# ---- block 1 ----
## src/rtl/ripple_count_capture_if.sv

```systemverilog
// Snapshot handshake bundle for ripple_count_capture.
// The design drives valid/data; the consumer drives req/ready.
interface ripple_count_capture_if #(
    parameter int unsigned EXT_W = 12
) ();
    logic             snap_req;
    logic             snap_ready;
    logic             snap_valid;
    logic [EXT_W-1:0] snap_data;

    modport master (
        output snap_req,
        output snap_ready,
        input  snap_valid,
        input  snap_data
    );

    modport slave (
        input  snap_req,
        input  snap_ready,
        output snap_valid,
        output snap_data
    );
endinterface

```

## src/rtl/ripple_count_capture.sv

```systemverilog
// Samples an asynchronous ripple counter, de-glitches it, extends it to EXT_W bits
// through wrap tracking, and offers a held snapshot over a valid/ready port.
module ripple_count_capture #(
    parameter int unsigned IN_W     = 4,
    parameter int unsigned EXT_W    = 12,
    parameter int unsigned STABLE_N = 2
) (
    input  logic                  clk,
    input  logic                  rst,
    input  logic [IN_W-1:0]       cnt_in,
    input  logic                  match_en,
    input  logic [EXT_W-1:0]      match_val,
    ripple_count_capture_if.slave snap,
    output logic [EXT_W-1:0]      count,
    output logic                  match_pulse,
    output logic                  wrap_pulse,
    output logic                  err_jump
);

    localparam int unsigned UP_W   = EXT_W - IN_W;
    localparam int unsigned STAB_W = $clog2(STABLE_N + 1);
    localparam logic [STAB_W-1:0] STAB_MAX = STAB_W'(STABLE_N);

    typedef enum logic {StIdle, StHold} snap_st_e;

    logic [IN_W-1:0]   s1_q, s2_q, s2p_q;
    logic              v1_q, v2_q, vp_q;
    logic [STAB_W-1:0] stab_q, stab_d;
    logic [IN_W-1:0]   acc_q;
    logic [UP_W-1:0]   upper_q;
    logic              aligned_q;
    logic              chg_q;
    logic              same, accept, first, step;
    logic [IN_W-1:0]   delta;

    snap_st_e          state_q, state_d;
    logic [EXT_W-1:0]  data_q, data_d;

    // Valid bits keep reset-zeroed sync flops from being taken as a real sample.
    always_comb begin
        same   = vp_q && (s2_q == s2p_q);
        stab_d = '0;
        if (same) begin
            stab_d = (stab_q == STAB_MAX) ? stab_q : stab_q + 1'b1;
        end
        accept = v2_q && ((32'(stab_d) + 32'd1) >= STABLE_N);
        first  = accept && !aligned_q;
        step   = accept && aligned_q && (s2_q != acc_q);
        delta  = s2_q - acc_q;
    end

    always_ff @(posedge clk) begin
        if (rst) begin
            s1_q        <= '0;
            s2_q        <= '0;
            s2p_q       <= '0;
            v1_q        <= 1'b0;
            v2_q        <= 1'b0;
            vp_q        <= 1'b0;
            stab_q      <= '0;
            acc_q       <= '0;
            upper_q     <= '0;
            aligned_q   <= 1'b0;
            chg_q       <= 1'b0;
            wrap_pulse  <= 1'b0;
            err_jump    <= 1'b0;
            match_pulse <= 1'b0;
        end else begin
            s1_q       <= cnt_in;
            s2_q       <= s1_q;
            s2p_q      <= s2_q;
            v1_q       <= 1'b1;
            v2_q       <= v1_q;
            vp_q       <= v2_q;
            stab_q     <= stab_d;
            chg_q      <= step;
            wrap_pulse <= 1'b0;
            err_jump   <= 1'b0;
            if (first) begin
                acc_q     <= s2_q;
                aligned_q <= 1'b1;
            end else if (step) begin
                acc_q <= s2_q;
                if (s2_q < acc_q) begin
                    upper_q    <= upper_q + 1'b1;
                    wrap_pulse <= 1'b1;
                end
                if (delta != IN_W'(1)) begin
                    err_jump <= 1'b1;
                end
            end
            // Only a real count change arms a match; moving match_val never does.
            match_pulse <= match_en && chg_q && (count == match_val);
        end
    end

    assign count = {upper_q, acc_q};

    always_comb begin
        state_d = state_q;
        data_d  = data_q;
        unique case (state_q)
            StIdle: begin
                if (snap.snap_req) begin
                    data_d  = count;
                    state_d = StHold;
                end
            end
            StHold: begin
                if (snap.snap_ready) begin
                    state_d = StIdle;
                end
            end
        endcase
    end

    always_ff @(posedge clk) begin
        if (rst) begin
            state_q <= StIdle;
            data_q  <= '0;
        end else begin
            state_q <= state_d;
            data_q  <= data_d;
        end
    end

    assign snap.snap_valid = (state_q == StHold);
    assign snap.snap_data  = data_q;

endmodule

```

## src/flat_wrapper.sv

```systemverilog
// flat-port wrapper written by rule: the top's interface ports become plain ports
module ripple_count_capture_flat 
#(
    parameter int unsigned IN_W     = 4,
    parameter int unsigned EXT_W    = 12,
    parameter int unsigned STABLE_N = 2
)
  (clk, rst, cnt_in, match_en, match_val, count, match_pulse, wrap_pulse, err_jump, snap_snap_req, snap_snap_ready, snap_snap_valid, snap_snap_data);
  ripple_count_capture_if #(.EXT_W(EXT_W)) snap_i ();
  input  logic clk;
  input  logic rst;
  input  logic [IN_W-1:0] cnt_in;
  input  logic match_en;
  input  logic [EXT_W-1:0] match_val;
  output logic [EXT_W-1:0] count;
  output logic match_pulse;
  output logic wrap_pulse;
  output logic err_jump;
  input wire logic [$bits(snap_i.snap_req)-1:0] snap_snap_req;
  input wire logic [$bits(snap_i.snap_ready)-1:0] snap_snap_ready;
  output wire logic [$bits(snap_i.snap_valid)-1:0] snap_snap_valid;
  output wire logic [$bits(snap_i.snap_data)-1:0] snap_snap_data;
  assign snap_i.snap_req = snap_snap_req;
  assign snap_i.snap_ready = snap_snap_ready;
  assign snap_snap_valid = snap_i.snap_valid;
  assign snap_snap_data = snap_i.snap_data;
  ripple_count_capture #(.IN_W(IN_W), .EXT_W(EXT_W), .STABLE_N(STABLE_N)) u_core (.clk(clk), .rst(rst), .cnt_in(cnt_in), .match_en(match_en), .match_val(match_val), .snap(snap_i), .count(count), .match_pulse(match_pulse), .wrap_pulse(wrap_pulse), .err_jump(err_jump));
endmodule
```

## config.mk

```make
export PLATFORM = sky130hd
export DESIGN_NAME = ripple_count_capture_flat
export DESIGN_NICKNAME = d
export VERILOG_FILES = /design/src/rtl/ripple_count_capture_if.sv /design/src/rtl/ripple_count_capture.sv /design/src/flat_wrapper.sv
export SDC_FILE = /design/constraint.sdc
export NUM_CORES = 1
export LEC_CHECK = 0
export CAP_MARGIN = 20
export CORE_MARGIN = 5
export CORE_UTILIZATION = 30
export CTS_CLUSTER_DIAMETER = 120
export DETAILED_ROUTE_END_ITERATION = 6
export GPL_TIMING_DRIVEN = 0
export PLACE_DENSITY = 0.54
export RECOVER_POWER = 25
export SYNTH_ARGS = -nofsm -noshare
export SYNTH_HDL_FRONTEND = slang
export SYNTH_SLANG_ARGS = --single-unit
```

## constraint.sdc

```tcl
create_clock -name clk -period 2.6 [get_ports clk]
set_input_delay 0.52 -clock clk [delete_from_list [all_inputs] [get_ports clk]]
set_output_delay 0.52 -clock clk [all_outputs]
set_load 0.1 [all_outputs]
```

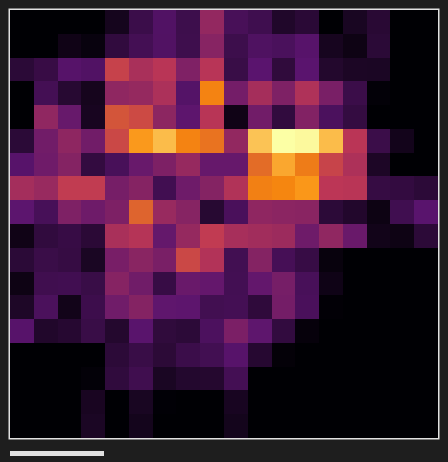
(block_1/metal_density.png)
The bar under the picture is 20 um long. The die is cut into 18 by 18 equal tiles; black is low, pale yellow is high, scaled to the fullest tile. Values are wire area over tile area, all layers added.
tiles over half the peak	7.7%
emptiest ninth of the die	bottom right
mean over tiles	0.091
fullest tile	0.46
nearly empty tiles	30%
routed len/inst: 13.82 um
number of vias in the routed layout: 1602

==> summary.txt <==
fresh numbers from the pnr run: result of the run=finished, final reports clean, H-tree depth reported by CTS=2, Tcrit/Tclk final=97.94%, WHS Path Cells=1, most common cell after layout, fill and taps aside=sky130_fd_sc_hd__dfxtp_1, hold_buf cts=0, endpoint with the worst hold slack=u_core.s2_q[3], iteration-0 DRC count of the detailed router=36, share of synthesized cell area in and-or and or-and compound cells=10.63%, AND/OR/NAND/NOR Cells, Area Fraction=20.94%, Synthesis Warnings=0, Core Util at FP=between 30% and 40%, worst hold slack across all endpoints=442.2 ps, GR Layer Usage met2=between 10% and 20%, top cell class by occupied area=sequential cells, pre-CTS setup slack=245.6 ps, cell with the most instances after synthesis=sky130_fd_sc_hd__dfxtp_1, flop count=47
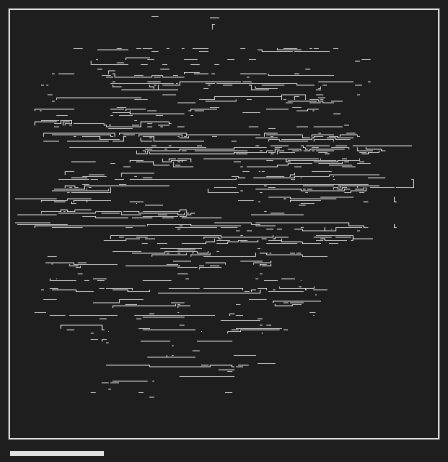
(block_1/layer_met1.png)
The bar under the picture is 20 um long.
wire length on this layer	2230 um
nets with wire on the layer	263
longest straight run	29.0 um
share of all routed wire	47%
met1 track demand over resource in global routing: 16.83%
detailed-route wire length: 4.739 mm


# ---- block 2 ----
==> block_2/congestion.png <==
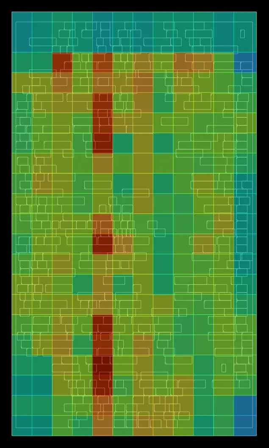
==> block_2/layer_met2.png <==
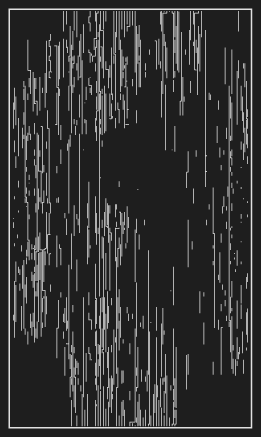
==> config.mk <==
export PLATFORM = sky130hd
export DESIGN_NAME = inst_wb_if_flat
export DESIGN_NICKNAME = d
export VERILOG_FILES = /design/src/rtl/inst_wb_if_pkg.sv /design/src/rtl/inst_wb_if_if.sv /design/src/rtl/inst_wb_if.sv /design/src/flat_wrapper.sv
export SDC_FILE = /design/constraint.sdc
export NUM_CORES = 1
export LEC_CHECK = 0
export CAP_MARGIN = 15
export CORE_ASPECT_RATIO = 1.75
export CORE_UTILIZATION = 28
export DETAILED_ROUTE_END_ITERATION = 12
export PLACE_DENSITY = 0.62
export RECOVER_POWER = 25
export SYNTH_ARGS = -nofsm -noshare
export SYNTH_HDL_FRONTEND = slang
export SYNTH_SLANG_ARGS = --single-unit
==> constraint.sdc <==
create_clock -name clk -period 2.2 [get_ports clk]
set_input_delay 0.33 -clock clk [delete_from_list [all_inputs] [get_ports clk]]
set_output_delay 0.33 -clock clk [all_outputs]
set_load 0.005 [all_outputs]
==> src/rtl/inst_wb_if_pkg.sv <==
// Shared types and widths for the instruction-fetch Wishbone bridge.
package inst_wb_if_pkg;

    localparam int INST_ADDR_W  = 32;
    localparam int INST_W       = 32;
    localparam int STALL_W      = 6;
    localparam int IF_STALL_BIT = 1;

    typedef enum logic [1:0] {
        WB_IDLE       = 2'b00,
        WB_BUSY       = 2'b01,
        WB_WAIT_STALL = 2'b10
    } wb_state_e;

endpackage

==> src/rtl/inst_wb_if_if.sv <==
// Wishbone B4 classic read-only bus between the fetch bridge (master) and the system bus (slave).
interface inst_wb_if_if;
    import inst_wb_if_pkg::*;

    logic [INST_ADDR_W-1:0] wb_adr_o;
    logic [INST_W-1:0]      wb_dat_i;
    logic                   wb_ack_i;
    logic                   wb_cyc_o;
    logic                   wb_stb_o;
    logic                   wb_we_o;
    logic [3:0]             wb_sel_o;

    modport master (
        output wb_adr_o, wb_cyc_o, wb_stb_o, wb_we_o, wb_sel_o,
        input  wb_dat_i, wb_ack_i
    );

    modport slave (
        input  wb_adr_o, wb_cyc_o, wb_stb_o, wb_we_o, wb_sel_o,
        output wb_dat_i, wb_ack_i
    );

endinterface

==> src/rtl/inst_wb_if.sv <==
// Instruction-fetch to Wishbone classic bridge: one single-beat read per fetch, stalls IF until ack.
// Optional fetch timeout enabled by defining WB_TIMEOUT_EN.
module inst_wb_if
    import inst_wb_if_pkg::*;
#(
    parameter int unsigned TIMEOUT_CYCLES = 255
) (
    input  logic                   clk,
    input  logic                   rst,
    input  logic [STALL_W-1:0]     stall_i,
    input  logic                   cpu_ce_i,
    input  logic [INST_ADDR_W-1:0] cpu_addr_i,
    output logic [INST_W-1:0]      cpu_data_o,
    output logic                   stallreq_o,
    output logic                   bus_err_o,
    inst_wb_if_if.master           wb
);

    wb_state_e              state_q;
    wb_state_e              state_d;
    logic [INST_ADDR_W-1:0] adr_q;
    logic                   cyc_q;
    logic [3:0]             sel_q;
    logic [INST_W-1:0]      rd_buf_q;
    logic                   timeout;
    logic                   done;
    logic                   if_stalled;
    logic                   unused_stall_bits;

    assign if_stalled        = stall_i[IF_STALL_BIT];
    assign unused_stall_bits = ^{stall_i[STALL_W-1:IF_STALL_BIT+1], stall_i[IF_STALL_BIT-1:0]};
    assign done              = (state_q == WB_BUSY) && (wb.wb_ack_i || timeout);

`ifdef WB_TIMEOUT_EN
    localparam logic [7:0] TO_LAST = 8'(TIMEOUT_CYCLES - 1);
    logic [7:0] to_cnt_q;

    // Counter is held at zero outside BUSY, so every fetch starts counting from 0.
    always_ff @(posedge clk or negedge rst) begin
        if (!rst) begin
            to_cnt_q <= '0;
        end else if (state_q != WB_BUSY) begin
            to_cnt_q <= '0;
        end else if (!wb.wb_ack_i) begin
            to_cnt_q <= to_cnt_q + 8'd1;
        end
    end

    assign timeout   = (state_q == WB_BUSY) && !wb.wb_ack_i && (to_cnt_q == TO_LAST);
    assign bus_err_o = timeout;
`else
    localparam int unsigned UNUSED_TIMEOUT = TIMEOUT_CYCLES;
    assign timeout   = 1'b0;
    assign bus_err_o = 1'b0;
`endif

    always_ff @(posedge clk or negedge rst) begin
        if (!rst) begin
            state_q <= WB_IDLE;
        end else begin
            state_q <= state_d;
        end
    end

    always_comb begin
        state_d    = state_q;
        stallreq_o = 1'b0;
        cpu_data_o = '0;
        case (state_q)
            WB_IDLE: begin
                stallreq_o = cpu_ce_i;
                if (cpu_ce_i) begin
                    state_d = WB_BUSY;
                end
            end
            WB_BUSY: begin
                stallreq_o = !wb.wb_ack_i && !timeout;
                if (wb.wb_ack_i) begin
                    cpu_data_o = wb.wb_dat_i;
                end
                if (done) begin
                    state_d = if_stalled ? WB_WAIT_STALL : WB_IDLE;
                end
            end
            WB_WAIT_STALL: begin
                cpu_data_o = rd_buf_q;
                if (!if_stalled) begin
                    state_d = WB_IDLE;
                end
            end
            default: state_d = WB_IDLE;
        endcase
    end

    // Bus outputs are registered; the address is latched once so pc movement mid-cycle is harmless.
    always_ff @(posedge clk or negedge rst) begin
        if (!rst) begin
            adr_q    <= '0;
            cyc_q    <= 1'b0;
            sel_q    <= 4'h0;
            rd_buf_q <= '0;
        end else if ((state_q == WB_IDLE) && cpu_ce_i) begin
            adr_q <= cpu_addr_i;
            cyc_q <= 1'b1;
            sel_q <= 4'hF;
        end else if (done) begin
            cyc_q    <= 1'b0;
            sel_q    <= 4'h0;
            rd_buf_q <= wb.wb_ack_i ? wb.wb_dat_i : '0;
        end
    end

    assign wb.wb_adr_o = adr_q;
    assign wb.wb_cyc_o = cyc_q;
    assign wb.wb_stb_o = cyc_q;
    assign wb.wb_we_o  = 1'b0;
    assign wb.wb_sel_o = sel_q;

endmodule

==> src/flat_wrapper.sv <==
// flat-port wrapper written by rule: the top's interface ports become plain ports
module inst_wb_if_flat import inst_wb_if_pkg::*;
#(
    parameter int unsigned TIMEOUT_CYCLES = 255
)
  (clk, rst, stall_i, cpu_ce_i, cpu_addr_i, cpu_data_o, stallreq_o, bus_err_o, wb_wb_adr_o, wb_wb_cyc_o, wb_wb_stb_o, wb_wb_we_o, wb_wb_sel_o, wb_wb_dat_i, wb_wb_ack_i);
  inst_wb_if_if wb_i ();
  input  logic clk;
  input  logic rst;
  input  logic [STALL_W-1:0] stall_i;
  input  logic cpu_ce_i;
  input  logic [INST_ADDR_W-1:0] cpu_addr_i;
  output logic [INST_W-1:0] cpu_data_o;
  output logic stallreq_o;
  output logic bus_err_o;
  output wire logic [$bits(wb_i.wb_adr_o)-1:0] wb_wb_adr_o;
  output wire logic [$bits(wb_i.wb_cyc_o)-1:0] wb_wb_cyc_o;
  output wire logic [$bits(wb_i.wb_stb_o)-1:0] wb_wb_stb_o;
  output wire logic [$bits(wb_i.wb_we_o)-1:0] wb_wb_we_o;
  output wire logic [$bits(wb_i.wb_sel_o)-1:0] wb_wb_sel_o;
  input wire logic [$bits(wb_i.wb_dat_i)-1:0] wb_wb_dat_i;
  input wire logic [$bits(wb_i.wb_ack_i)-1:0] wb_wb_ack_i;
  assign wb_wb_adr_o = wb_i.wb_adr_o;
  assign wb_wb_cyc_o = wb_i.wb_cyc_o;
  assign wb_wb_stb_o = wb_i.wb_stb_o;
  assign wb_wb_we_o = wb_i.wb_we_o;
  assign wb_wb_sel_o = wb_i.wb_sel_o;
  assign wb_i.wb_dat_i = wb_wb_dat_i;
  assign wb_i.wb_ack_i = wb_wb_ack_i;
  inst_wb_if #(.TIMEOUT_CYCLES(TIMEOUT_CYCLES)) u_core (.clk(clk), .rst(rst), .stall_i(stall_i), .cpu_ce_i(cpu_ce_i), .cpu_addr_i(cpu_addr_i), .cpu_data_o(cpu_data_o), .stallreq_o(stallreq_o), .bus_err_o(bus_err_o), .wb(wb_i));
endmodule
==> summary.txt <==
fresh numbers from the pnr run: clock share of power=between 20% and 30%, wl on met1=3.121 mm, Post-CTS Repair Setup Buffers=4, part of the total power dissipated in combinational logic=45.7%, WHS Path Cells=1, sum of negative setup slack=0 ps, highest-count cells in the layout ignoring fill and taps=105 x sky130_fd_sc_hd__clkdlybuf4s50_1, 67 x sky130_fd_sc_hd__dfrtp_1, 34 x sky130_fd_sc_hd__mux2_2, proportion of synthesized chip area in sequential cells=51.32%, maximum fanout along the worst path=9, type of origin of the critical path=register, Total Nets Final=468, Slew @ Worst Pin=1215 ps, gate count of the mapped netlist=242, Max-area cell share=51.32%, RSZ-0062 raised after global routing=true, # Cells Yosys=around 240, per-instance average area after synthesis=between 10 and 15 um2, Synthesis Warnings=0, RePlAce Congestion=approximately 0.7, clock tree skew after final layout=5.448 ps, result of the run=finished, final reports clean, H-tree depth reported by CTS=3, tool warnings=36, global-route wire length before repair=13.28 mm
Notes on block_2/congestion.png above:
routed len/inst: 15.71 um
combined global-route utilization of all metal layers: 14.20%

Notes on block_2/layer_met2.png above:
main direction	vertical
longest straight run	81.4 um
share of all routed wire	54%
GR Layer Usage met2: 25.97%
detailed-route wire length: 8.263 mm


# ---- block 3 ----
==> block_3/congestion.png <==
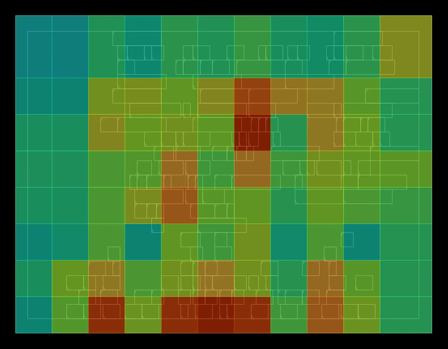
==> block_3/layer_met1.png <==
The bar under the picture is 20 um long.
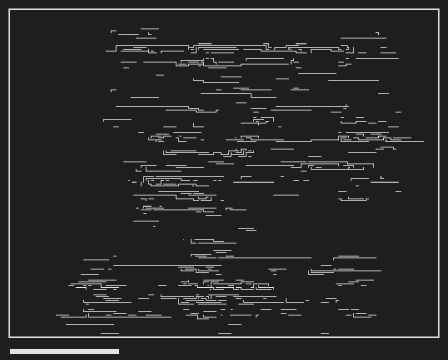
===== src/rtl/instr_step_ctrl_pkg.sv =====
// Shared encodings and default widths for the run/step/halt controller.
package instr_step_ctrl_pkg;

    localparam int PC_W_DEF  = 32;
    localparam int CNT_W_DEF = 16;

    typedef enum logic [1:0] {
        ST_HALTED = 2'b00,
        ST_RUN    = 2'b01,
        ST_STEP   = 2'b10
    } state_e;

endpackage


===== src/rtl/instr_step_ctrl_instr_counter.sv =====
// Retired-instruction counter: increments on each enable and wraps modulo 2^CNT_W.
module instr_counter #(
    parameter int CNT_W = 16
) (
    input  logic             clk,
    input  logic             rst_n,
    input  logic             en,
    output logic [CNT_W-1:0] count
);

    always_ff @(posedge clk or negedge rst_n) begin
        if (!rst_n)
            count <= '0;
        else if (en)
            count <= count + 1'b1;
    end

endmodule


===== src/rtl/instr_step_ctrl.sv =====
// Run/step/halt controller gating the stage sequencer at instruction boundaries,
// with a PC breakpoint and a retired-instruction counter.
module instr_step_ctrl
    import instr_step_ctrl_pkg::*;
#(
    parameter int PC_W  = PC_W_DEF,
    parameter int CNT_W = CNT_W_DEF
) (
    input  logic             clk,
    input  logic             rst_n,
    input  logic             run_req,
    input  logic             step_req,
    input  logic             halt_req,
    input  logic             done_tick,
    input  logic [PC_W-1:0]  pc,
    input  logic             bp_en,
    input  logic [PC_W-1:0]  bp_addr,
    output logic             seq_en,
    output logic             halted,
    output logic             step_done,
    output logic             bp_hit,
    output logic [CNT_W-1:0] instr_count
);

    state_e state, state_nxt;
    logic   halt_pend, halt_pend_nxt;
    logic   bp_hit_nxt, step_done_nxt;
    logic   tick, bpm;

    // A done_tick only counts while the sequencer is actually enabled.
    assign tick = done_tick & seq_en;
    assign bpm  = bp_en & (pc == bp_addr);

    always_ff @(posedge clk or negedge rst_n) begin
        if (!rst_n) begin
            state     <= ST_HALTED;
            seq_en    <= 1'b0;
            halted    <= 1'b1;
            step_done <= 1'b0;
            bp_hit    <= 1'b0;
            halt_pend <= 1'b0;
        end else begin
            state     <= state_nxt;
            seq_en    <= (state_nxt != ST_HALTED);
            halted    <= (state_nxt == ST_HALTED);
            step_done <= step_done_nxt;
            bp_hit    <= bp_hit_nxt;
            halt_pend <= halt_pend_nxt;
        end
    end

    always_comb begin
        state_nxt     = state;
        halt_pend_nxt = halt_pend;
        bp_hit_nxt    = bp_hit;
        step_done_nxt = 1'b0;
        case (state)
            ST_HALTED: begin
                halt_pend_nxt = 1'b0;
                if (step_req) begin
                    state_nxt  = ST_STEP;
                    bp_hit_nxt = 1'b0;
                end else if (run_req) begin
                    state_nxt  = ST_RUN;
                    bp_hit_nxt = 1'b0;
                end
            end
            ST_RUN: begin
                // Stops only land on a tick so an instruction is never cut short.
                if (tick && (halt_pend || halt_req || bpm)) begin
                    state_nxt     = ST_HALTED;
                    halt_pend_nxt = 1'b0;
                    bp_hit_nxt    = bpm;
                end else if (halt_req) begin
                    halt_pend_nxt = 1'b1;
                end
            end
            ST_STEP: begin
                if (tick) begin
                    state_nxt     = ST_HALTED;
                    step_done_nxt = 1'b1;
                    bp_hit_nxt    = bpm;
                end
            end
            default: begin
                state_nxt     = ST_HALTED;
                halt_pend_nxt = 1'b0;
            end
        endcase
    end

    instr_counter #(.CNT_W(CNT_W)) u_cnt (
        .clk   (clk),
        .rst_n (rst_n),
        .en    (tick),
        .count (instr_count)
    );

endmodule


===== config.mk =====
export PLATFORM = sky130hd
export DESIGN_NAME = instr_step_ctrl
export DESIGN_NICKNAME = d
export VERILOG_FILES = /design/src/rtl/instr_step_ctrl_pkg.sv /design/src/rtl/instr_step_ctrl_instr_counter.sv /design/src/rtl/instr_step_ctrl.sv
export SDC_FILE = /design/constraint.sdc
export NUM_CORES = 1
export LEC_CHECK = 0
export CAP_MARGIN = 30
export CORE_ASPECT_RATIO = 0.75
export CORE_MARGIN = 2
export CORE_UTILIZATION = 35
export CTS_CLUSTER_DIAMETER = 40
export CTS_CLUSTER_SIZE = 25
export DETAILED_ROUTE_END_ITERATION = 6
export DONT_BUFFER_PORTS = 1
export GPL_TIMING_DRIVEN = 0
export PLACE_DENSITY = 0.59
export SYNTH_ARGS = -nofsm -noshare
export SYNTH_HDL_FRONTEND = slang
export SYNTH_SLANG_ARGS = --single-unit

===== constraint.sdc =====
create_clock -name clk -period 2.1 [get_ports clk]
set_input_delay 0.315 -clock clk [delete_from_list [all_inputs] [get_ports clk]]
set_output_delay 0.315 -clock clk [all_outputs]
set_load 0.02 [all_outputs]

==> summary.txt <==
fresh numbers from the pnr run: result of the run=finished, final reports clean, clk root buf=sky130_fd_sc_hd__clkbuf_8, Distinct cells, synth=32, number of signal-net buffers in the layout=3, Post-CTS Repair Setup Buffers=0, Slew @ Worst Pin=~430 ps, comb_multi_in=118, top-level I/O count=approximately 90, TritonCTS sink count=23, tool warnings=29, worst flop-to-flop path endpoint=u_cnt.count[11], per-instance average area after synthesis=9.538 um2, Net Sw Frac=36.53%, diodes inserted=0, die width=78.81 um, Worst R2R Setup Slack=250 ps, slowest stage delay, CP=480 ps, vias in the first global route=1144, # Cells Yosys=between 150 and 200, total internal power=0.8876 mW, WHS Path Cells=2, total power per unit cell area=863.1 nW/um2, Core Util at FP=36.46%, Max stage delay cell, worst path=sky130_fd_sc_hd__dfrtp_1, First-pass DRT Iterations=4, Die H=60.11 um, # clk buffers=4, H-tree depth reported by CTS=1, register with the most flip-flops=u_cnt.count, combined global-route utilization of all metal layers=13.56%, worst hold slack across all endpoints=220.2 ps, setup ws final=246.1 ps, RSZ-0062 raised after global routing=false
## Picture notes: block_3/congestion.png
GR Layer Usage met2: 25.76%
routed len/inst: 14.29 um
met3 Usage GRT: 5.136%
final cell utilization of the core: 40.22%
met1 track demand over resource in global routing: 14.51%

## Picture notes: block_3/layer_met1.png
nets with wire on the layer	208
longest straight run	19.8 um
detailed-route wire length: 3.072 mm
number of vias in the routed layout: 1103


# ---- block 4 ----
==> block_4/layer_met1.png <==
The bar under the picture is 20 um long.
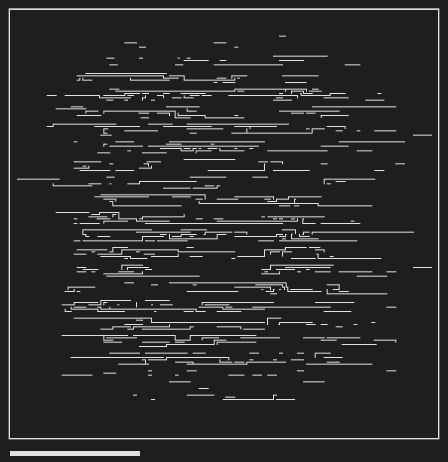
==> block_4/layer_met2.png <==
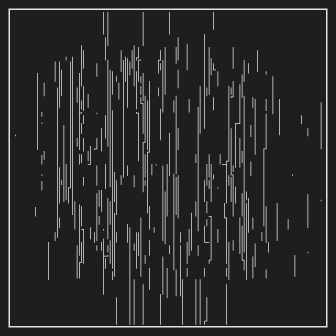
<file path="src/rtl/serial_subtracter_ctrl.sv">
// Bit-serial subtracter sequencer: one full-subtracter step per clock, LSB first.
// WIDTH clocks in RUN, one DONE pulse; start is ignored unless IDLE.
module serial_subtracter_ctrl #(
    parameter int WIDTH = 8
) (
    input  logic             clk,
    input  logic             rst,
    input  logic             start,
    input  logic [WIDTH-1:0] a,
    input  logic [WIDTH-1:0] b,
    input  logic             borrow_in,
    output logic             busy,
    output logic             done,
    output logic [WIDTH-1:0] difference,
    output logic             borrow_out
);
    localparam int CW = (WIDTH > 1) ? $clog2(WIDTH) : 1;
    localparam logic [CW-1:0] LAST = CW'(WIDTH - 1);

    typedef enum logic [1:0] {IDLE, RUN, DONE} state_t;

    state_t           state, state_nxt;
    logic [WIDTH-1:0] a_sh, b_sh;
    logic             br;
    logic [CW-1:0]    count;
    logic             bit_d, br_nxt, last_bit;

    always_comb begin
        bit_d    = a_sh[0] ^ b_sh[0] ^ br;
        br_nxt   = (~a_sh[0] & b_sh[0]) | (~a_sh[0] & br) | (b_sh[0] & br);
        last_bit = (count == LAST);
    end

    always_ff @(posedge clk or posedge rst) begin
        if (rst) state <= IDLE;
        else     state <= state_nxt;
    end

    always_comb begin
        state_nxt = state;
        busy      = 1'b0;
        done      = 1'b0;
        case (state)
            IDLE: if (start) state_nxt = RUN;
            RUN: begin
                busy = 1'b1;
                if (last_bit) state_nxt = DONE;
            end
            DONE: begin
                done      = 1'b1;
                state_nxt = IDLE;
            end
            default: state_nxt = IDLE;
        endcase
    end

    // The minuend register doubles as the result register: each processed
    // operand bit leaves at the LSB while its difference bit enters at the MSB.
    always_ff @(posedge clk or posedge rst) begin
        if (rst) begin
            a_sh       <= '0;
            b_sh       <= '0;
            br         <= 1'b0;
            count      <= '0;
            difference <= '0;
            borrow_out <= 1'b0;
        end else begin
            case (state)
                IDLE: begin
                    if (start) begin
                        a_sh  <= a;
                        b_sh  <= b;
                        br    <= borrow_in;
                        count <= '0;
                    end
                end
                RUN: begin
                    a_sh  <= {bit_d, a_sh[WIDTH-1:1]};
                    b_sh  <= {1'b0, b_sh[WIDTH-1:1]};
                    br    <= br_nxt;
                    count <= last_bit ? '0 : count + CW'(1);
                    if (last_bit) begin
                        difference <= {bit_d, a_sh[WIDTH-1:1]};
                        borrow_out <= br_nxt;
                    end
                end
                default: ;
            endcase
        end
    end
endmodule

</file>
<file path="config.mk">
export PLATFORM = sky130hd
export DESIGN_NAME = serial_subtracter_ctrl
export DESIGN_NICKNAME = d
export VERILOG_FILES = /design/src/rtl/serial_subtracter_ctrl.sv
export SDC_FILE = /design/constraint.sdc
export NUM_CORES = 1
export LEC_CHECK = 0
export CORE_MARGIN = 3
export CORE_UTILIZATION = 45
export CTS_CLUSTER_SIZE = 30
export DETAILED_ROUTE_END_ITERATION = 8
export GPL_TIMING_DRIVEN = 0
export PLACE_DENSITY = 0.71
export SLEW_MARGIN = 10
export SYNTH_ARGS = -nofsm -noshare
export SYNTH_HDL_FRONTEND = slang
export SYNTH_SLANG_ARGS = --single-unit
</file>
<file path="constraint.sdc">
create_clock -name clk -period 2.2 [get_ports clk]
set_input_delay 0.44 -clock clk [delete_from_list [all_inputs] [get_ports clk]]
set_output_delay 0.44 -clock clk [all_outputs]
set_load 0.1 [all_outputs]
</file>
==> summary.txt <==
fresh numbers from the pnr run: uppermost routed layer=met4, AND/OR/NAND/NOR Cells, Area Fraction=18.01%, critical path type=register to primary output, comb. cell area=699.4 um2, overflow left after global routing=0, top area cells in the synthesized netlist=sky130_fd_sc_hd__dfrtp_1 48%, sky130_fd_sc_hd__mux2_4 7.4%, sky130_fd_sc_hd__nor3b_1 6.5%, post-cts resize count=17, power drawn by the combinational cells=around 1.8 mW, Slew @ Worst Pin=956.7 ps, Routed Antenna Nets=0, Post-Layout Inst Area=2033 um2, non-clock buffer contribution to total cell area=17.72%, switching pwr=1.568 mW, class of the worst hold path=input port to asynchronous set/reset pin, Detail Placement HPWL=2.292 mm, share of cell area taken by flip-flops and latches=38.15%, result of the run=finished, final reports clean, Period minus WS final=2093 ps, Tcrit/Tclk final=95.15%, worst flop-to-flop path endpoint=borrow_out, Net Sw Frac=approximately half, number of cells on the worst reg-to-reg path=5, Total Nets Final=roughly 190, area fraction in xor and xnor cells=0%, comb_multi_in=just over 70, met3 Usage GRT=4.422%, number of antenna violations at the first check in global routing=0, global-route wire length before repair=5.609 mm, Worst R2R Setup Slack=roughly 660 ps, Hold Violations, Final=0, maximum clock insertion buffer count=2, area grow syn2layout=25.10%, pre-CTS setup slack=-240.0 ps
About block_4/layer_met1.png:
main direction	horizontal
wire length on this layer	1530 um
share of all routed wire	47%
longest straight run	21.2 um
nets with wire on the layer	173
met1 track demand over resource in global routing: 23.27%
number of vias in the routed layout: 1116
detailed-route wire length: 3.273 mm

About block_4/layer_met2.png:
nets with wire on the layer	158
main direction	vertical
wire length on this layer	1510 um
longest straight run	33.0 um
GR Layer Usage met2: 26.77%


# ---- block 5 ----
File: src/rtl/fifo_pkg.sv
// Shared constants for the FIFO and its pop controller: state encodings,
// default word width and the skid-buffer credit check.
package fifo_pkg;

    localparam int DATA_W_DEF = 10;

    localparam logic [1:0] ST_IDLE   = 2'd0;
    localparam logic [1:0] ST_ACTIVE = 2'd1;
    localparam logic [1:0] ST_DRAIN  = 2'd2;

    // A new pop fits if the words left in the buffer after this edge, plus the
    // pending read, plus the new one do not exceed the buffer depth.
    function automatic logic credit_ok(
        input logic [1:0] occ,
        input logic       xfer,
        input logic       inflight,
        input int         depth
    );
        int need;
        need = int'(occ) - int'(xfer) + int'(inflight) + 1;
        return (need <= depth);
    endfunction

endpackage

File: src/rtl/skid_buffer2.sv
// Two-entry register FIFO holding popped words until the consumer takes them.
// Contents are not reset; only pointers and count are.
module skid_buffer2
    import fifo_pkg::*;
#(
    parameter int DATA_W = DATA_W_DEF
) (
    input  logic              clk,
    input  logic              reset,
    input  logic              push,
    input  logic [DATA_W-1:0] push_data,
    input  logic              pop,
    output logic [DATA_W-1:0] head,
    output logic [1:0]        count
);

    logic [DATA_W-1:0] mem_r [2];
    logic              wr_ptr_r;
    logic              rd_ptr_r;
    logic [1:0]        count_r;
    logic              do_push_s;
    logic              do_pop_s;

    // Guard against overflow and underflow; a full buffer accepts a push only alongside a pop.
    always_comb begin
        do_pop_s  = pop & (count_r != 2'd0);
        do_push_s = push & ((count_r != 2'd2) | do_pop_s);
    end

    // Storage, pointers and occupancy.
    always_ff @(posedge clk) begin
        if (!reset) begin
            wr_ptr_r <= 1'b0;
            rd_ptr_r <= 1'b0;
            count_r  <= 2'd0;
        end else begin
            if (do_push_s) begin
                mem_r[wr_ptr_r] <= push_data;
                wr_ptr_r        <= ~wr_ptr_r;
            end
            if (do_pop_s) begin
                rd_ptr_r <= ~rd_ptr_r;
            end
            case ({do_push_s, do_pop_s})
                2'b10:   count_r <= count_r + 2'd1;
                2'b01:   count_r <= count_r - 2'd1;
                default: count_r <= count_r;
            endcase
        end
    end

    assign head  = mem_r[rd_ptr_r];
    assign count = count_r;

endmodule

File: src/rtl/fifo_pop_ctrl.sv
// Pops an upstream FIFO with one-cycle read latency into a 2-entry skid buffer,
// using credits so the buffer never overflows even with the consumer stalled.
module fifo_pop_ctrl
    import fifo_pkg::*;
#(
    parameter int DATA_W    = DATA_W_DEF,
    parameter int BUF_DEPTH = 2
) (
    input  logic              clk,
    input  logic              reset,
    input  logic              enable,
    input  logic              fifo_empty,
    input  logic [DATA_W-1:0] fifo_data_out,
    output logic              fifo_read_enable,
    input  logic              out_ready,
    output logic              out_valid,
    output logic [DATA_W-1:0] out_data,
    output logic [1:0]        out_dest,
    output logic [7:0]        pop_count,
    output logic [1:0]        state
);

    logic [1:0]        state_r;
    logic [1:0]        next_state_s;
    logic              inflight_r;
    logic [7:0]        pop_count_r;
    logic [1:0]        occ_s;
    logic [DATA_W-1:0] head_s;
    logic              valid_s;
    logic              xfer_s;
    logic              rd_en_s;

    skid_buffer2 #(.DATA_W(DATA_W)) u_buf (
        .clk       (clk),
        .reset     (reset),
        .push      (inflight_r),
        .push_data (fifo_data_out),
        .pop       (xfer_s),
        .head      (head_s),
        .count     (occ_s)
    );

    // Handshake and pop request; the credit counts the word leaving this edge
    // so a steady stream sustains one pop per cycle.
    always_comb begin
        valid_s = reset & (occ_s != 2'd0);
        xfer_s  = valid_s & out_ready;
        rd_en_s = reset & (state_r == ST_ACTIVE) & enable & ~fifo_empty &
                  credit_ok(occ_s, xfer_s, inflight_r, BUF_DEPTH);
    end

    // Next-state decode; the unused encoding recovers to IDLE.
    always_comb begin
        next_state_s = ST_IDLE;
        case (state_r)
            ST_IDLE:   next_state_s = enable ? ST_ACTIVE : ST_IDLE;
            ST_ACTIVE: next_state_s = enable ? ST_ACTIVE : ST_DRAIN;
            ST_DRAIN: begin
                if (enable) begin
                    next_state_s = ST_ACTIVE;
                end else if ((occ_s == 2'd0) && !inflight_r) begin
                    next_state_s = ST_IDLE;
                end else begin
                    next_state_s = ST_DRAIN;
                end
            end
            default:   next_state_s = ST_IDLE;
        endcase
    end

    // State, in-flight read flag and transfer counter.
    always_ff @(posedge clk) begin
        if (!reset) begin
            state_r     <= ST_IDLE;
            inflight_r  <= 1'b0;
            pop_count_r <= 8'd0;
        end else begin
            state_r    <= next_state_s;
            inflight_r <= rd_en_s;
            if (xfer_s) begin
                pop_count_r <= pop_count_r + 8'd1;
            end
        end
    end

    assign fifo_read_enable = rd_en_s;
    assign out_valid        = valid_s;
    assign out_data         = head_s;
    assign out_dest         = head_s[DATA_W-1:DATA_W-2];
    assign pop_count        = pop_count_r;
    assign state            = state_r;

endmodule

File: config.mk
export PLATFORM = sky130hd
export DESIGN_NAME = fifo_pop_ctrl
export DESIGN_NICKNAME = d
export VERILOG_FILES = /design/src/rtl/fifo_pkg.sv /design/src/rtl/skid_buffer2.sv /design/src/rtl/fifo_pop_ctrl.sv
export SDC_FILE = /design/constraint.sdc
export NUM_CORES = 1
export LEC_CHECK = 0
export ABC_AREA = 1
export CORE_ASPECT_RATIO = 0.8
export CORE_MARGIN = 8
export CORE_UTILIZATION = 35
export DETAILED_ROUTE_END_ITERATION = 10
export MAX_ROUTING_LAYER = met4
export SETUP_SLACK_MARGIN = 0.15
export SLEW_MARGIN = 20
export SYNTH_ARGS = -nofsm -noshare
export SYNTH_HDL_FRONTEND = slang
export SYNTH_SLANG_ARGS = --single-unit
File: constraint.sdc
create_clock -name clk -period 2.4 [get_ports clk]
set_clock_uncertainty 0.15 [all_clocks]
set_input_delay 0.24 -clock clk [delete_from_list [all_inputs] [get_ports clk]]
set_output_delay 0.24 -clock clk [all_outputs]
set_load 0.01 [all_outputs]
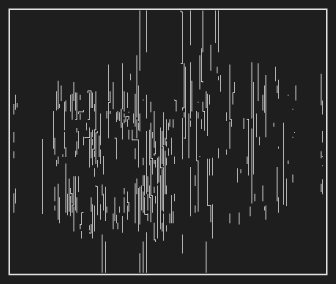
(block_5/layer_met2.png)
nets with wire on the layer	196
share of all routed wire	48%
detailed-route wire length: 3.544 mm
number of vias in the routed layout: 1253
GR Layer Usage met2: 15.83%

==> summary.txt <==
fresh numbers from the pnr run: result of the run=complete, but fails checks, failing checks=negative setup slack, clk root buf=sky130_fd_sc_hd__clkbuf_8, cell with the most instances after synthesis=sky130_fd_sc_hd__nor2_1, endpoint of the worst setup timing path=fifo_read_enable, gate count of the mapped netlist=between 150 and 200, launch instance of the worst min-delay path=state[0], clock network area share=3.819%, setup ws final=-294.6 ps, Chip Area, Yosys=1629 um2, # Cells Yosys=155, Synth Area in Adders=under 10%, power group with the largest share=sequential cells, TritonCTS sink count=36, fraction of layout cells with a size suffix above 1=24.64%, global-route wire length before repair=5.816 mm, Post-Layout Inst Area=2293 um2, Die H=77.02 um, vias in the first global route=1237, comb_multi_in=96, clock share of power=36.0%, Routed Antenna Nets=0, post-placement cell area=between 2000 and 2500 um2, Net Sw Frac=21.98%, total clock buffers created by CTS=5, max-cap violations=0, hold_buf cts=0, power in sequential cells=0.656 mW, Well Taps=60, number of flops mapped to enable cells by yosys=20, count of buffers inserted at the top-level ports=38, AND/OR/NAND/NOR Cells, Area Fraction=17.36%, arrival time at the worst endpoint=between 2000 and 2500 ps, amount of wire on met3 after detailed routing=approximately 190 um, net count after synthesis=178, setup violators final=2, Hold Violations, Final=0, Slew @ Worst Pin=425.4 ps

# ---- block 6 ----
[config.mk]
export PLATFORM = sky130hd
export DESIGN_NAME = fns_tsv_serial_encoder
export DESIGN_NICKNAME = d
export VERILOG_FILES = /design/src/rtl/fns_tsv_pkg.sv /design/src/rtl/fns_weight_table.sv /design/src/rtl/fns_tsv_serial_encoder.sv
export SDC_FILE = /design/constraint.sdc
export NUM_CORES = 1
export LEC_CHECK = 0
export CORE_AREA = 2 2 118 120
export CTS_BUF_LIST = sky130_fd_sc_hd__clkbuf_8
export DETAILED_ROUTE_END_ITERATION = 8
export DIE_AREA = 0 0 120 122
export PLACE_DENSITY = 0.74
export SYNTH_ARGS = -nofsm -noshare
export SYNTH_HDL_FRONTEND = slang
export SYNTH_SLANG_ARGS = --single-unit
[constraint.sdc]
create_clock -name clock -period 4.5 [get_ports clock]
set_input_delay 0.45 -clock clock [delete_from_list [all_inputs] [get_ports clock]]
set_output_delay 0.45 -clock clock [all_outputs]
set_load 0.01 [all_outputs]
[src/rtl/fns_tsv_pkg.sv]
// Shared types and constant helpers for the FNS TSV encoder.
package fns_tsv_pkg;

  typedef enum logic [2:0] {
    ST_IDLE,
    ST_CFG,
    ST_READY,
    ST_ENC,
    ST_OUT
  } state_t;

  // Fibonacci number with F(1) = F(2) = 1.
  function automatic int unsigned fib(input int unsigned n);
    int unsigned a;
    int unsigned b;
    int unsigned t;
    a = 1;
    b = 1;
    for (int unsigned i = 3; i <= n; i++) begin
      t = a + b;
      a = b;
      b = t;
    end
    return b;
  endfunction

  function automatic int unsigned popcount(input logic [31:0] v);
    int unsigned c;
    c = 0;
    for (int i = 0; i < 32; i++) c += int'(v[i]);
    return c;
  endfunction

  // The largest codeword value F(N_TSV+2)-1 has to fit in a data word.
  function automatic bit fns_width_ok(input int unsigned n_tsv, input int unsigned data_w);
    return (fib(n_tsv + 2) - 1) <= ((32'd1 << data_w) - 1);
  endfunction

endpackage

[src/rtl/fns_weight_table.sv]
// Fault-map scan: assigns Fibonacci weights to healthy TSVs, one TSV per cycle.
module fns_weight_table
  import fns_tsv_pkg::*;
#(
  parameter int N_TSV  = 9,
  parameter int DATA_W = 7,
  parameter int CNT_W  = 4
) (
  input  logic                           clock,
  input  logic                           reset,
  input  logic                           load,
  input  logic                           step,
  input  logic [N_TSV-1:0]               f_flag,
  output logic [N_TSV-1:0][DATA_W-1:0]   weight,
  output logic [DATA_W-1:0]              capacity,
  output logic [N_TSV-1:0]               en_flag,
  output logic [CNT_W-1:0]               fault_cnt,
  output logic                           scan_last
);

  localparam int IDX_W = $clog2(N_TSV);

  logic [N_TSV-1:0]  f_lat;
  logic [IDX_W-1:0]  idx;
  logic [DATA_W-1:0] w_cur;
  logic [DATA_W-1:0] w_nxt;
  logic [DATA_W-1:0] w_cur_upd;
  logic [CNT_W-1:0]  fault_acc;
  logic              cur_faulty;

  assign cur_faulty = f_lat[idx];
  assign scan_last  = (idx == IDX_W'(N_TSV - 1));
  // Count including the TSV being scanned this cycle, so the FSM can decide on the last step.
  assign fault_cnt  = fault_acc + CNT_W'(cur_faulty);
  // w_cur always holds F(K+2) after K healthy TSVs, hence capacity = w_cur - 1.
  assign w_cur_upd  = cur_faulty ? w_cur : w_nxt;

  // Scan bookkeeping: index, Fibonacci pair, fault count and the end-of-scan results.
  always_ff @(posedge clock or posedge reset) begin
    if (reset) begin
      f_lat     <= '0;
      idx       <= '0;
      w_cur     <= DATA_W'(1);
      w_nxt     <= DATA_W'(2);
      fault_acc <= '0;
      capacity  <= '0;
      en_flag   <= '0;
    end else if (load) begin
      f_lat     <= f_flag;
      idx       <= '0;
      w_cur     <= DATA_W'(1);
      w_nxt     <= DATA_W'(2);
      fault_acc <= '0;
    end else if (step) begin
      fault_acc <= fault_cnt;
      // w_nxt may wrap past the last healthy TSV; it is never consumed then.
      if (!cur_faulty) begin
        w_cur <= w_nxt;
        w_nxt <= w_cur + w_nxt;
      end
      if (scan_last) begin
        capacity <= w_cur_upd - DATA_W'(1);
        en_flag  <= ~f_lat;
      end else begin
        idx <= idx + IDX_W'(1);
      end
    end
  end

  // Weight register array, written at the scanned index.
  always_ff @(posedge clock or posedge reset) begin
    if (reset) begin
      weight <= '0;
    end else if (step && !load) begin
      weight[idx] <= cur_faulty ? '0 : w_cur;
    end
  end

endmodule

[src/rtl/fns_tsv_serial_encoder.sv]
// Fault-aware serial Zeckendorf encoder for a TSV bundle with spares.
//
// state    | meaning
// ---------+-----------------------------------------------------------
// ST_IDLE  | no valid fault map; waits for a cfg request
// ST_CFG   | weight table scans TSV 0..N_TSV-1, one per cycle
// ST_READY | accepts a data word or a new fault map (cfg wins)
// ST_ENC   | greedy scan from TSV N_TSV-1 down to 0, one per cycle
// ST_OUT   | codeword presented until out_ready
module fns_tsv_serial_encoder
  import fns_tsv_pkg::*;
#(
  parameter int N_TSV   = 9,
  parameter int N_SPARE = 4,
  parameter int DATA_W  = 7
) (
  input  logic              clock,
  input  logic              reset,
  input  logic              cfg_valid,
  output logic              cfg_ready,
  input  logic [N_TSV-1:0]  f_flag,
  output logic              cfg_err,
  output logic [DATA_W-1:0] capacity,
  input  logic              in_valid,
  output logic              in_ready,
  input  logic [DATA_W-1:0] datain,
  output logic              out_valid,
  input  logic              out_ready,
  output logic [N_TSV-1:0]  tsv,
  output logic              out_err,
  output logic [N_TSV-1:0]  en_flag
);

  localparam int CNT_W = $clog2(N_TSV + 1);
  localparam int IDX_W = $clog2(N_TSV);

  if (!fns_width_ok(N_TSV, DATA_W)) begin : g_width_err
    $error("fns_tsv_serial_encoder: DATA_W too narrow for N_TSV");
  end

  state_t                         state;
  state_t                         state_nxt;
  logic [N_TSV-1:0][DATA_W-1:0]   weight;
  logic [CNT_W-1:0]               fault_cnt;
  logic                           scan_last;
  logic [DATA_W-1:0]              residual;
  logic [IDX_W-1:0]               enc_idx;
  logic                           cfg_hs;
  logic                           cfg_fail;
  logic                           over;

  assign cfg_ready = (state == ST_IDLE) || (state == ST_READY);
  assign in_ready  = (state == ST_READY) && !cfg_valid;
  assign cfg_hs    = cfg_valid && cfg_ready;
  assign cfg_fail  = int'(fault_cnt) > N_SPARE;
  assign over      = datain > capacity;

  fns_weight_table #(
    .N_TSV  (N_TSV),
    .DATA_W (DATA_W),
    .CNT_W  (CNT_W)
  ) u_weights (
    .clock     (clock),
    .reset     (reset),
    .load      (cfg_hs),
    .step      (state == ST_CFG),
    .f_flag    (f_flag),
    .weight    (weight),
    .capacity  (capacity),
    .en_flag   (en_flag),
    .fault_cnt (fault_cnt),
    .scan_last (scan_last)
  );

  // State register.
  always_ff @(posedge clock or posedge reset) begin
    if (reset) state <= ST_IDLE;
    else       state <= state_nxt;
  end

  // Next-state decode; cfg_valid outranks in_valid in READY.
  always_comb begin
    state_nxt = state;
    case (state)
      ST_IDLE:  if (cfg_valid) state_nxt = ST_CFG;
      ST_CFG:   if (scan_last) state_nxt = cfg_fail ? ST_IDLE : ST_READY;
      ST_READY: begin
        if (cfg_valid)     state_nxt = ST_CFG;
        else if (in_valid) state_nxt = over ? ST_OUT : ST_ENC;
      end
      ST_ENC:   if (enc_idx == '0) state_nxt = ST_OUT;
      ST_OUT:   if (out_ready) state_nxt = ST_READY;
      default:  state_nxt = ST_IDLE;
    endcase
  end

  // Datapath: config result, word accept, greedy encode and output handshake.
  always_ff @(posedge clock or posedge reset) begin
    if (reset) begin
      tsv       <= '0;
      residual  <= '0;
      enc_idx   <= '0;
      cfg_err   <= 1'b0;
      out_err   <= 1'b0;
      out_valid <= 1'b0;
    end else begin
      case (state)
        ST_CFG: if (scan_last) cfg_err <= cfg_fail;
        ST_READY: begin
          if (!cfg_valid && in_valid) begin
            tsv      <= '0;
            residual <= datain;
            enc_idx  <= IDX_W'(N_TSV - 1);
            if (over) begin
              out_err   <= 1'b1;
              out_valid <= 1'b1;
            end
          end
        end
        ST_ENC: begin
          if (en_flag[enc_idx] && (residual >= weight[enc_idx])) begin
            tsv[enc_idx] <= 1'b1;
            residual     <= residual - weight[enc_idx];
          end
          if (enc_idx == '0) out_valid <= 1'b1;
          else               enc_idx   <= enc_idx - IDX_W'(1);
        end
        ST_OUT: begin
          if (out_ready) begin
            out_valid <= 1'b0;
            out_err   <= 1'b0;
          end
        end
        default: ;
      endcase
    end
  end

endmodule

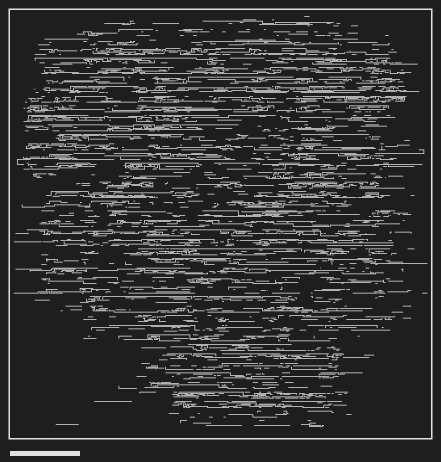
(block_6/layer_met1.png)
The bar under the picture is 20 um long.
share of all routed wire	45%
main direction	horizontal
number of vias in the routed layout: 5683
detailed-route wire length: 17.21 mm

==> summary.txt <==
fresh numbers from the pnr run: result of the run=finished, final reports clean, tool warnings=32, flip-flop and latch count after synthesis=136, # clk buffers=21, arrival time at the worst endpoint=4280 ps, count of filler cells inserted in the layout=1152, Tcrit/Tclk final=slightly below 90%, Worst R2R Setup Slack=550 ps, Leak=3.663 nW, count of buffering cells on the critical path with inverters included=0, sum of negative setup slack=0 ps, TritonCTS sink count=about 140, launch instance of the worst min-delay path=u_weights.weight[5], max-cap violations=0, predominant post-synthesis flop cell=sky130_fd_sc_hd__dfrtp_1
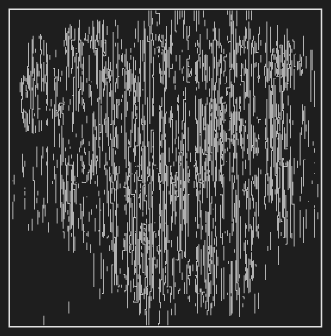
(block_6/layer_met2.png)
wire length on this layer	8410 um
main direction	vertical
share of all routed wire	49%
nets with wire on the layer	684
longest straight run	63.6 um
GR Layer Usage met2: 40.73%


# ---- block 7 ----
==> block_7/congestion.png <==
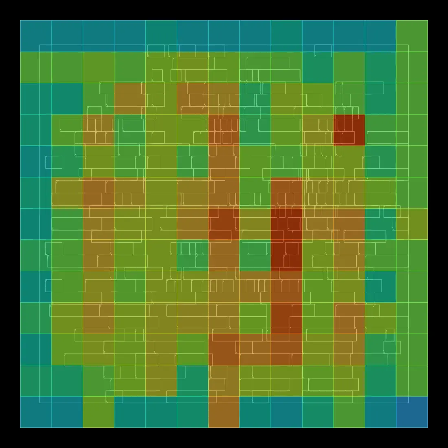
==> block_7/cell_density.png <==
The bar under the picture is 20 um long. The die is cut into 9 by 9 equal tiles; black is low, pale yellow is high, 0 to 100% covered.
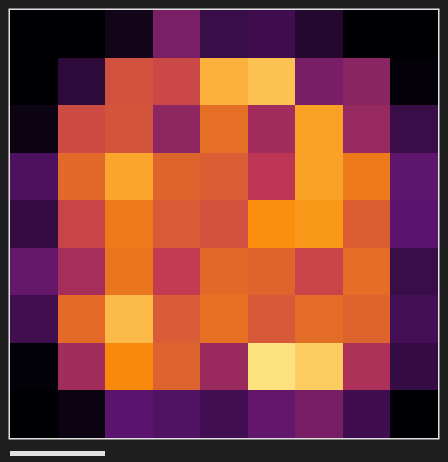
==> block_7/metal_density.png <==
The bar under the picture is 20 um long. The die is cut into 18 by 18 equal tiles; black is low, pale yellow is high, scaled to the fullest tile. Values are wire area over tile area, all layers added.
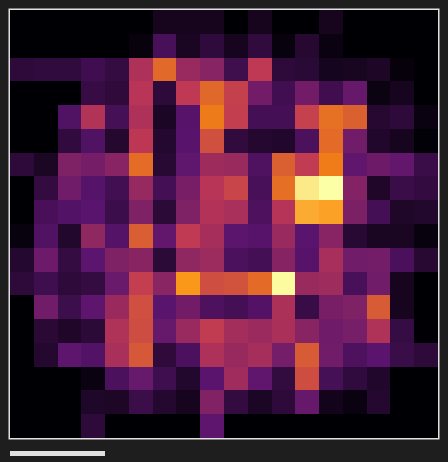
File: config.mk
export PLATFORM = sky130hd
export DESIGN_NAME = uart_frame_tx
export DESIGN_NICKNAME = d
export VERILOG_FILES = /design/src/rtl/uart_frame_tx.sv
export SDC_FILE = /design/constraint.sdc
export NUM_CORES = 1
export LEC_CHECK = 0
export CORE_MARGIN = 4
export CORE_UTILIZATION = 45
export DETAILED_ROUTE_END_ITERATION = 16
export RECOVER_POWER = 25
export SETUP_SLACK_MARGIN = 0.1
export SLEW_MARGIN = 20
export SYNTH_ARGS = -nofsm -noshare
export SYNTH_HDL_FRONTEND = slang
export SYNTH_SLANG_ARGS = --single-unit
File: constraint.sdc
create_clock -name clk -period 2.2 [get_ports clk]
set_input_delay 0.33 -clock clk [delete_from_list [all_inputs] [get_ports clk]]
set_output_delay 0.33 -clock clk [all_outputs]
set_load 0.01 [all_outputs]
File: src/rtl/uart_frame_tx.sv
// UART transmit back-end: buffers pre-framed 10-bit words from the LSU in a small FIFO
// and shifts each one out LSB-first. Bit timing comes from an internal baud divider.
module uart_frame_tx #(
    parameter int CLK_DIV = 16,
    parameter int DEPTH   = 4
) (
    input  logic       clk,
    input  logic       rst,
    input  logic [9:0] frame_in,
    input  logic       wr_en,
    output logic       Ff,
    output logic       Fe,
    output logic       ovf,
    output logic       tx,
    output logic       busy,
    output logic       tx_clk,
    output logic       done_t
);

    localparam int PW = $clog2(DEPTH);
    localparam int CW = PW + 1;
    localparam int BW = $clog2(CLK_DIV);

    localparam logic [BW-1:0] BAUD_MAX = BW'(CLK_DIV - 1);
    localparam logic [CW-1:0] COUNT_FULL = CW'(DEPTH);
    localparam logic [3:0]    LAST_BIT = 4'd9;

    localparam logic [0:0] ST_IDLE  = 1'b0;
    localparam logic [0:0] ST_SHIFT = 1'b1;

    logic [9:0]    mem [DEPTH];
    logic [PW-1:0] wr_ptr;
    logic [PW-1:0] rd_ptr;
    logic [CW-1:0] count;
    logic [CW-1:0] count_next;
    logic [9:0]    head;

    logic [0:0]    state;
    logic [9:0]    shreg;
    logic [BW-1:0] baud;
    logic [3:0]    bit_idx;

    logic push;
    logic pop;
    logic bit_end;
    logic frame_end;

    assign head      = mem[rd_ptr];
    assign push      = wr_en && !Ff;
    assign bit_end   = (state == ST_SHIFT) && (baud == BAUD_MAX);
    assign frame_end = bit_end && (bit_idx == LAST_BIT);
    // A new frame is taken either from idle or straight after a stop bit, so frames chain with no gap.
    assign pop       = !Fe && ((state == ST_IDLE) || frame_end);

    // The shift register idles at all ones, so its LSB doubles as the line driver.
    assign tx   = shreg[0];
    assign busy = (state == ST_SHIFT);

    always_comb begin
        count_next = count;
        if (push && !pop) begin
            count_next = count + CW'(1);
        end else if (!push && pop) begin
            count_next = count - CW'(1);
        end
    end

    // NOTE: the storage array has no reset; only pointers and count define what is valid,
    // which keeps it mappable onto plain RAM/register-file cells.
    always_ff @(posedge clk) begin
        if (push) begin
            mem[wr_ptr] <= frame_in;
        end
    end

    // NOTE: all state uses non-blocking assignments so every register sees pre-edge values.
    always_ff @(posedge clk or negedge rst) begin
        if (!rst) begin
            wr_ptr <= '0;
            rd_ptr <= '0;
            count  <= '0;
            Ff     <= 1'b0;
            Fe     <= 1'b1;
            ovf    <= 1'b0;
        end else begin
            if (push) begin
                wr_ptr <= wr_ptr + PW'(1);
            end
            if (pop) begin
                rd_ptr <= rd_ptr + PW'(1);
            end
            count <= count_next;
            Ff    <= (count_next == COUNT_FULL);
            Fe    <= (count_next == '0);
            ovf   <= wr_en && Ff;
        end
    end

    always_ff @(posedge clk or negedge rst) begin
        if (!rst) begin
            state   <= ST_IDLE;
            shreg   <= '1;
            baud    <= '0;
            bit_idx <= '0;
            tx_clk  <= 1'b0;
            done_t  <= 1'b0;
        end else begin
            tx_clk <= 1'b0;
            done_t <= 1'b0;
            case (state)
                ST_IDLE: begin
                    if (pop) begin
                        shreg   <= head;
                        baud    <= '0;
                        bit_idx <= '0;
                        state   <= ST_SHIFT;
                    end
                end
                ST_SHIFT: begin
                    if (bit_end) begin
                        tx_clk <= 1'b1;
                        baud   <= '0;
                        if (bit_idx == LAST_BIT) begin
                            done_t  <= 1'b1;
                            bit_idx <= '0;
                            if (pop) begin
                                shreg <= head;
                            end else begin
                                shreg <= '1;
                                state <= ST_IDLE;
                            end
                        end else begin
                            shreg   <= {1'b1, shreg[9:1]};
                            bit_idx <= bit_idx + 4'd1;
                        end
                    end else begin
                        baud <= baud + BW'(1);
                    end
                end
                default: state <= ST_IDLE;
            endcase
        end
    end

endmodule

==> summary.txt <==
fresh numbers from the pnr run: cell with the most instances after synthesis=sky130_fd_sc_hd__edfxtp_1, setup ws final=222.9 ps, Chip Area, Yosys=~3000 um2, comb_multi_in=about 120, WHS Path Cells=1, Req. time, crit path=~2400 ps, Synthesis Warnings=0, result of the run=finished, final reports clean, Max stage delay cell, worst path=sky130_fd_sc_hd__dfrtp_1, drt via density=5.359, clock transition at the registers of the reported paths=70 ps, Largest regs=mem (40), shreg (10), endpoint with the worst hold slack=busy, pre-CTS setup slack=264.9 ps, number of flops mapped to enable cells by yosys=40, worst flop-to-flop path endpoint=Ff, Total Nets Final=260, switching pwr=~0.87 mW, Worst R2R Setup Slack=220 ps, flop count=between 70 and 80, inverter count of the layout excluding clock inverters=9, most heavily used metal layer in global routing=met2
## Picture notes: block_7/congestion.png
combined global-route utilization of all metal layers: 13.82%
met1 track demand over resource in global routing: 18.48%

## Picture notes: block_7/cell_density.png
densest ninth of the die	middle
nearly empty tiles	11%
fullest tile	94%
tiles over 75% full	12%
mean over tiles	42%
emptiest ninth of the die	top left
Core Util at FP: 46.80%
core region area: 6422 um2

## Picture notes: block_7/metal_density.png
emptiest ninth of the die	top left
densest ninth of the die	middle
fullest tile	0.45
mean over tiles	0.10
nearly empty tiles	21%
tiles over half the peak	11%
detailed-route wire length: 5.049 mm
number of vias in the routed layout: 1715
routed len/inst: 15.78 um


# ---- block 8 ----
`src/rtl/moore_pattern_tx.sv`:
```
// -----------------------------------------------------------------------------
// moore_pattern_tx
//
// Serial frame generator. On an accepted start it emits PRE_LEN zero bits, one
// sync 1 bit, then `count` repetitions of the pair "0","1", and returns to the
// idle level 1. Bit periods are paced by bit_en; only the IDLE->PRE launch
// ignores bit_en. All data outputs are Moore functions of the state.
//
// Ports
//   clk     rising-edge clock
//   rst     asynchronous reset, active low
//   start   frame request, sampled only in IDLE
//   count   number of "01" mark pairs (0..15), latched when start is accepted
//   bit_en  bit-rate enable; a bit period ends on an edge with bit_en=1
//   abort   synchronous frame cancel, returns to IDLE without done
//   sdo     registered serial data out, idle level 1
//   busy    high whenever the state is not IDLE
//   mark    high while sdo carries the 1 of a "01" pair
//   done    one-cycle pulse in the first IDLE cycle after normal completion
//   st      current state code (IDLE=0 PRE=1 SYNC=2 ZERO=3 ONE=4)
// -----------------------------------------------------------------------------
module moore_pattern_tx #(
  parameter int PRE_LEN = 5  // preamble zero bits, 1..7
) (
  input  logic       clk,
  input  logic       rst,
  input  logic       start,
  input  logic [3:0] count,
  input  logic       bit_en,
  input  logic       abort,
  output logic       sdo,
  output logic       busy,
  output logic       mark,
  output logic       done,
  output logic [3:0] st
);

  typedef enum logic [3:0] {
    IDLE = 4'd0,
    PRE  = 4'd1,
    SYNC = 4'd2,
    ZERO = 4'd3,
    ONE  = 4'd4
  } state_t;

  localparam logic [2:0] PRE_LAST = 3'(PRE_LEN - 1);

  state_t     state, state_nx;
  logic [3:0] rep_left, rep_left_nx;
  logic [2:0] pre_cnt, pre_cnt_nx;
  logic       done_nx;
  logic       sdo_nx;

  // Next-state, counter and registered-output logic.
  always_comb begin
    // NOTE: every variable written here gets a default first so no path can
    // leave it unassigned and infer a latch.
    state_nx    = state;
    rep_left_nx = rep_left;
    pre_cnt_nx  = pre_cnt;
    done_nx     = 1'b0;

    if (abort) begin
      // Cancel wins over everything, including a start seen in IDLE.
      state_nx = IDLE;
    end else begin
      case (state)
        IDLE: begin
          // Launch does not wait for bit_en.
          if (start) begin
            state_nx    = PRE;
            rep_left_nx = count;
            pre_cnt_nx  = 3'd0;
          end
        end
        PRE: begin
          if (bit_en) begin
            if (pre_cnt == PRE_LAST) state_nx = SYNC;
            else                     pre_cnt_nx = pre_cnt + 3'd1;
          end
        end
        SYNC: begin
          if (bit_en) begin
            if (rep_left != 4'd0) begin
              state_nx = ZERO;
            end else begin
              state_nx = IDLE;
              done_nx  = 1'b1;
            end
          end
        end
        ZERO: begin
          if (bit_en) state_nx = ONE;
        end
        ONE: begin
          if (bit_en) begin
            rep_left_nx = rep_left - 4'd1;
            // Decision uses the value before the decrement.
            if (rep_left > 4'd1) begin
              state_nx = ZERO;
            end else begin
              state_nx = IDLE;
              done_nx  = 1'b1;
            end
          end
        end
        default: state_nx = IDLE;  // unreachable codes recover to IDLE
      endcase
    end

    // sdo is registered from the next state so it changes together with st.
    case (state_nx)
      PRE, ZERO: sdo_nx = 1'b0;
      default:   sdo_nx = 1'b1;
    endcase
  end

  // NOTE: the reset branch clears every state-holding register, including the
  // counters, so a reset mid-frame leaves nothing stale behind.
  always_ff @(posedge clk or negedge rst) begin
    if (!rst) begin
      state    <= IDLE;
      rep_left <= 4'd0;
      pre_cnt  <= 3'd0;
      sdo      <= 1'b1;
      done     <= 1'b0;
    end else begin
      // NOTE: non-blocking assignments so all registers update from the same
      // pre-edge values regardless of statement order.
      state    <= state_nx;
      rep_left <= rep_left_nx;
      pre_cnt  <= pre_cnt_nx;
      sdo      <= sdo_nx;
      done     <= done_nx;
    end
  end

  assign busy = (state != IDLE);
  assign mark = (state == ONE);
  assign st   = state;

endmodule

```
`config.mk`:
```
export PLATFORM = sky130hd
export DESIGN_NAME = moore_pattern_tx
export DESIGN_NICKNAME = d
export VERILOG_FILES = /design/src/rtl/moore_pattern_tx.sv
export SDC_FILE = /design/constraint.sdc
export NUM_CORES = 1
export LEC_CHECK = 0
export ABC_AREA = 1
export CORE_MARGIN = 4
export CORE_UTILIZATION = 35
export CTS_BUF_LIST = sky130_fd_sc_hd__clkbuf_16
export DETAILED_ROUTE_END_ITERATION = 16
export PLACE_DENSITY = 0.64
export SLEW_MARGIN = 10
export SYNTH_ARGS = -nofsm -noshare
export SYNTH_HDL_FRONTEND = slang
export SYNTH_SLANG_ARGS = --single-unit
```
`constraint.sdc`:
```
create_clock -name clk -period 1.5 [get_ports clk]
set_input_delay 0.15 -clock clk [delete_from_list [all_inputs] [get_ports clk]]
set_output_delay 0.15 -clock clk [all_outputs]
set_load 0.01 [all_outputs]
```
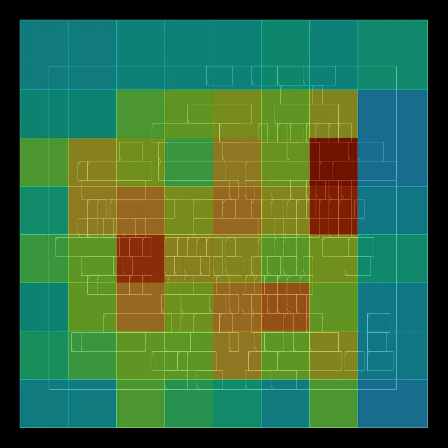
(block_8/congestion.png)
routed len/inst: 11.55 um
combined global-route utilization of all metal layers: 13.70%
met3 Usage GRT: 4.900%

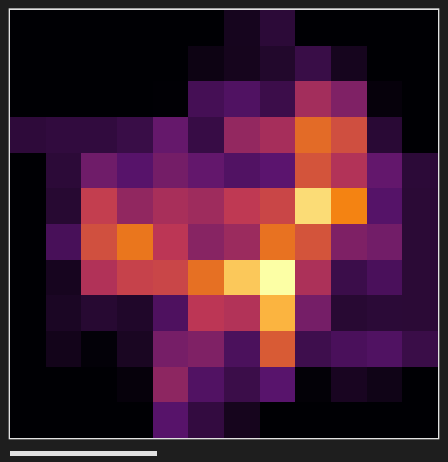
(block_8/metal_density.png)
The bar under the picture is 20 um long. The die is cut into 12 by 12 equal tiles; black is low, pale yellow is high, scaled to the fullest tile. Values are wire area over tile area, all layers added.
tiles over half the peak	13%
densest ninth of the die	middle
mean over tiles	0.094
number of vias in the routed layout: 835
detailed-route wire length: 2.022 mm

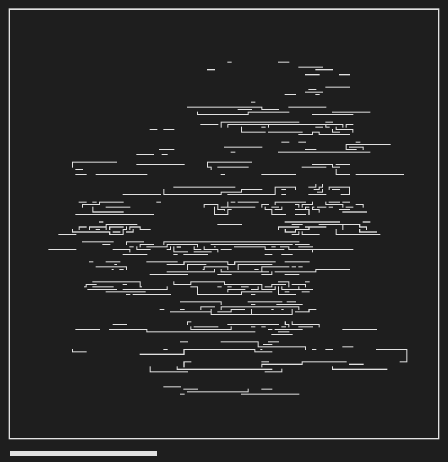
(block_8/layer_met1.png)
The bar under the picture is 20 um long.
main direction	horizontal
nets with wire on the layer	143
share of all routed wire	45%
wire length on this layer	920 um
longest straight run	18.4 um
met1 track demand over resource in global routing: 17.39%

==> summary.txt <==
fresh numbers from the pnr run: ys async rst share=100.0%, post-placement cell area=1095 um2, die area=3396 um2, non-clock buffer contribution to total cell area=approximately 16%, share of cell area taken by flip-flops and latches=27.57%, clk ins delay skew pair=240 ps, Synthesis Warnings=0, result of the run=finished, final reports clean, comb. cell area=495.5 um2, Synth logic family=simple AND/OR/NAND/NOR gates, RSZ-0062 raised after global routing=true, Comb/total area=41.51%, maximum fanout along the worst path=4, flop count=13, final slew viol count=0, Synth Area in Adders=under 10%, final instance count without filler cells=between 150 and 200, arrival time at the worst endpoint=1280 ps, hold_buf cts=0, # clk buffers=3, net count after synthesis=between 100 and 150, proportion of synthesized chip area in sequential cells=36.92%, Final Power=about 1.1 mW, type of origin of the critical path=register, gate count of the mapped netlist=123, setup ws final=65.72 ps, Chip Area, Yosys=884.6 um2, clock tree skew after final layout=around 5 ps, ordered cell list for the critical path=buf_4 -> inv_2 -> nand2_2 -> nor2_4 -> dlygate4sd2_1, number of flops mapped to enable cells by yosys=0, number of DRC violations after detailed routing=0, worst hold slack across all endpoints=216.8 ps, Worst R2R Setup Slack=130 ps, Leak=0.6037 nW, comb_multi_in=around 92, slowest stage delay, CP=420 ps, maximum clock insertion buffer count=2, total internal power=around 0.82 mW

# ---- block 9 ----
===== src/rtl/alphabet_ps2_tx.sv =====
// PS/2 device-side transmitter. It sends one key press/release event for a
// letter: the Set-2 make code, then F0, then the make code again. Each byte is
// an 11-bit frame with odd parity, and the bytes are separated by idle gaps.
module alphabet_ps2_tx #(
    parameter int unsigned HALF_PERIOD = 4000,
    parameter int unsigned GAP_CYCLES  = 8000
) (
    input  logic       clk,
    input  logic       rst,
    input  logic       start,
    input  logic [4:0] key_alphabet,
    output logic       ps2_clk,
    output logic       ps2_data,
    output logic       busy,
    output logic       done,
    output logic       err
);

    // One counter serves both the half-period and the inter-byte gap, so it
    // is sized for whichever of the two is larger.
    localparam int unsigned MAX_CNT = (HALF_PERIOD > GAP_CYCLES) ? HALF_PERIOD : GAP_CYCLES;
    localparam int unsigned CW      = $clog2(MAX_CNT + 1);
    localparam logic [CW-1:0] HP_LAST  = CW'(HALF_PERIOD - 1);
    localparam logic [CW-1:0] GAP_LAST = CW'(GAP_CYCLES - 1);

    typedef enum logic [1:0] {IDLE, SEND, GAP, FIN} state_t;

    state_t          r_state, w_state_nxt;
    logic [7:0]      r_code,  w_code_nxt;
    logic [CW-1:0]   r_cnt,   w_cnt_nxt;
    logic            r_half,  w_half_nxt;   // 0: ps2_clk high phase, 1: low phase
    logic [3:0]      r_bit,   w_bit_nxt;    // 0..10 within the frame
    logic [1:0]      r_byte,  w_byte_nxt;   // 0..2 within the event
    logic            r_err,   w_err_nxt;

    logic            w_valid;
    logic [7:0]      w_byte_val;
    logic [10:0]     w_frame;

    // Set-2 make code for letters A..Z; out-of-range indices are never loaded.
    function automatic logic [7:0] f_make_code(input logic [4:0] idx);
        logic [7:0] code;
        case (idx)
            5'd1:    code = 8'h1C;
            5'd2:    code = 8'h32;
            5'd3:    code = 8'h21;
            5'd4:    code = 8'h23;
            5'd5:    code = 8'h24;
            5'd6:    code = 8'h2B;
            5'd7:    code = 8'h34;
            5'd8:    code = 8'h33;
            5'd9:    code = 8'h43;
            5'd10:   code = 8'h3B;
            5'd11:   code = 8'h42;
            5'd12:   code = 8'h4B;
            5'd13:   code = 8'h3A;
            5'd14:   code = 8'h31;
            5'd15:   code = 8'h44;
            5'd16:   code = 8'h4D;
            5'd17:   code = 8'h15;
            5'd18:   code = 8'h2D;
            5'd19:   code = 8'h1B;
            5'd20:   code = 8'h2C;
            5'd21:   code = 8'h3C;
            5'd22:   code = 8'h2A;
            5'd23:   code = 8'h1D;
            5'd24:   code = 8'h22;
            5'd25:   code = 8'h35;
            5'd26:   code = 8'h1A;
            default: code = 8'h00;
        endcase
        return code;
    endfunction

    assign w_valid    = (key_alphabet != 5'd0) && (key_alphabet <= 5'd26);
    // The middle byte of every event is the break prefix.
    assign w_byte_val = (r_byte == 2'd1) ? 8'hF0 : r_code;
    // The frame is {stop, odd parity, data[7:0], start}, indexed by r_bit.
    assign w_frame    = {1'b1, ~(^w_byte_val), w_byte_val, 1'b0};

    // Outputs are decoded from registered state only.
    assign ps2_clk  = !((r_state == SEND) && r_half);
    assign ps2_data = (r_state == SEND) ? w_frame[r_bit] : 1'b1;
    assign busy     = (r_state == SEND) || (r_state == GAP);
    assign done     = (r_state == FIN);
    assign err      = r_err;

    // State register and counters, with synchronous reset taking priority.
    always_ff @(posedge clk) begin
        if (rst) begin
            r_state <= IDLE;
            r_code  <= 8'h00;
            r_cnt   <= '0;
            r_half  <= 1'b0;
            r_bit   <= 4'd0;
            r_byte  <= 2'd0;
            r_err   <= 1'b0;
        end else begin
            r_state <= w_state_nxt;
            r_code  <= w_code_nxt;
            r_cnt   <= w_cnt_nxt;
            r_half  <= w_half_nxt;
            r_bit   <= w_bit_nxt;
            r_byte  <= w_byte_nxt;
            r_err   <= w_err_nxt;
        end
    end

    // Next-state logic: bit, byte and gap sequencing.
    always_comb begin
        w_state_nxt = r_state;
        w_code_nxt  = r_code;
        w_cnt_nxt   = r_cnt;
        w_half_nxt  = r_half;
        w_bit_nxt   = r_bit;
        w_byte_nxt  = r_byte;
        w_err_nxt   = 1'b0;

        case (r_state)
            IDLE: begin
                if (start) begin
                    if (w_valid) begin
                        w_state_nxt = SEND;
                        w_code_nxt  = f_make_code(key_alphabet);
                        w_cnt_nxt   = '0;
                        w_half_nxt  = 1'b0;
                        w_bit_nxt   = 4'd0;
                        w_byte_nxt  = 2'd0;
                    end else begin
                        w_err_nxt = 1'b1;
                    end
                end
            end
            SEND: begin
                if (r_cnt == HP_LAST) begin
                    w_cnt_nxt = '0;
                    if (!r_half) begin
                        w_half_nxt = 1'b1;
                    end else begin
                        w_half_nxt = 1'b0;
                        if (r_bit == 4'd10) begin
                            w_bit_nxt = 4'd0;
                            if (r_byte == 2'd2) begin
                                w_state_nxt = FIN;
                            end else begin
                                w_byte_nxt  = r_byte + 2'd1;
                                w_state_nxt = GAP;
                            end
                        end else begin
                            w_bit_nxt = r_bit + 4'd1;
                        end
                    end
                end else begin
                    w_cnt_nxt = r_cnt + 1'b1;
                end
            end
            GAP: begin
                if (r_cnt == GAP_LAST) begin
                    w_cnt_nxt   = '0;
                    w_state_nxt = SEND;
                end else begin
                    w_cnt_nxt = r_cnt + 1'b1;
                end
            end
            FIN: begin
                w_state_nxt = IDLE;
                w_cnt_nxt   = '0;
                w_half_nxt  = 1'b0;
                w_bit_nxt   = 4'd0;
                w_byte_nxt  = 2'd0;
            end
            default: w_state_nxt = IDLE;
        endcase
    end

endmodule


===== config.mk =====
export PLATFORM = sky130hd
export DESIGN_NAME = alphabet_ps2_tx
export DESIGN_NICKNAME = d
export VERILOG_FILES = /design/src/rtl/alphabet_ps2_tx.sv
export SDC_FILE = /design/constraint.sdc
export NUM_CORES = 1
export LEC_CHECK = 0
export CAP_MARGIN = 0
export CORE_AREA = 2 2 65 67
export DETAILED_ROUTE_END_ITERATION = 10
export DIE_AREA = 0 0 67 69
export GPL_TIMING_DRIVEN = 0
export PLACE_DENSITY = 0.77
export SLEW_MARGIN = 20
export SYNTH_ARGS = -nofsm -noshare
export SYNTH_HDL_FRONTEND = slang
export SYNTH_SLANG_ARGS = --single-unit

===== constraint.sdc =====
create_clock -name clk -period 6.2 [get_ports clk]
set_input_delay 0.62 -clock clk [delete_from_list [all_inputs] [get_ports clk]]
set_output_delay 0.62 -clock clk [all_outputs]
set_load 0.01 [all_outputs]

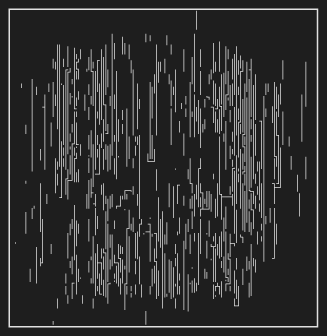
(block_9/layer_met2.png)
wire length on this layer	2320 um
longest straight run	36.0 um
share of all routed wire	45%
detailed-route wire length: 5.196 mm
number of vias in the routed layout: 2211
GR Layer Usage met2: 36.30%

==> summary.txt <==
fresh numbers from the pnr run: endpoint class of the critical path=primary output, most prevalent standard cell on the critical path=sky130_fd_sc_hd__o311a_1, endpoint of the worst setup timing path=ps2_data, routed len/inst=14.51 um, normalized max-slew margin=52.71%, clock tree skew after final layout=8.543 ps, met1 track demand over resource in global routing=35.94%, post-cts resize count=0, Period minus WS final=around 3100 ps, Well Taps=50, count of buffering cells on the critical path with inverters included=1, Largest register FFs=13, net count after synthesis=approximately 310, tool warnings=38, most common cell after layout, fill and taps aside=sky130_fd_sc_hd__dfxtp_1, H-tree depth reported by CTS=2, power drawn by the clock network=0.164 mW, Largest regs=r_cnt (13), r_code (7), r_bit (4), maximum number of pins on one net before global-route repair=12, area grow syn2layout=11.74%, netlist area before placement=2250 um2, launch instance of the worst min-delay path=r_code[5], instance count on the critical path=7, result of the run=finished, final reports clean, proportion of synthesized chip area in sequential cells=26.70%, Max-area cell share=about a quarter, setup violators final=0, power drawn by the combinational cells=about 0.32 mW, switching pwr=a little under 0.3 mW, Hold Violations, Final=0

# ---- block 10 ----
==> block_10/metal_density.png <==
The bar under the picture is 100 um long. The die is cut into 39 by 39 equal tiles; black is low, pale yellow is high, scaled to the fullest tile. Values are wire area over tile area, all layers added.
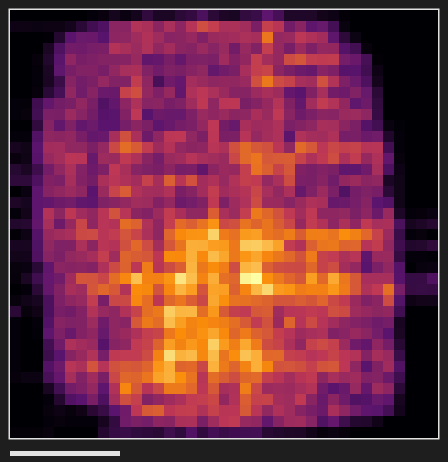
==> block_10/layer_met1.png <==
The bar under the picture is 100 um long.
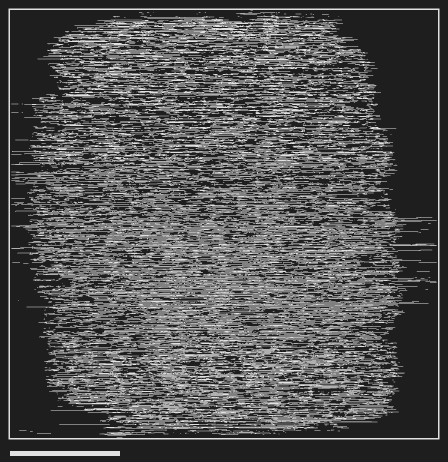
==> block_10/congestion.png <==
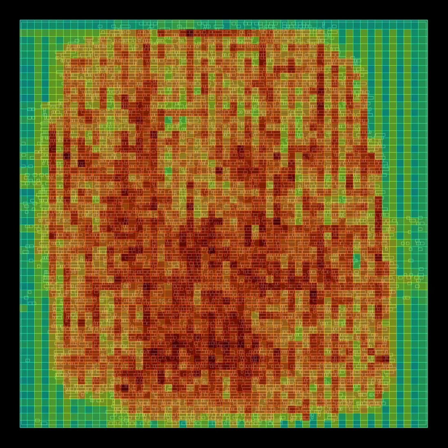
==> config.mk <==
export PLATFORM = sky130hd
export DESIGN_NAME = gpr_bank
export DESIGN_NICKNAME = d
export VERILOG_FILES = /design/src/rtl/gpr_bank.sv
export SDC_FILE = /design/constraint.sdc
export NUM_CORES = 2
export LEC_CHECK = 0
export CAP_MARGIN = 20
export CORE_UTILIZATION = 45
export CTS_BUF_LIST = sky130_fd_sc_hd__clkbuf_2
export CTS_CLUSTER_DIAMETER = 50
export DETAILED_ROUTE_END_ITERATION = 10
export HOLD_SLACK_MARGIN = 0.1
export PLACE_DENSITY_LB_ADDON = 0.2
export SLEW_MARGIN = 5
export SYNTH_ARGS = -nofsm -noshare
export SYNTH_HDL_FRONTEND = slang
export SYNTH_SLANG_ARGS = --single-unit
export TNS_END_PERCENT = 30
==> constraint.sdc <==
create_clock -name clk -period 8.35 [get_ports clk]
set_input_delay 1.67 -clock clk [delete_from_list [all_inputs] [get_ports clk]]
set_output_delay 1.67 -clock clk [all_outputs]
set_load 0.005 [all_outputs]
==> src/rtl/gpr_bank.sv <==
// Integer register file with N combinational read ports, two write-back ports
// (ALU and load) and a per-register busy scoreboard. Register 0 reads as zero, never busy.
module gpr_bank #(
    parameter int unsigned WordSize = 32,
    parameter int unsigned NumRegs  = 32,
    parameter int unsigned NumRead  = 2,
    parameter int unsigned Bypass   = 1
) (
    input  logic                          clk,
    input  logic                          rstn,
    input  logic [NumRead*$clog2(NumRegs)-1:0] rd_addr,
    output logic [NumRead*WordSize-1:0]   rd_data,
    output logic [NumRead-1:0]            rd_busy,
    input  logic                          wb0_en,
    input  logic [$clog2(NumRegs)-1:0]    wb0_addr,
    input  logic [WordSize-1:0]           wb0_data,
    input  logic                          wb1_en,
    input  logic [$clog2(NumRegs)-1:0]    wb1_addr,
    input  logic [WordSize-1:0]           wb1_data,
    input  logic                          rsv_en,
    input  logic [$clog2(NumRegs)-1:0]    rsv_addr,
    output logic                          busy_any
);

    localparam int unsigned AddrW = $clog2(NumRegs);

    logic [WordSize-1:0] regs_q [NumRegs];
    logic [NumRegs-1:0]  busy_q;
    logic [NumRegs-1:0]  busy_d;

    // Scoreboard next state: a new reservation outranks a completing write-back.
    always_comb begin
        busy_d = busy_q;
        for (int unsigned r = 1; r < NumRegs; r++) begin
            if (rsv_en && (rsv_addr == AddrW'(r))) begin
                busy_d[r] = 1'b1;
            end else if ((wb0_en && (wb0_addr == AddrW'(r))) ||
                         (wb1_en && (wb1_addr == AddrW'(r)))) begin
                busy_d[r] = 1'b0;
            end
        end
        busy_d[0] = 1'b0;
    end

    always_ff @(posedge clk or negedge rstn) begin
        if (!rstn) begin
            busy_q <= '0;
        end else begin
            busy_q <= busy_d;
        end
    end

    // Storage; the later wb1 assignment lets the load win a same-address collision.
    always_ff @(posedge clk or negedge rstn) begin
        if (!rstn) begin
            for (int unsigned r = 0; r < NumRegs; r++) begin
                regs_q[r] <= '0;
            end
        end else begin
            if (wb0_en && (wb0_addr != '0)) begin
                regs_q[wb0_addr] <= wb0_data;
            end
            if (wb1_en && (wb1_addr != '0)) begin
                regs_q[wb1_addr] <= wb1_data;
            end
        end
    end

    // Read ports; forwarding is suppressed during reset so outputs read as zero.
    for (genvar k = 0; k < NumRead; k++) begin : g_rd
        logic [AddrW-1:0] addr;
        logic             hit0;
        logic             hit1;

        assign addr = rd_addr[k*AddrW +: AddrW];
        assign hit1 = (Bypass != 0) && rstn && wb1_en && (wb1_addr == addr) && (addr != '0);
        assign hit0 = (Bypass != 0) && rstn && wb0_en && (wb0_addr == addr) && (addr != '0);

        assign rd_data[k*WordSize +: WordSize] = (addr == '0) ? '0 :
                                                 hit1         ? wb1_data :
                                                 hit0         ? wb0_data :
                                                                regs_q[addr];
        assign rd_busy[k] = (addr == '0)    ? 1'b0 :
                            (hit1 || hit0)  ? (rsv_en && (rsv_addr == addr)) :
                                              busy_q[addr];
    end

    assign busy_any = |busy_q;

endmodule

==> summary.txt <==
fresh numbers from the pnr run: power group with the largest share=sequential cells, start of the worst register-to-register path=regs_q[642], power drawn by the combinational cells=4.68 mW, maximum fanout along the worst path=approximately 43, Well Taps=1930, Chip Area, Yosys=around 67000 um2, die area=150800 um2, Hold Violations, Final=0, number of flops mapped to enable cells by yosys=0, diodes inserted=13, max frequency=about 0.13 GHz, clock network area share=3.387%, area grow syn2layout=8.296%, Period minus WS final=just under 8000 ps, Total Nets Final=6362, highest-count cells in the layout ignoring fill and taps=1086 x sky130_fd_sc_hd__mux2i_1, 1055 x sky130_fd_sc_hd__dfrtp_1, 588 x sky130_fd_sc_hd__o21ai_0, post-cts resize count=0, DR WL met2=121.8 mm, netlist area before placement=67160 um2, Routed Antenna Nets=0, RSZ-0062 raised after global routing=false, Detail Placement HPWL=162.2 mm, Die H=388.3 um, largest voltage drop on the vdd net=0.1517 mV, Final Power=16.01 mW, setup violators final=0, pre-CTS setup slack=just over 600 ps, inverter count of the layout excluding clock inverters=13, flip-flop and latch count after synthesis=1055, gate count of the mapped netlist=around 6400, Max-area cell share=between 30% and 40%, final slew viol count=0, final instance count without filler cells=8400, Slew @ Worst Pin=1348 ps, most used standard cells in the synthesized netlist=1086 x sky130_fd_sc_hd__mux2i_1, 1055 x sky130_fd_sc_hd__dfrtp_1, 593 x sky130_fd_sc_hd__nor2_1, top cell class by occupied area=multi-input combinational cells, power drawn by the clock network=3.83 mW, result of the run=finished, final reports clean, most common cell after layout, fill and taps aside=sky130_fd_sc_hd__mux2i_1, clock share of power=roughly a quarter, AND/OR/NAND/NOR Cells, Area Fraction=9.485%, Tcrit/Tclk final=95.14%, comb_multi_in=4496, class of the worst hold path=input port to asynchronous set/reset pin, number of signal-net buffers in the layout=392
Notes on block_10/metal_density.png above:
tiles over half the peak	26%
mean over tiles	0.33
emptiest ninth of the die	top right
nearly empty tiles	15%
fullest tile	0.93
detailed-route wire length: 282.7 mm
number of vias in the routed layout: 57130
routed len/inst: 33.65 um
combined global-route utilization of all metal layers: 37.09%

Notes on block_10/layer_met1.png above:
main direction	horizontal
share of all routed wire	37%
longest straight run	97.5 um
wire length on this layer	104 mm
met1 track demand over resource in global routing: 46.95%

Notes on block_10/congestion.png above:
GR Layer Usage met2: 53.93%
most heavily used metal layer in global routing: met2
met3 Usage GRT: 13.69%
final cell utilization of the core: 49.20%


# ---- block 11 ----
==> block_11/cell_density.png <==
The bar under the picture is 20 um long. The die is cut into 10 by 10 equal tiles; black is low, pale yellow is high, 0 to 100% covered.
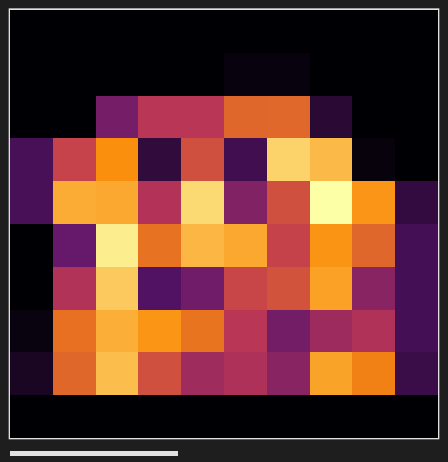
[config.mk]
export PLATFORM = sky130hd
export DESIGN_NAME = seq_decoder_2to4
export DESIGN_NICKNAME = d
export VERILOG_FILES = /design/src/rtl/seq_decoder_2to4_pkg.sv /design/src/rtl/seq_decoder_2to4_hold_timer.sv /design/src/rtl/seq_decoder_2to4.sv
export SDC_FILE = /design/constraint.sdc
export NUM_CORES = 1
export LEC_CHECK = 0
export CORE_MARGIN = 3
export CORE_UTILIZATION = 40
export DETAILED_ROUTE_END_ITERATION = 7
export DONT_BUFFER_PORTS = 1
export GPL_TIMING_DRIVEN = 0
export PLACE_DENSITY_LB_ADDON = 0.25
export SYNTH_ARGS = -nofsm -noshare
export SYNTH_HDL_FRONTEND = slang
export SYNTH_SLANG_ARGS = --single-unit
export TNS_END_PERCENT = 100
[constraint.sdc]
create_clock -name clk -period 2.3 [get_ports clk]
set_input_delay 0.23 -clock clk [delete_from_list [all_inputs] [get_ports clk]]
set_output_delay 0.23 -clock clk [all_outputs]
set_load 0.1 [all_outputs]
[src/rtl/seq_decoder_2to4_pkg.sv]
// Shared definitions for the registered 2-to-4 decoder: state encodings,
// counter width and the default hold length.
package seq_decoder_2to4_pkg;

  // 2'd3 is unused and recovers to ST_IDLE.
  typedef enum logic [1:0] {
    ST_IDLE = 2'd0,
    ST_HOLD = 2'd1,
    ST_SCAN = 2'd2
  } state_t;

  localparam int CNT_W            = 8;
  localparam int HOLD_CYCLES_DFLT = 4;

endpackage

[src/rtl/seq_decoder_2to4_hold_timer.sv]
// Loadable down-counter that times how long a decoded line stays asserted.
// It saturates at zero, so the count can never wrap.
import seq_decoder_2to4_pkg::*;

module seq_decoder_2to4_hold_timer (
  input  logic             clk,
  input  logic             rst_n,
  input  logic             load,
  input  logic             dec,
  input  logic [CNT_W-1:0] ld_val,
  output logic             zero
);

  logic [CNT_W-1:0] cnt;

  // Load has priority over decrement; decrement stops at zero.
  always_ff @(posedge clk or negedge rst_n) begin
    if (!rst_n)                 cnt <= '0;
    else if (load)              cnt <= ld_val;
    else if (dec && cnt != '0)  cnt <= cnt - 1'b1;
  end

  assign zero = (cnt == '0);

endmodule

[src/rtl/seq_decoder_2to4.sv]
// Registered N_SEL-to-2**N_SEL decoder. A valid index drives a one-hot line
// for HOLD_CYCLES cycles and then releases it with a done pulse; scan mode
// walks a single 1 across the outputs while scan_en stays high.
import seq_decoder_2to4_pkg::*;

module seq_decoder_2to4 #(
  parameter int N_SEL       = 2,
  parameter int HOLD_CYCLES = HOLD_CYCLES_DFLT  // legal 1..255
) (
  input  logic                clk,
  input  logic                rst_n,
  input  logic                v,
  input  logic [N_SEL-1:0]    y,
  input  logic                scan_en,
  output logic [2**N_SEL-1:0] Q,
  output logic                busy,
  output logic                done
);

  localparam int              W   = 2**N_SEL;
  localparam logic [W-1:0]    ONE = W'(1);
  // Q is loaded at the accept edge, so the counter starts one below the
  // hold length and exit happens on the edge that sees zero.
  localparam logic [CNT_W-1:0] LD_VAL = CNT_W'(HOLD_CYCLES - 1);

  state_t       state, state_nxt;
  logic [W-1:0] q_nxt;
  logic         done_nxt;
  logic         tmr_load, tmr_dec, tmr_zero;

  seq_decoder_2to4_hold_timer u_tmr (
    .clk    (clk),
    .rst_n  (rst_n),
    .load   (tmr_load),
    .dec    (tmr_dec),
    .ld_val (LD_VAL),
    .zero   (tmr_zero)
  );

  // State and output registers; busy mirrors the next state being non-idle.
  always_ff @(posedge clk or negedge rst_n) begin
    if (!rst_n) begin
      state <= ST_IDLE;
      Q     <= '0;
      busy  <= 1'b0;
      done  <= 1'b0;
    end else begin
      state <= state_nxt;
      Q     <= q_nxt;
      busy  <= (state_nxt != ST_IDLE);
      done  <= done_nxt;
    end
  end

  // Next-state and next-output decode; unknown states fall back to idle with Q cleared.
  always_comb begin
    state_nxt = state;
    q_nxt     = Q;
    done_nxt  = 1'b0;
    tmr_load  = 1'b0;
    tmr_dec   = 1'b0;
    case (state)
      ST_IDLE: begin
        q_nxt = '0;
        if (v) begin
          state_nxt = ST_HOLD;
          q_nxt     = ONE << y;
          tmr_load  = 1'b1;
        end else if (scan_en) begin
          state_nxt = ST_SCAN;
          q_nxt     = ONE;
        end
      end
      ST_HOLD: begin
        // Requests are dropped here, not queued.
        if (tmr_zero) begin
          state_nxt = ST_IDLE;
          q_nxt     = '0;
          done_nxt  = 1'b1;
        end else begin
          tmr_dec   = 1'b1;
        end
      end
      ST_SCAN: begin
        if (scan_en) begin
          q_nxt = {Q[W-2:0], Q[W-1]};
        end else begin
          state_nxt = ST_IDLE;
          q_nxt     = '0;
        end
      end
      default: begin
        state_nxt = ST_IDLE;
        q_nxt     = '0;
      end
    endcase
  end

endmodule

==> summary.txt <==
fresh numbers from the pnr run: result of the run=finished, final reports clean, post-placement cell area=roughly 840 um2, mux frac, synth=2.488%, per-instance average area after synthesis=10.59 um2, Max stage delay cell, worst path=sky130_fd_sc_hd__dfrtp_1, launch instance of the worst min-delay path=y[0], maximum clock insertion buffer count=2, Req. time, crit path=approximately 2500 ps, number of vias in the routed layout=between 500 and 600, ordered cell list for the critical path=inv_1 -> ha_1 -> or3b_1 -> buf_2 -> o211ai_1 -> o311ai_0 -> o41ai_1, type of origin of the critical path=register, Synth logic family=simple AND/OR/NAND/NOR gates, Distinct cells, synth=31, most used standard cells in the synthesized netlist=16 x sky130_fd_sc_hd__dfrtp_1, 10 x sky130_fd_sc_hd__nand2_1, 4 x sky130_fd_sc_hd__inv_1, netlist area before placement=a little over 800 um2, detailed-route wire length=about 1.5 mm, total clock buffers created by CTS=3, Period minus WS final=~1800 ps
About block_11/cell_density.png:
mean over tiles	33%
tiles over 75% full	18%
densest ninth of the die	middle
nearly empty tiles	35%
fullest tile	100%
emptiest ninth of the die	top right
core region area: 1821 um2
Core Util at FP: 44.19%
final cell utilization of the core: 48.45%


# ---- block 12 ----
--- config.mk ---
export PLATFORM = sky130hd
export DESIGN_NAME = mem_arbiter
export DESIGN_NICKNAME = d
export VERILOG_FILES = /design/src/rtl/mem_arbiter.sv
export SDC_FILE = /design/constraint.sdc
export NUM_CORES = 1
export LEC_CHECK = 0
export ABC_AREA = 1
export ABC_CLOCK_PERIOD_IN_PS = 1400
export CORE_UTILIZATION = 41
export CTS_CLUSTER_SIZE = 10
export DETAILED_ROUTE_END_ITERATION = 8
export GPL_TIMING_DRIVEN = 0
export PLACE_DENSITY = 0.8
export SLEW_MARGIN = 40
export SYNTH_ARGS = -nofsm -noshare
export SYNTH_HDL_FRONTEND = slang
export SYNTH_SLANG_ARGS = --single-unit
export TNS_END_PERCENT = 20
--- constraint.sdc ---
create_clock -name clk -period 1.4 [get_ports clk]
set_clock_uncertainty 0.1 [all_clocks]
set_input_delay 0.14 -clock clk [delete_from_list [all_inputs] [get_ports clk]]
set_output_delay 0.14 -clock clk [all_outputs]
set_load 0.02 [all_outputs]
--- src/rtl/mem_arbiter.sv ---
// mem_arbiter: shares one single-port synchronous RAM between the CPU data
// port and a video scan-out reader. Three-state FSM (IDLE/ACCESS/RESP), one
// access in flight, registered RAM controls, per-requester ack pulse.
// Video has fixed priority.
// Optional build macro MEM_ARB_STARVE_GUARD_EN adds a 4-bit wait counter:
// after WAIT_LIMIT consecutive lost arbitrations the CPU wins the next one.
module mem_arbiter #(
  parameter int unsigned WAIT_LIMIT = 4
) (
  input  logic        clk,
  input  logic        reset,
  // CPU data port
  input  logic        cpu_req,
  input  logic        cpu_we,
  input  logic [14:0] cpu_addr,
  input  logic [15:0] cpu_wdata,
  output logic [15:0] cpu_rdata,
  output logic        cpu_ack,
  output logic        cpu_stall,
  // video scan-out port (read only)
  input  logic        vid_req,
  input  logic [14:0] vid_addr,
  output logic [15:0] vid_rdata,
  output logic        vid_ack,
  // RAM side
  output logic        ram_en,
  output logic        ram_we,
  output logic [14:0] ram_addr,
  output logic [15:0] ram_wdata,
  input  logic [15:0] ram_rdata
);

  // Elaboration-time sanity check on the guard threshold.
  if ((WAIT_LIMIT < 1) || (WAIT_LIMIT > 15)) begin : g_bad_limit
    $error("mem_arbiter: WAIT_LIMIT must be in 1..15");
  end

  typedef enum logic [1:0] {
    S_IDLE   = 2'd0,
    S_ACCESS = 2'd1,
    S_RESP   = 2'd2
  } state_t;

  state_t      state_q, state_d;
  logic        own_q, own_d;          // 0 = CPU, 1 = video
  logic        ram_en_q, ram_en_d;
  logic        ram_we_q, ram_we_d;
  logic [14:0] ram_addr_q, ram_addr_d;
  logic [15:0] ram_wdata_q, ram_wdata_d;
  logic        cpu_ack_q, cpu_ack_d;
  logic        vid_ack_q, vid_ack_d;
  logic [15:0] cpu_rdata_q, cpu_rdata_d;
  logic [15:0] vid_rdata_q, vid_rdata_d;

  logic any_req;
  logic guard_fire;  // CPU has waited long enough and overrides video
  logic cpu_win;
  logic grant;       // an arbitration happens on the coming edge

  assign any_req = cpu_req | vid_req;
  assign cpu_win = cpu_req & (~vid_req | guard_fire);
  assign grant   = (state_q == S_IDLE) & any_req;

`ifdef MEM_ARB_STARVE_GUARD_EN
  localparam logic [3:0] LIMIT = 4'(WAIT_LIMIT);

  logic [3:0] wcnt_q, wcnt_d;

  assign guard_fire = cpu_req & (wcnt_q == LIMIT);

  // Wait counter: count CPU losses to video, clear on a CPU win, saturate.
  always_comb begin
    wcnt_d = wcnt_q;
    if (grant) begin
      if (cpu_win)
        wcnt_d = 4'd0;
      else if (cpu_req && (wcnt_q < LIMIT))
        wcnt_d = wcnt_q + 4'd1;
    end
  end

  // Wait counter register.
  always_ff @(posedge clk) begin
    if (reset) wcnt_q <= 4'd0;
    else       wcnt_q <= wcnt_d;
  end
`else
  assign guard_fire = 1'b0;
`endif

  // State register.
  always_ff @(posedge clk) begin
    if (reset) state_q <= S_IDLE;
    else       state_q <= state_d;
  end

  // Next-state: a fixed three-cycle walk once anything is granted; requests
  // are only looked at in IDLE, so the FSM can never wedge on a bad requester.
  always_comb begin
    state_d = S_IDLE;
    case (state_q)
      S_IDLE:   state_d = any_req ? S_ACCESS : S_IDLE;
      S_ACCESS: state_d = S_RESP;
      S_RESP:   state_d = S_IDLE;
      default:  state_d = S_IDLE;
    endcase
  end

  // Output/datapath next values: launch the RAM access in IDLE, drop the
  // strobe in ACCESS, steer read data and the ack to the owner in RESP.
  always_comb begin
    own_d       = own_q;
    ram_en_d    = ram_en_q;
    ram_we_d    = ram_we_q;
    ram_addr_d  = ram_addr_q;
    ram_wdata_d = ram_wdata_q;
    cpu_ack_d   = 1'b0;
    vid_ack_d   = 1'b0;
    cpu_rdata_d = cpu_rdata_q;
    vid_rdata_d = vid_rdata_q;
    case (state_q)
      S_IDLE: begin
        if (any_req) begin
          own_d    = ~cpu_win;
          ram_en_d = 1'b1;
          // video is read-only, so only a CPU win can raise the write enable
          ram_we_d = cpu_win & cpu_we;
          if (cpu_win) begin
            ram_addr_d  = cpu_addr;
            ram_wdata_d = cpu_wdata;
          end else begin
            ram_addr_d  = vid_addr;
          end
        end
      end
      S_ACCESS: begin
        ram_en_d = 1'b0;
        ram_we_d = 1'b0;
      end
      S_RESP: begin
        // RAM data is valid this cycle; the ack pulse lines up with it
        if (own_q) begin
          vid_rdata_d = ram_rdata;
          vid_ack_d   = 1'b1;
        end else begin
          cpu_rdata_d = ram_rdata;
          cpu_ack_d   = 1'b1;
        end
      end
      default: begin
        ram_en_d = 1'b0;
        ram_we_d = 1'b0;
      end
    endcase
  end

  // Registered outputs and owner; reset drops any access in flight.
  always_ff @(posedge clk) begin
    if (reset) begin
      own_q       <= 1'b0;
      ram_en_q    <= 1'b0;
      ram_we_q    <= 1'b0;
      ram_addr_q  <= 15'd0;
      ram_wdata_q <= 16'd0;
      cpu_ack_q   <= 1'b0;
      vid_ack_q   <= 1'b0;
      cpu_rdata_q <= 16'd0;
      vid_rdata_q <= 16'd0;
    end else begin
      own_q       <= own_d;
      ram_en_q    <= ram_en_d;
      ram_we_q    <= ram_we_d;
      ram_addr_q  <= ram_addr_d;
      ram_wdata_q <= ram_wdata_d;
      cpu_ack_q   <= cpu_ack_d;
      vid_ack_q   <= vid_ack_d;
      cpu_rdata_q <= cpu_rdata_d;
      vid_rdata_q <= vid_rdata_d;
    end
  end

  assign ram_en    = ram_en_q;
  assign ram_we    = ram_we_q;
  assign ram_addr  = ram_addr_q;
  assign ram_wdata = ram_wdata_q;
  assign cpu_ack   = cpu_ack_q;
  assign vid_ack   = vid_ack_q;
  assign cpu_rdata = cpu_rdata_q;
  assign vid_rdata = vid_rdata_q;

  // Stall the CPU for as long as it asks and has not been answered.
  assign cpu_stall = cpu_req & ~cpu_ack_q;

endmodule

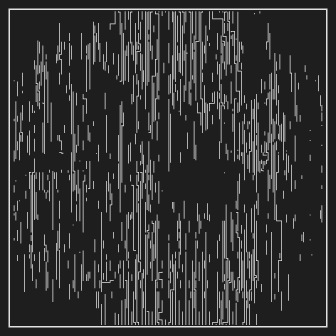
(block_12/layer_met2.png)
nets with wire on the layer	491
share of all routed wire	48%
wire length on this layer	3760 um
GR Layer Usage met2: 37.88%
number of vias in the routed layout: 3026
detailed-route wire length: 7.901 mm

==> summary.txt <==
fresh numbers from the pnr run: result of the run=finished, final reports clean, max-cap violations=0, wl on met1=3.472 mm, non-clock buffer contribution to total cell area=31.24%, number of cells on the worst reg-to-reg path=6, flip-flop and latch count after synthesis=70, post-placement cell area=between 4000 and 5000 um2, Chip Area, Yosys=2923 um2, predominant post-synthesis flop cell=sky130_fd_sc_hd__dfxtp_1, most heavily used metal layer in global routing=met2, Die H=between 80 and 90 um, post-cts resize count=between 60 and 70, diodes inserted=0, setup violators final=0, net count after synthesis=470, Req. time, crit path=1530 ps, final cell utilization of the core=65.77%, Largest delay share family, worst path=simple AND/OR/NAND/NOR gates, proportion of synthesized chip area in sequential cells=47.95%, ys async rst share=0%, First-pass DRT Iterations=4, launch instance of the worst min-delay path=cpu_req, ordered cell list for the critical path=buf_4 -> nor2_2 -> nand3_4 -> buf_6 -> nor2_1 -> nor2_1, combined global-route utilization of all metal layers=22.11%
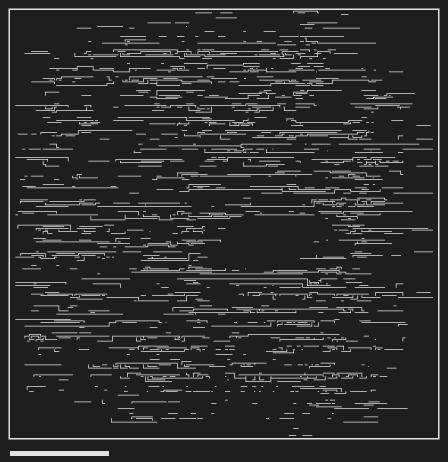
(block_12/layer_met1.png)
The bar under the picture is 20 um long.
longest straight run	26.2 um
share of all routed wire	44%
nets with wire on the layer	544
main direction	horizontal
wire length on this layer	3470 um
met1 track demand over resource in global routing: 25.96%


# ---- block 13 ----
<file path="src/rtl/mips_fetch_unit.sv">
// Instruction fetch stage: drives a registered-read instruction memory, tracks the
// single in-flight response, and hands words to decode through a one-entry skid buffer.
module mips_fetch_unit #(
    parameter logic [31:0] RESET_PC = 32'h00000000,
    parameter logic [31:0] NOP_WORD = 32'h00000000
) (
    input  logic        clk,
    input  logic        rst,
    output logic [31:0] prog_counter,
    input  logic [31:0] instruction,
    input  logic        stall,
    input  logic        redirect,
    input  logic [31:0] redirect_target,
    output logic [31:0] id_instr,
    output logic [31:0] id_pc,
    output logic        id_valid
);

    logic [31:0] pc_q, pc_d;
    logic        resp_valid_q, resp_valid_d;
    logic [31:0] resp_pc_q, resp_pc_d;
    logic        skid_valid_q, skid_valid_d;
    logic [31:0] skid_instr_q, skid_instr_d;
    logic [31:0] skid_pc_q, skid_pc_d;
    logic [31:0] id_instr_q, id_instr_d;
    logic [31:0] id_pc_q, id_pc_d;
    logic        id_valid_q, id_valid_d;
    logic        issue_en_s;

    // A full skid blocks issue, so at most one response is ever in flight when stall rises.
    assign issue_en_s = !stall && !skid_valid_q && !redirect;

    // Next-state logic for fetch, response tracking, skid buffer and decode outputs
    always_comb begin
        pc_d         = pc_q;
        resp_valid_d = 1'b0;
        resp_pc_d    = resp_pc_q;
        skid_valid_d = skid_valid_q;
        skid_instr_d = skid_instr_q;
        skid_pc_d    = skid_pc_q;
        id_instr_d   = id_instr_q;
        id_pc_d      = id_pc_q;
        id_valid_d   = id_valid_q;

        if (redirect) begin
            // Flush everything; the response arriving this cycle is dropped.
            pc_d         = redirect_target;
            resp_valid_d = 1'b0;
            skid_valid_d = 1'b0;
            id_valid_d   = 1'b0;
            id_instr_d   = NOP_WORD;
        end else begin
            if (issue_en_s) begin
                pc_d         = pc_q + 32'd1;
                resp_valid_d = 1'b1;
                resp_pc_d    = pc_q;
            end else begin
                pc_d         = pc_q;
                resp_valid_d = 1'b0;
            end

            if (!stall) begin
                if (skid_valid_q) begin
                    id_instr_d   = skid_instr_q;
                    id_pc_d      = skid_pc_q;
                    id_valid_d   = 1'b1;
                    skid_valid_d = 1'b0;
                end else if (resp_valid_q) begin
                    id_instr_d = instruction;
                    id_pc_d    = resp_pc_q;
                    id_valid_d = 1'b1;
                end else begin
                    id_instr_d = NOP_WORD;
                    id_valid_d = 1'b0;
                end
            end else begin
                if (resp_valid_q) begin
                    if (id_valid_q) begin
                        skid_instr_d = instruction;
                        skid_pc_d    = resp_pc_q;
                        skid_valid_d = 1'b1;
                    end else begin
                        id_instr_d = instruction;
                        id_pc_d    = resp_pc_q;
                        id_valid_d = 1'b1;
                    end
                end else begin
                    id_valid_d = id_valid_q;
                end
            end
        end
    end

    // State registers with asynchronous reset
    always_ff @(posedge clk or posedge rst) begin
        if (rst) begin
            pc_q         <= RESET_PC;
            resp_valid_q <= 1'b0;
            resp_pc_q    <= 32'h00000000;
            skid_valid_q <= 1'b0;
            skid_instr_q <= 32'h00000000;
            skid_pc_q    <= 32'h00000000;
            id_instr_q   <= NOP_WORD;
            id_pc_q      <= 32'h00000000;
            id_valid_q   <= 1'b0;
        end else begin
            pc_q         <= pc_d;
            resp_valid_q <= resp_valid_d;
            resp_pc_q    <= resp_pc_d;
            skid_valid_q <= skid_valid_d;
            skid_instr_q <= skid_instr_d;
            skid_pc_q    <= skid_pc_d;
            id_instr_q   <= id_instr_d;
            id_pc_q      <= id_pc_d;
            id_valid_q   <= id_valid_d;
        end
    end

    assign prog_counter = pc_q;
    assign id_instr     = id_instr_q;
    assign id_pc        = id_pc_q;
    assign id_valid     = id_valid_q;

endmodule

</file>
<file path="config.mk">
export PLATFORM = sky130hd
export DESIGN_NAME = mips_fetch_unit
export DESIGN_NICKNAME = d
export VERILOG_FILES = /design/src/rtl/mips_fetch_unit.sv
export SDC_FILE = /design/constraint.sdc
export NUM_CORES = 1
export LEC_CHECK = 0
export ABC_CLOCK_PERIOD_IN_PS = 20400
export CAP_MARGIN = 5
export CORE_UTILIZATION = 56
export DETAILED_ROUTE_END_ITERATION = 8
export HOLD_SLACK_MARGIN = 0.08
export PLACE_DENSITY = 0.84
export SYNTH_ARGS = -nofsm -noshare
export SYNTH_HDL_FRONTEND = slang
export SYNTH_SLANG_ARGS = --single-unit
</file>
<file path="constraint.sdc">
create_clock -name clk -period 20.4 [get_ports clk]
set_clock_uncertainty 0.05 [all_clocks]
set_input_delay 6.12 -clock clk [delete_from_list [all_inputs] [get_ports clk]]
set_output_delay 6.12 -clock clk [all_outputs]
set_load 0.02 [all_outputs]
</file>
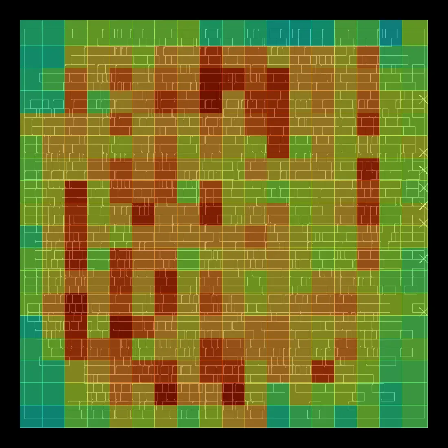
(block_13/congestion.png)
GR Layer Usage met2: 44.00%
met1 track demand over resource in global routing: 36.26%
final cell utilization of the core: 73.61%
met3 Usage GRT: 4.664%

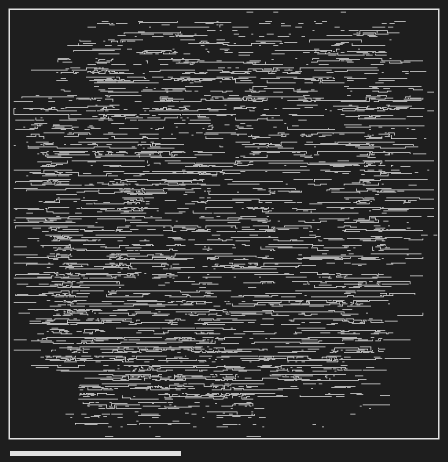
(block_13/layer_met1.png)
The bar under the picture is 50 um long.
wire length on this layer	8770 um
main direction	horizontal
share of all routed wire	43%
detailed-route wire length: 20.20 mm
number of vias in the routed layout: 6499

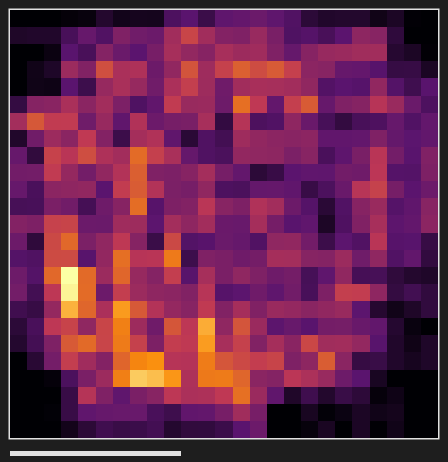
(block_13/metal_density.png)
The bar under the picture is 50 um long. The die is cut into 25 by 25 equal tiles; black is low, pale yellow is high, scaled to the fullest tile. Values are wire area over tile area, all layers added.
tiles over half the peak	14%
fullest tile	0.66
nearly empty tiles	7.2%
mean over tiles	0.21
emptiest ninth of the die	bottom right
routed len/inst: 18.52 um
combined global-route utilization of all metal layers: 27.28%

==> summary.txt <==
fresh numbers from the pnr run: result of the run=complete, but fails checks, failing checks=design-rule violations, Tcrit/Tclk final=42.03%, overflow left after global routing=0, Slew @ Worst Pin=around 1200 ps, Worst R2R Setup Slack=17730 ps, die width=approximately 130 um, endpoint with the worst hold slack=id_instr[0], highest-count cells in the layout ignoring fill and taps=195 x sky130_fd_sc_hd__dfrtp_1, 164 x sky130_fd_sc_hd__clkdlybuf4s50_1, 126 x sky130_fd_sc_hd__nand2_1, wl on met1=8.767 mm, largest voltage drop on the vdd net=0.06727 mV, maximum fanout along the worst path=65, clock network area share=5.585%, power in sequential cells=around 0.50 mW, ordered cell list for the critical path=clkdlybuf4s50_1 -> nor2b_1 -> nand3_4 -> mux2_2, cell with the most instances after synthesis=sky130_fd_sc_hd__dfrtp_1, flop count=195, count of buffering cells on the critical path with inverters included=1, comb_multi_in=504, die area=15680 um2, setup violators final=0, fraction of layout cells with a size suffix above 1=about 16%, number of DRC violations after detailed routing=16, beginning of the critical path=stall, most heavily used metal layer in global routing=met2, critical path type=input port to register, Comb/total area=31.36%, Post-Layout Inst Area=~11000 um2, power group with the largest share=sequential cells, Die H=approximately 130 um

# ---- block 14 ----
[src/rtl/tt_mux_sel_ctrl_pkg.sv]
// Package for the mux select controller.
// Holds the default address width and the controller FSM state encoding.
package tt_mux_ctrl_pkg;

  localparam int unsigned ADDR_W_DEF = 10;

  typedef enum logic [2:0] {
    IDLE,
    SEL_RST_LO,
    SEL_RST_HI,
    INC_HI,
    INC_LO,
    FINISH
  } state_t;

endpackage

[src/rtl/tt_mux_sel_ctrl_if.sv]
// Request handshake bundle for tt_mux_sel_ctrl.
// Signals:
//   req_valid - a select request is present (master -> slave)
//   req_ready - the controller can accept a request (slave -> master)
//   req_addr  - target design address (master -> slave)
//   req_ena   - enable the selected design afterwards (master -> slave)
interface tt_mux_sel_ctrl_if
  import tt_mux_ctrl_pkg::*;
#(
  parameter int unsigned ADDR_W = ADDR_W_DEF
) ();

  logic              req_valid;
  logic              req_ready;
  logic [ADDR_W-1:0] req_addr;
  logic              req_ena;

  modport master (
    output req_valid,
    output req_addr,
    output req_ena,
    input  req_ready
  );

  modport slave (
    input  req_valid,
    input  req_addr,
    input  req_ena,
    output req_ready
  );

endinterface

[src/rtl/tt_mux_sel_ctrl_timer.sv]
// Half-phase timer for the mux select controller.
// Ports:
//   clk    - rising-edge clock
//   rst    - synchronous active-high reset
//   load   - (re)start a half-phase of PULSE_CYC cycles
//   expire - high for one cycle, the last cycle of the half-phase
module tt_mux_pulse_timer #(
  parameter int unsigned PULSE_CYC = 2
) (
  input  logic clk,
  input  logic rst,
  input  logic load,
  output logic expire
);

  logic [3:0] cnt;
  logic       run;

  always_ff @(posedge clk) begin
    if (rst) begin
      cnt <= '0;
      run <= 1'b0;
    end else if (load) begin
      cnt <= 4'(PULSE_CYC - 1);
      run <= 1'b1;
    end else if (run) begin
      if (cnt == '0) begin
        run <= 1'b0;
      end else begin
        cnt <= cnt - 4'd1;
      end
    end
  end

  // Loaded at edge e, expire is seen in cycle e+PULSE_CYC-1 so the
  // consumer changes phase exactly at edge e+PULSE_CYC.
  assign expire = run && (cnt == '0);

endmodule

[src/rtl/tt_mux_sel_ctrl.sv]
// Mux select controller: drives the mux select counter (reset + increment
// pulses) so that it points at a requested design address, then enables it.
// Ports:
//   clk            - rising-edge clock
//   rst            - synchronous active-high reset
//   req            - request handshake (slave side): valid/ready/addr/ena
//   ctrl_sel_rst_n - active-low reset to the mux select counter (registered)
//   ctrl_sel_inc   - increment strobe to the mux select counter (registered)
//   ctrl_ena       - enable for the selected design (registered)
//   done           - one-cycle pulse when a request completes
//   cur_addr       - address currently selected
//   cur_valid      - cur_addr is known
module tt_mux_sel_ctrl
  import tt_mux_ctrl_pkg::*;
#(
  parameter int unsigned ADDR_W    = ADDR_W_DEF,
  parameter int unsigned PULSE_CYC = 2
) (
  input  logic              clk,
  input  logic              rst,
  tt_mux_sel_ctrl_if.slave  req,
  output logic              ctrl_sel_rst_n,
  output logic              ctrl_sel_inc,
  output logic              ctrl_ena,
  output logic              done,
  output logic [ADDR_W-1:0] cur_addr,
  output logic              cur_valid
);

  state_t            state;
  logic [ADDR_W-1:0] cnt;
  logic              ena_q;
  logic              ready;
  logic              accept;
  logic              same_addr;
  logic              rebuild;
  logic              load;
  logic              expire;

  // ready is a register that is high only while in IDLE, so accept needs
  // no separate state decode.
  assign req.req_ready = ready;
  assign accept        = req.req_valid && ready;
  assign same_addr     = cur_valid && (req.req_addr == cur_addr);
  assign rebuild       = !cur_valid || (req.req_addr < cur_addr);

  // Every timed phase starts either on accept or on the expiry of the
  // previous phase; a spare load when heading to FINISH is harmless.
  assign load = (accept && !same_addr) ||
                (expire && (state inside {SEL_RST_LO, SEL_RST_HI, INC_HI, INC_LO}));

  tt_mux_pulse_timer #(
    .PULSE_CYC(PULSE_CYC)
  ) u_timer (
    .clk   (clk),
    .rst   (rst),
    .load  (load),
    .expire(expire)
  );

  always_ff @(posedge clk) begin
    if (rst) begin
      state          <= IDLE;
      ready          <= 1'b0;
      ctrl_sel_rst_n <= 1'b1;
      ctrl_sel_inc   <= 1'b0;
      ctrl_ena       <= 1'b0;
      done           <= 1'b0;
      cur_valid      <= 1'b0;
      cur_addr       <= '0;
      cnt            <= '0;
      ena_q          <= 1'b0;
    end else begin
      done <= 1'b0;
      case (state)
        IDLE: begin
          ready <= 1'b1;
          if (accept) begin
            ready <= 1'b0;
            ena_q <= req.req_ena;
            if (same_addr) begin
              state     <= FINISH;
              done      <= 1'b1;
              ctrl_ena  <= req.req_ena;
              cur_valid <= 1'b1;
            end else if (rebuild) begin
              state          <= SEL_RST_LO;
              ctrl_sel_rst_n <= 1'b0;
              ctrl_ena       <= 1'b0;
              cur_valid      <= 1'b0;
              cur_addr       <= '0;
              cnt            <= req.req_addr;
            end else begin
              state        <= INC_HI;
              ctrl_sel_inc <= 1'b1;
              ctrl_ena     <= 1'b0;
              cnt          <= req.req_addr - cur_addr;
              cur_addr     <= cur_addr + 1'b1;
            end
          end
        end

        SEL_RST_LO: begin
          if (expire) begin
            state          <= SEL_RST_HI;
            ctrl_sel_rst_n <= 1'b1;
          end
        end

        SEL_RST_HI: begin
          if (expire) begin
            if (cnt == '0) begin
              state     <= FINISH;
              done      <= 1'b1;
              ctrl_ena  <= ena_q;
              cur_valid <= 1'b1;
            end else begin
              state        <= INC_HI;
              ctrl_sel_inc <= 1'b1;
              cur_addr     <= cur_addr + 1'b1;
            end
          end
        end

        INC_HI: begin
          if (expire) begin
            state        <= INC_LO;
            ctrl_sel_inc <= 1'b0;
            cnt          <= cnt - 1'b1;
          end
        end

        INC_LO: begin
          if (expire) begin
            if (cnt == '0) begin
              state     <= FINISH;
              done      <= 1'b1;
              ctrl_ena  <= ena_q;
              cur_valid <= 1'b1;
            end else begin
              state        <= INC_HI;
              ctrl_sel_inc <= 1'b1;
              cur_addr     <= cur_addr + 1'b1;
            end
          end
        end

        FINISH: begin
          state <= IDLE;
          ready <= 1'b1;
        end

        default: begin
          state <= IDLE;
          ready <= 1'b0;
        end
      endcase
    end
  end

endmodule

[src/flat_wrapper.sv]
// flat-port wrapper written by rule: the top's interface ports become plain ports
module tt_mux_sel_ctrl_flat import tt_mux_ctrl_pkg::*;
#(
  parameter int unsigned ADDR_W    = ADDR_W_DEF,
  parameter int unsigned PULSE_CYC = 2
)
  (clk, rst, ctrl_sel_rst_n, ctrl_sel_inc, ctrl_ena, done, cur_addr, cur_valid, req_req_valid, req_req_addr, req_req_ena, req_req_ready);
  tt_mux_sel_ctrl_if #(.ADDR_W(ADDR_W)) req_i ();
  input  logic clk;
  input  logic rst;
  output logic ctrl_sel_rst_n;
  output logic ctrl_sel_inc;
  output logic ctrl_ena;
  output logic done;
  output logic [ADDR_W-1:0] cur_addr;
  output logic cur_valid;
  input wire logic [$bits(req_i.req_valid)-1:0] req_req_valid;
  input wire logic [$bits(req_i.req_addr)-1:0] req_req_addr;
  input wire logic [$bits(req_i.req_ena)-1:0] req_req_ena;
  output wire logic [$bits(req_i.req_ready)-1:0] req_req_ready;
  assign req_i.req_valid = req_req_valid;
  assign req_i.req_addr = req_req_addr;
  assign req_i.req_ena = req_req_ena;
  assign req_req_ready = req_i.req_ready;
  tt_mux_sel_ctrl #(.ADDR_W(ADDR_W), .PULSE_CYC(PULSE_CYC)) u_core (.clk(clk), .rst(rst), .req(req_i), .ctrl_sel_rst_n(ctrl_sel_rst_n), .ctrl_sel_inc(ctrl_sel_inc), .ctrl_ena(ctrl_ena), .done(done), .cur_addr(cur_addr), .cur_valid(cur_valid));
endmodule
[config.mk]
export PLATFORM = sky130hd
export DESIGN_NAME = tt_mux_sel_ctrl_flat
export DESIGN_NICKNAME = d
export VERILOG_FILES = /design/src/rtl/tt_mux_sel_ctrl_pkg.sv /design/src/rtl/tt_mux_sel_ctrl_if.sv /design/src/rtl/tt_mux_sel_ctrl_timer.sv /design/src/rtl/tt_mux_sel_ctrl.sv /design/src/flat_wrapper.sv
export SDC_FILE = /design/constraint.sdc
export NUM_CORES = 1
export LEC_CHECK = 0
export CAP_MARGIN = 20
export CORE_UTILIZATION = 51
export CTS_CLUSTER_DIAMETER = 120
export DETAILED_ROUTE_END_ITERATION = 10
export PLACE_DENSITY = 0.81
export SLEW_MARGIN = 20
export SYNTH_ARGS = -nofsm -noshare
export SYNTH_HDL_FRONTEND = slang
export SYNTH_SLANG_ARGS = --single-unit
[constraint.sdc]
create_clock -name clk -period 3.6 [get_ports clk]
set_clock_uncertainty 0.2 [all_clocks]
set_input_delay 0.72 -clock clk [delete_from_list [all_inputs] [get_ports clk]]
set_output_delay 0.72 -clock clk [all_outputs]
set_load 0.01 [all_outputs]
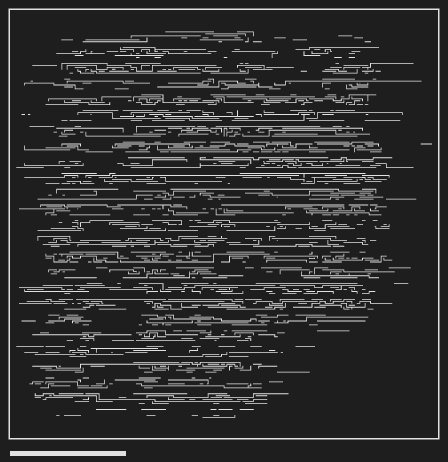
(block_14/layer_met1.png)
The bar under the picture is 20 um long.
share of all routed wire	46%
main direction	horizontal
longest straight run	32.2 um
nets with wire on the layer	395
wire length on this layer	3500 um
number of vias in the routed layout: 2877
met1 track demand over resource in global routing: 41.53%
detailed-route wire length: 7.575 mm

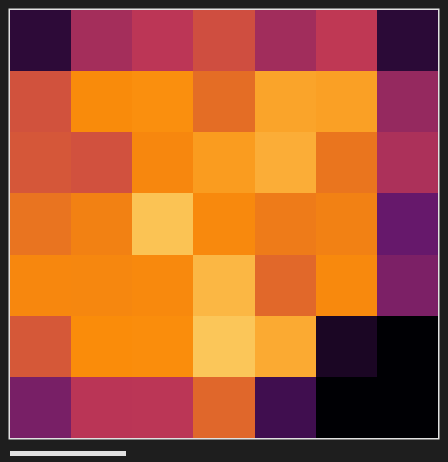
(block_14/cell_density.png)
The bar under the picture is 20 um long. The die is cut into 7 by 7 equal tiles; black is low, pale yellow is high, 0 to 100% covered.
fullest tile	88%
densest ninth of the die	middle
mean over tiles	56%
tiles over 75% full	20%
emptiest ninth of the die	bottom right
nearly empty tiles	6.1%
final cell utilization of the core: 65.19%
Core Util at FP: 54.53%

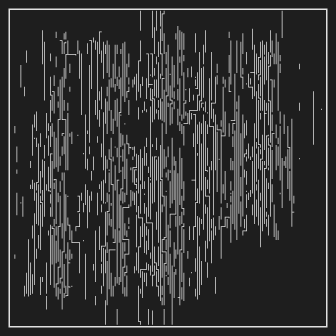
(block_14/layer_met2.png)
nets with wire on the layer	359
longest straight run	29.9 um
main direction	vertical
wire length on this layer	3430 um
GR Layer Usage met2: 44.34%

==> summary.txt <==
fresh numbers from the pnr run: result of the run=finished, final reports clean, power drawn by the combinational cells=0.613 mW, number of antenna violations at the first check in global routing=0, Die H=74 um, count of buffers inserted at the top-level ports=29, gate count of the mapped netlist=357, endpoint of the worst setup timing path=u_core.cnt[4], ordered cell list for the critical path=clkdlybuf4s50_1 -> inv_1 -> ha_1 -> fa_1 -> nor2b_1 -> o21bai_1 -> a211o_1 -> nand2_1 -> buf_12 -> mux2i_1 -> o22ai_1, inverter count of the layout excluding clock inverters=21, die area=between 5000 and 6000 um2, clock share of power=between 20% and 30%, Synthesis Warnings=0, number of flops mapped to enable cells by yosys=0, Well Taps=67, most heavily used metal layer in global routing=met2, clock network area share=between 2 and 3%, area grow syn2layout=19.55%, Post-CTS Repair Setup Buffers=0, sum of negative setup slack=0 ps, critical path type=input port to register, post-placement cell area=about 3100 um2, net count after synthesis=386, amount of wire on met3 after detailed routing=502 um, pre-CTS setup slack=-7.008 ps, final instance count without filler cells=460, max-cap violations=0, Final Power=around 1.4 mW, RSZ-0062 raised after global routing=false, per-instance average area after synthesis=7.406 um2, arrival time at the worst endpoint=3340 ps, core region area=4848 um2


## Gallery

M1 wires.
The bar under the picture is 20 um long.
panel A
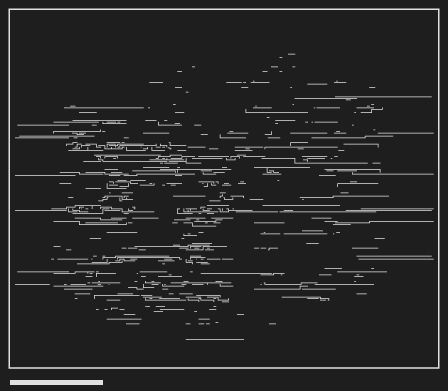
panel B
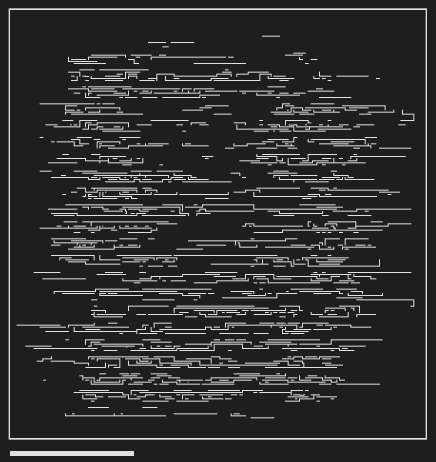
panel C
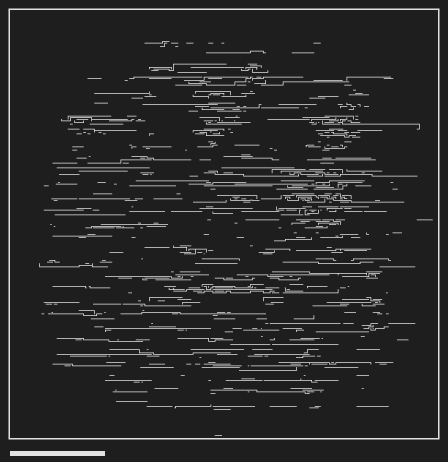
panel D
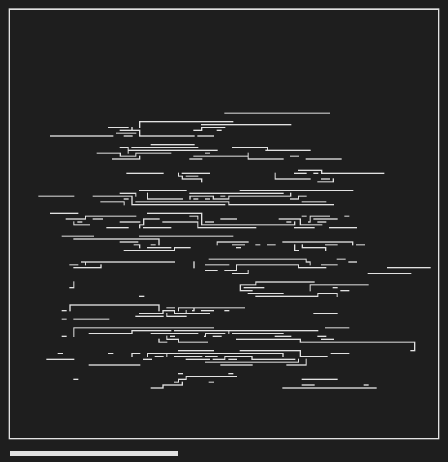
panel E
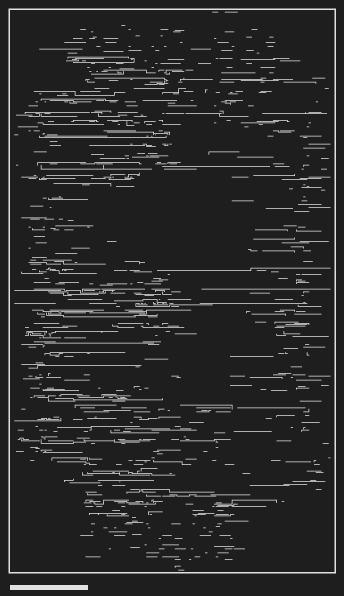
block 5 -> panel A
block 9 -> panel B
block 11 -> panel D
block 2 -> panel E
block 7 -> panel C
- smallest die: panel D
- largest die: panel E


==> layout pictures side by side <==
Placement density heat map.
picture 1
The bar under the picture is 50 um long. The die is cut into 13 by 13 equal tiles; black is low, pale yellow is high, 0 to 100% covered.
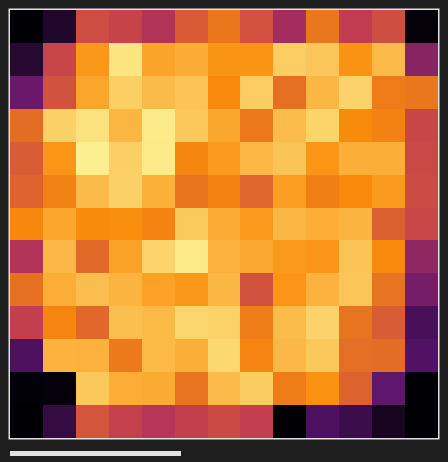
picture 2
The bar under the picture is 20 um long. The die is cut into 9 by 9 equal tiles; black is low, pale yellow is high, 0 to 100% covered.
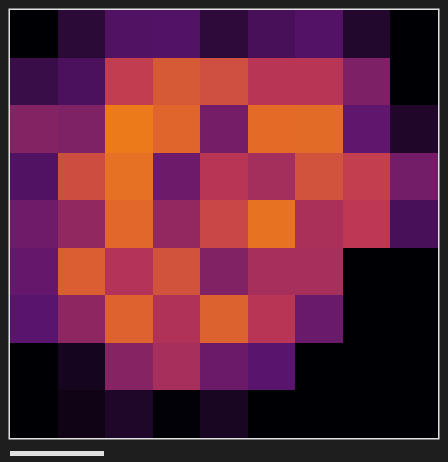
picture 3
The bar under the picture is 20 um long. The die is cut into 7 by 7 equal tiles; black is low, pale yellow is high, 0 to 100% covered.
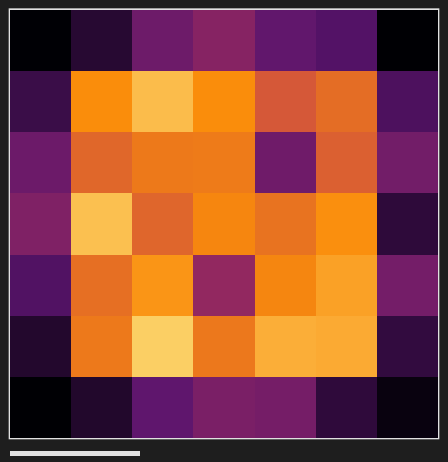
picture 4
The bar under the picture is 20 um long. The die is cut into 9 by 8 equal tiles; black is low, pale yellow is high, 0 to 100% covered.
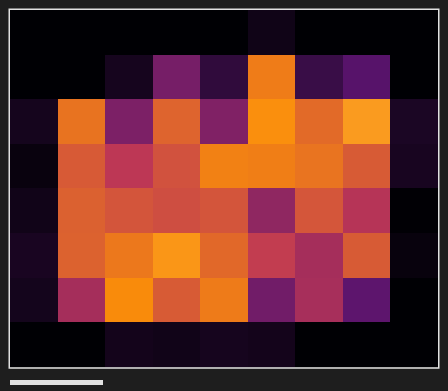
picture 5
The bar under the picture is 20 um long. The die is cut into 12 by 12 equal tiles; black is low, pale yellow is high, 0 to 100% covered.
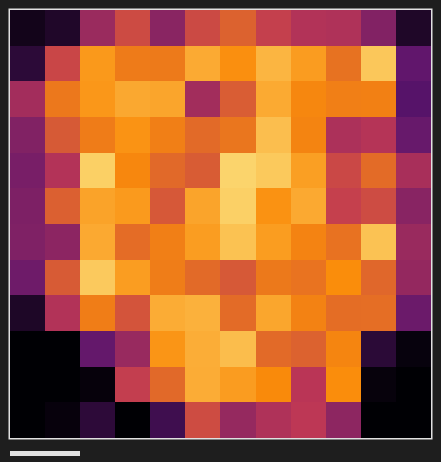
picture 6
The bar under the picture is 100 um long. The die is cut into 39 by 39 equal tiles; black is low, pale yellow is high, 0 to 100% covered.
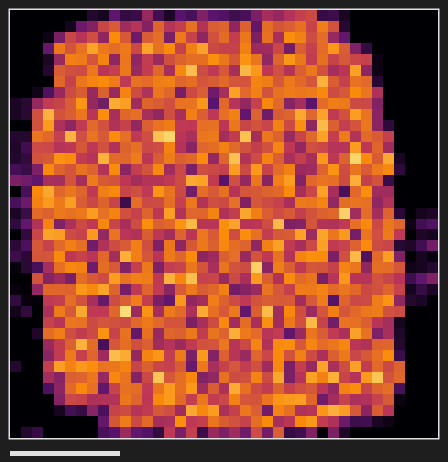
picture 2 -> block 1
picture 6 -> block 10
picture 4 -> block 5
picture 3 -> block 4
picture 1 -> block 13
picture 5 -> block 6

Power and IR drop assume default switching activity.
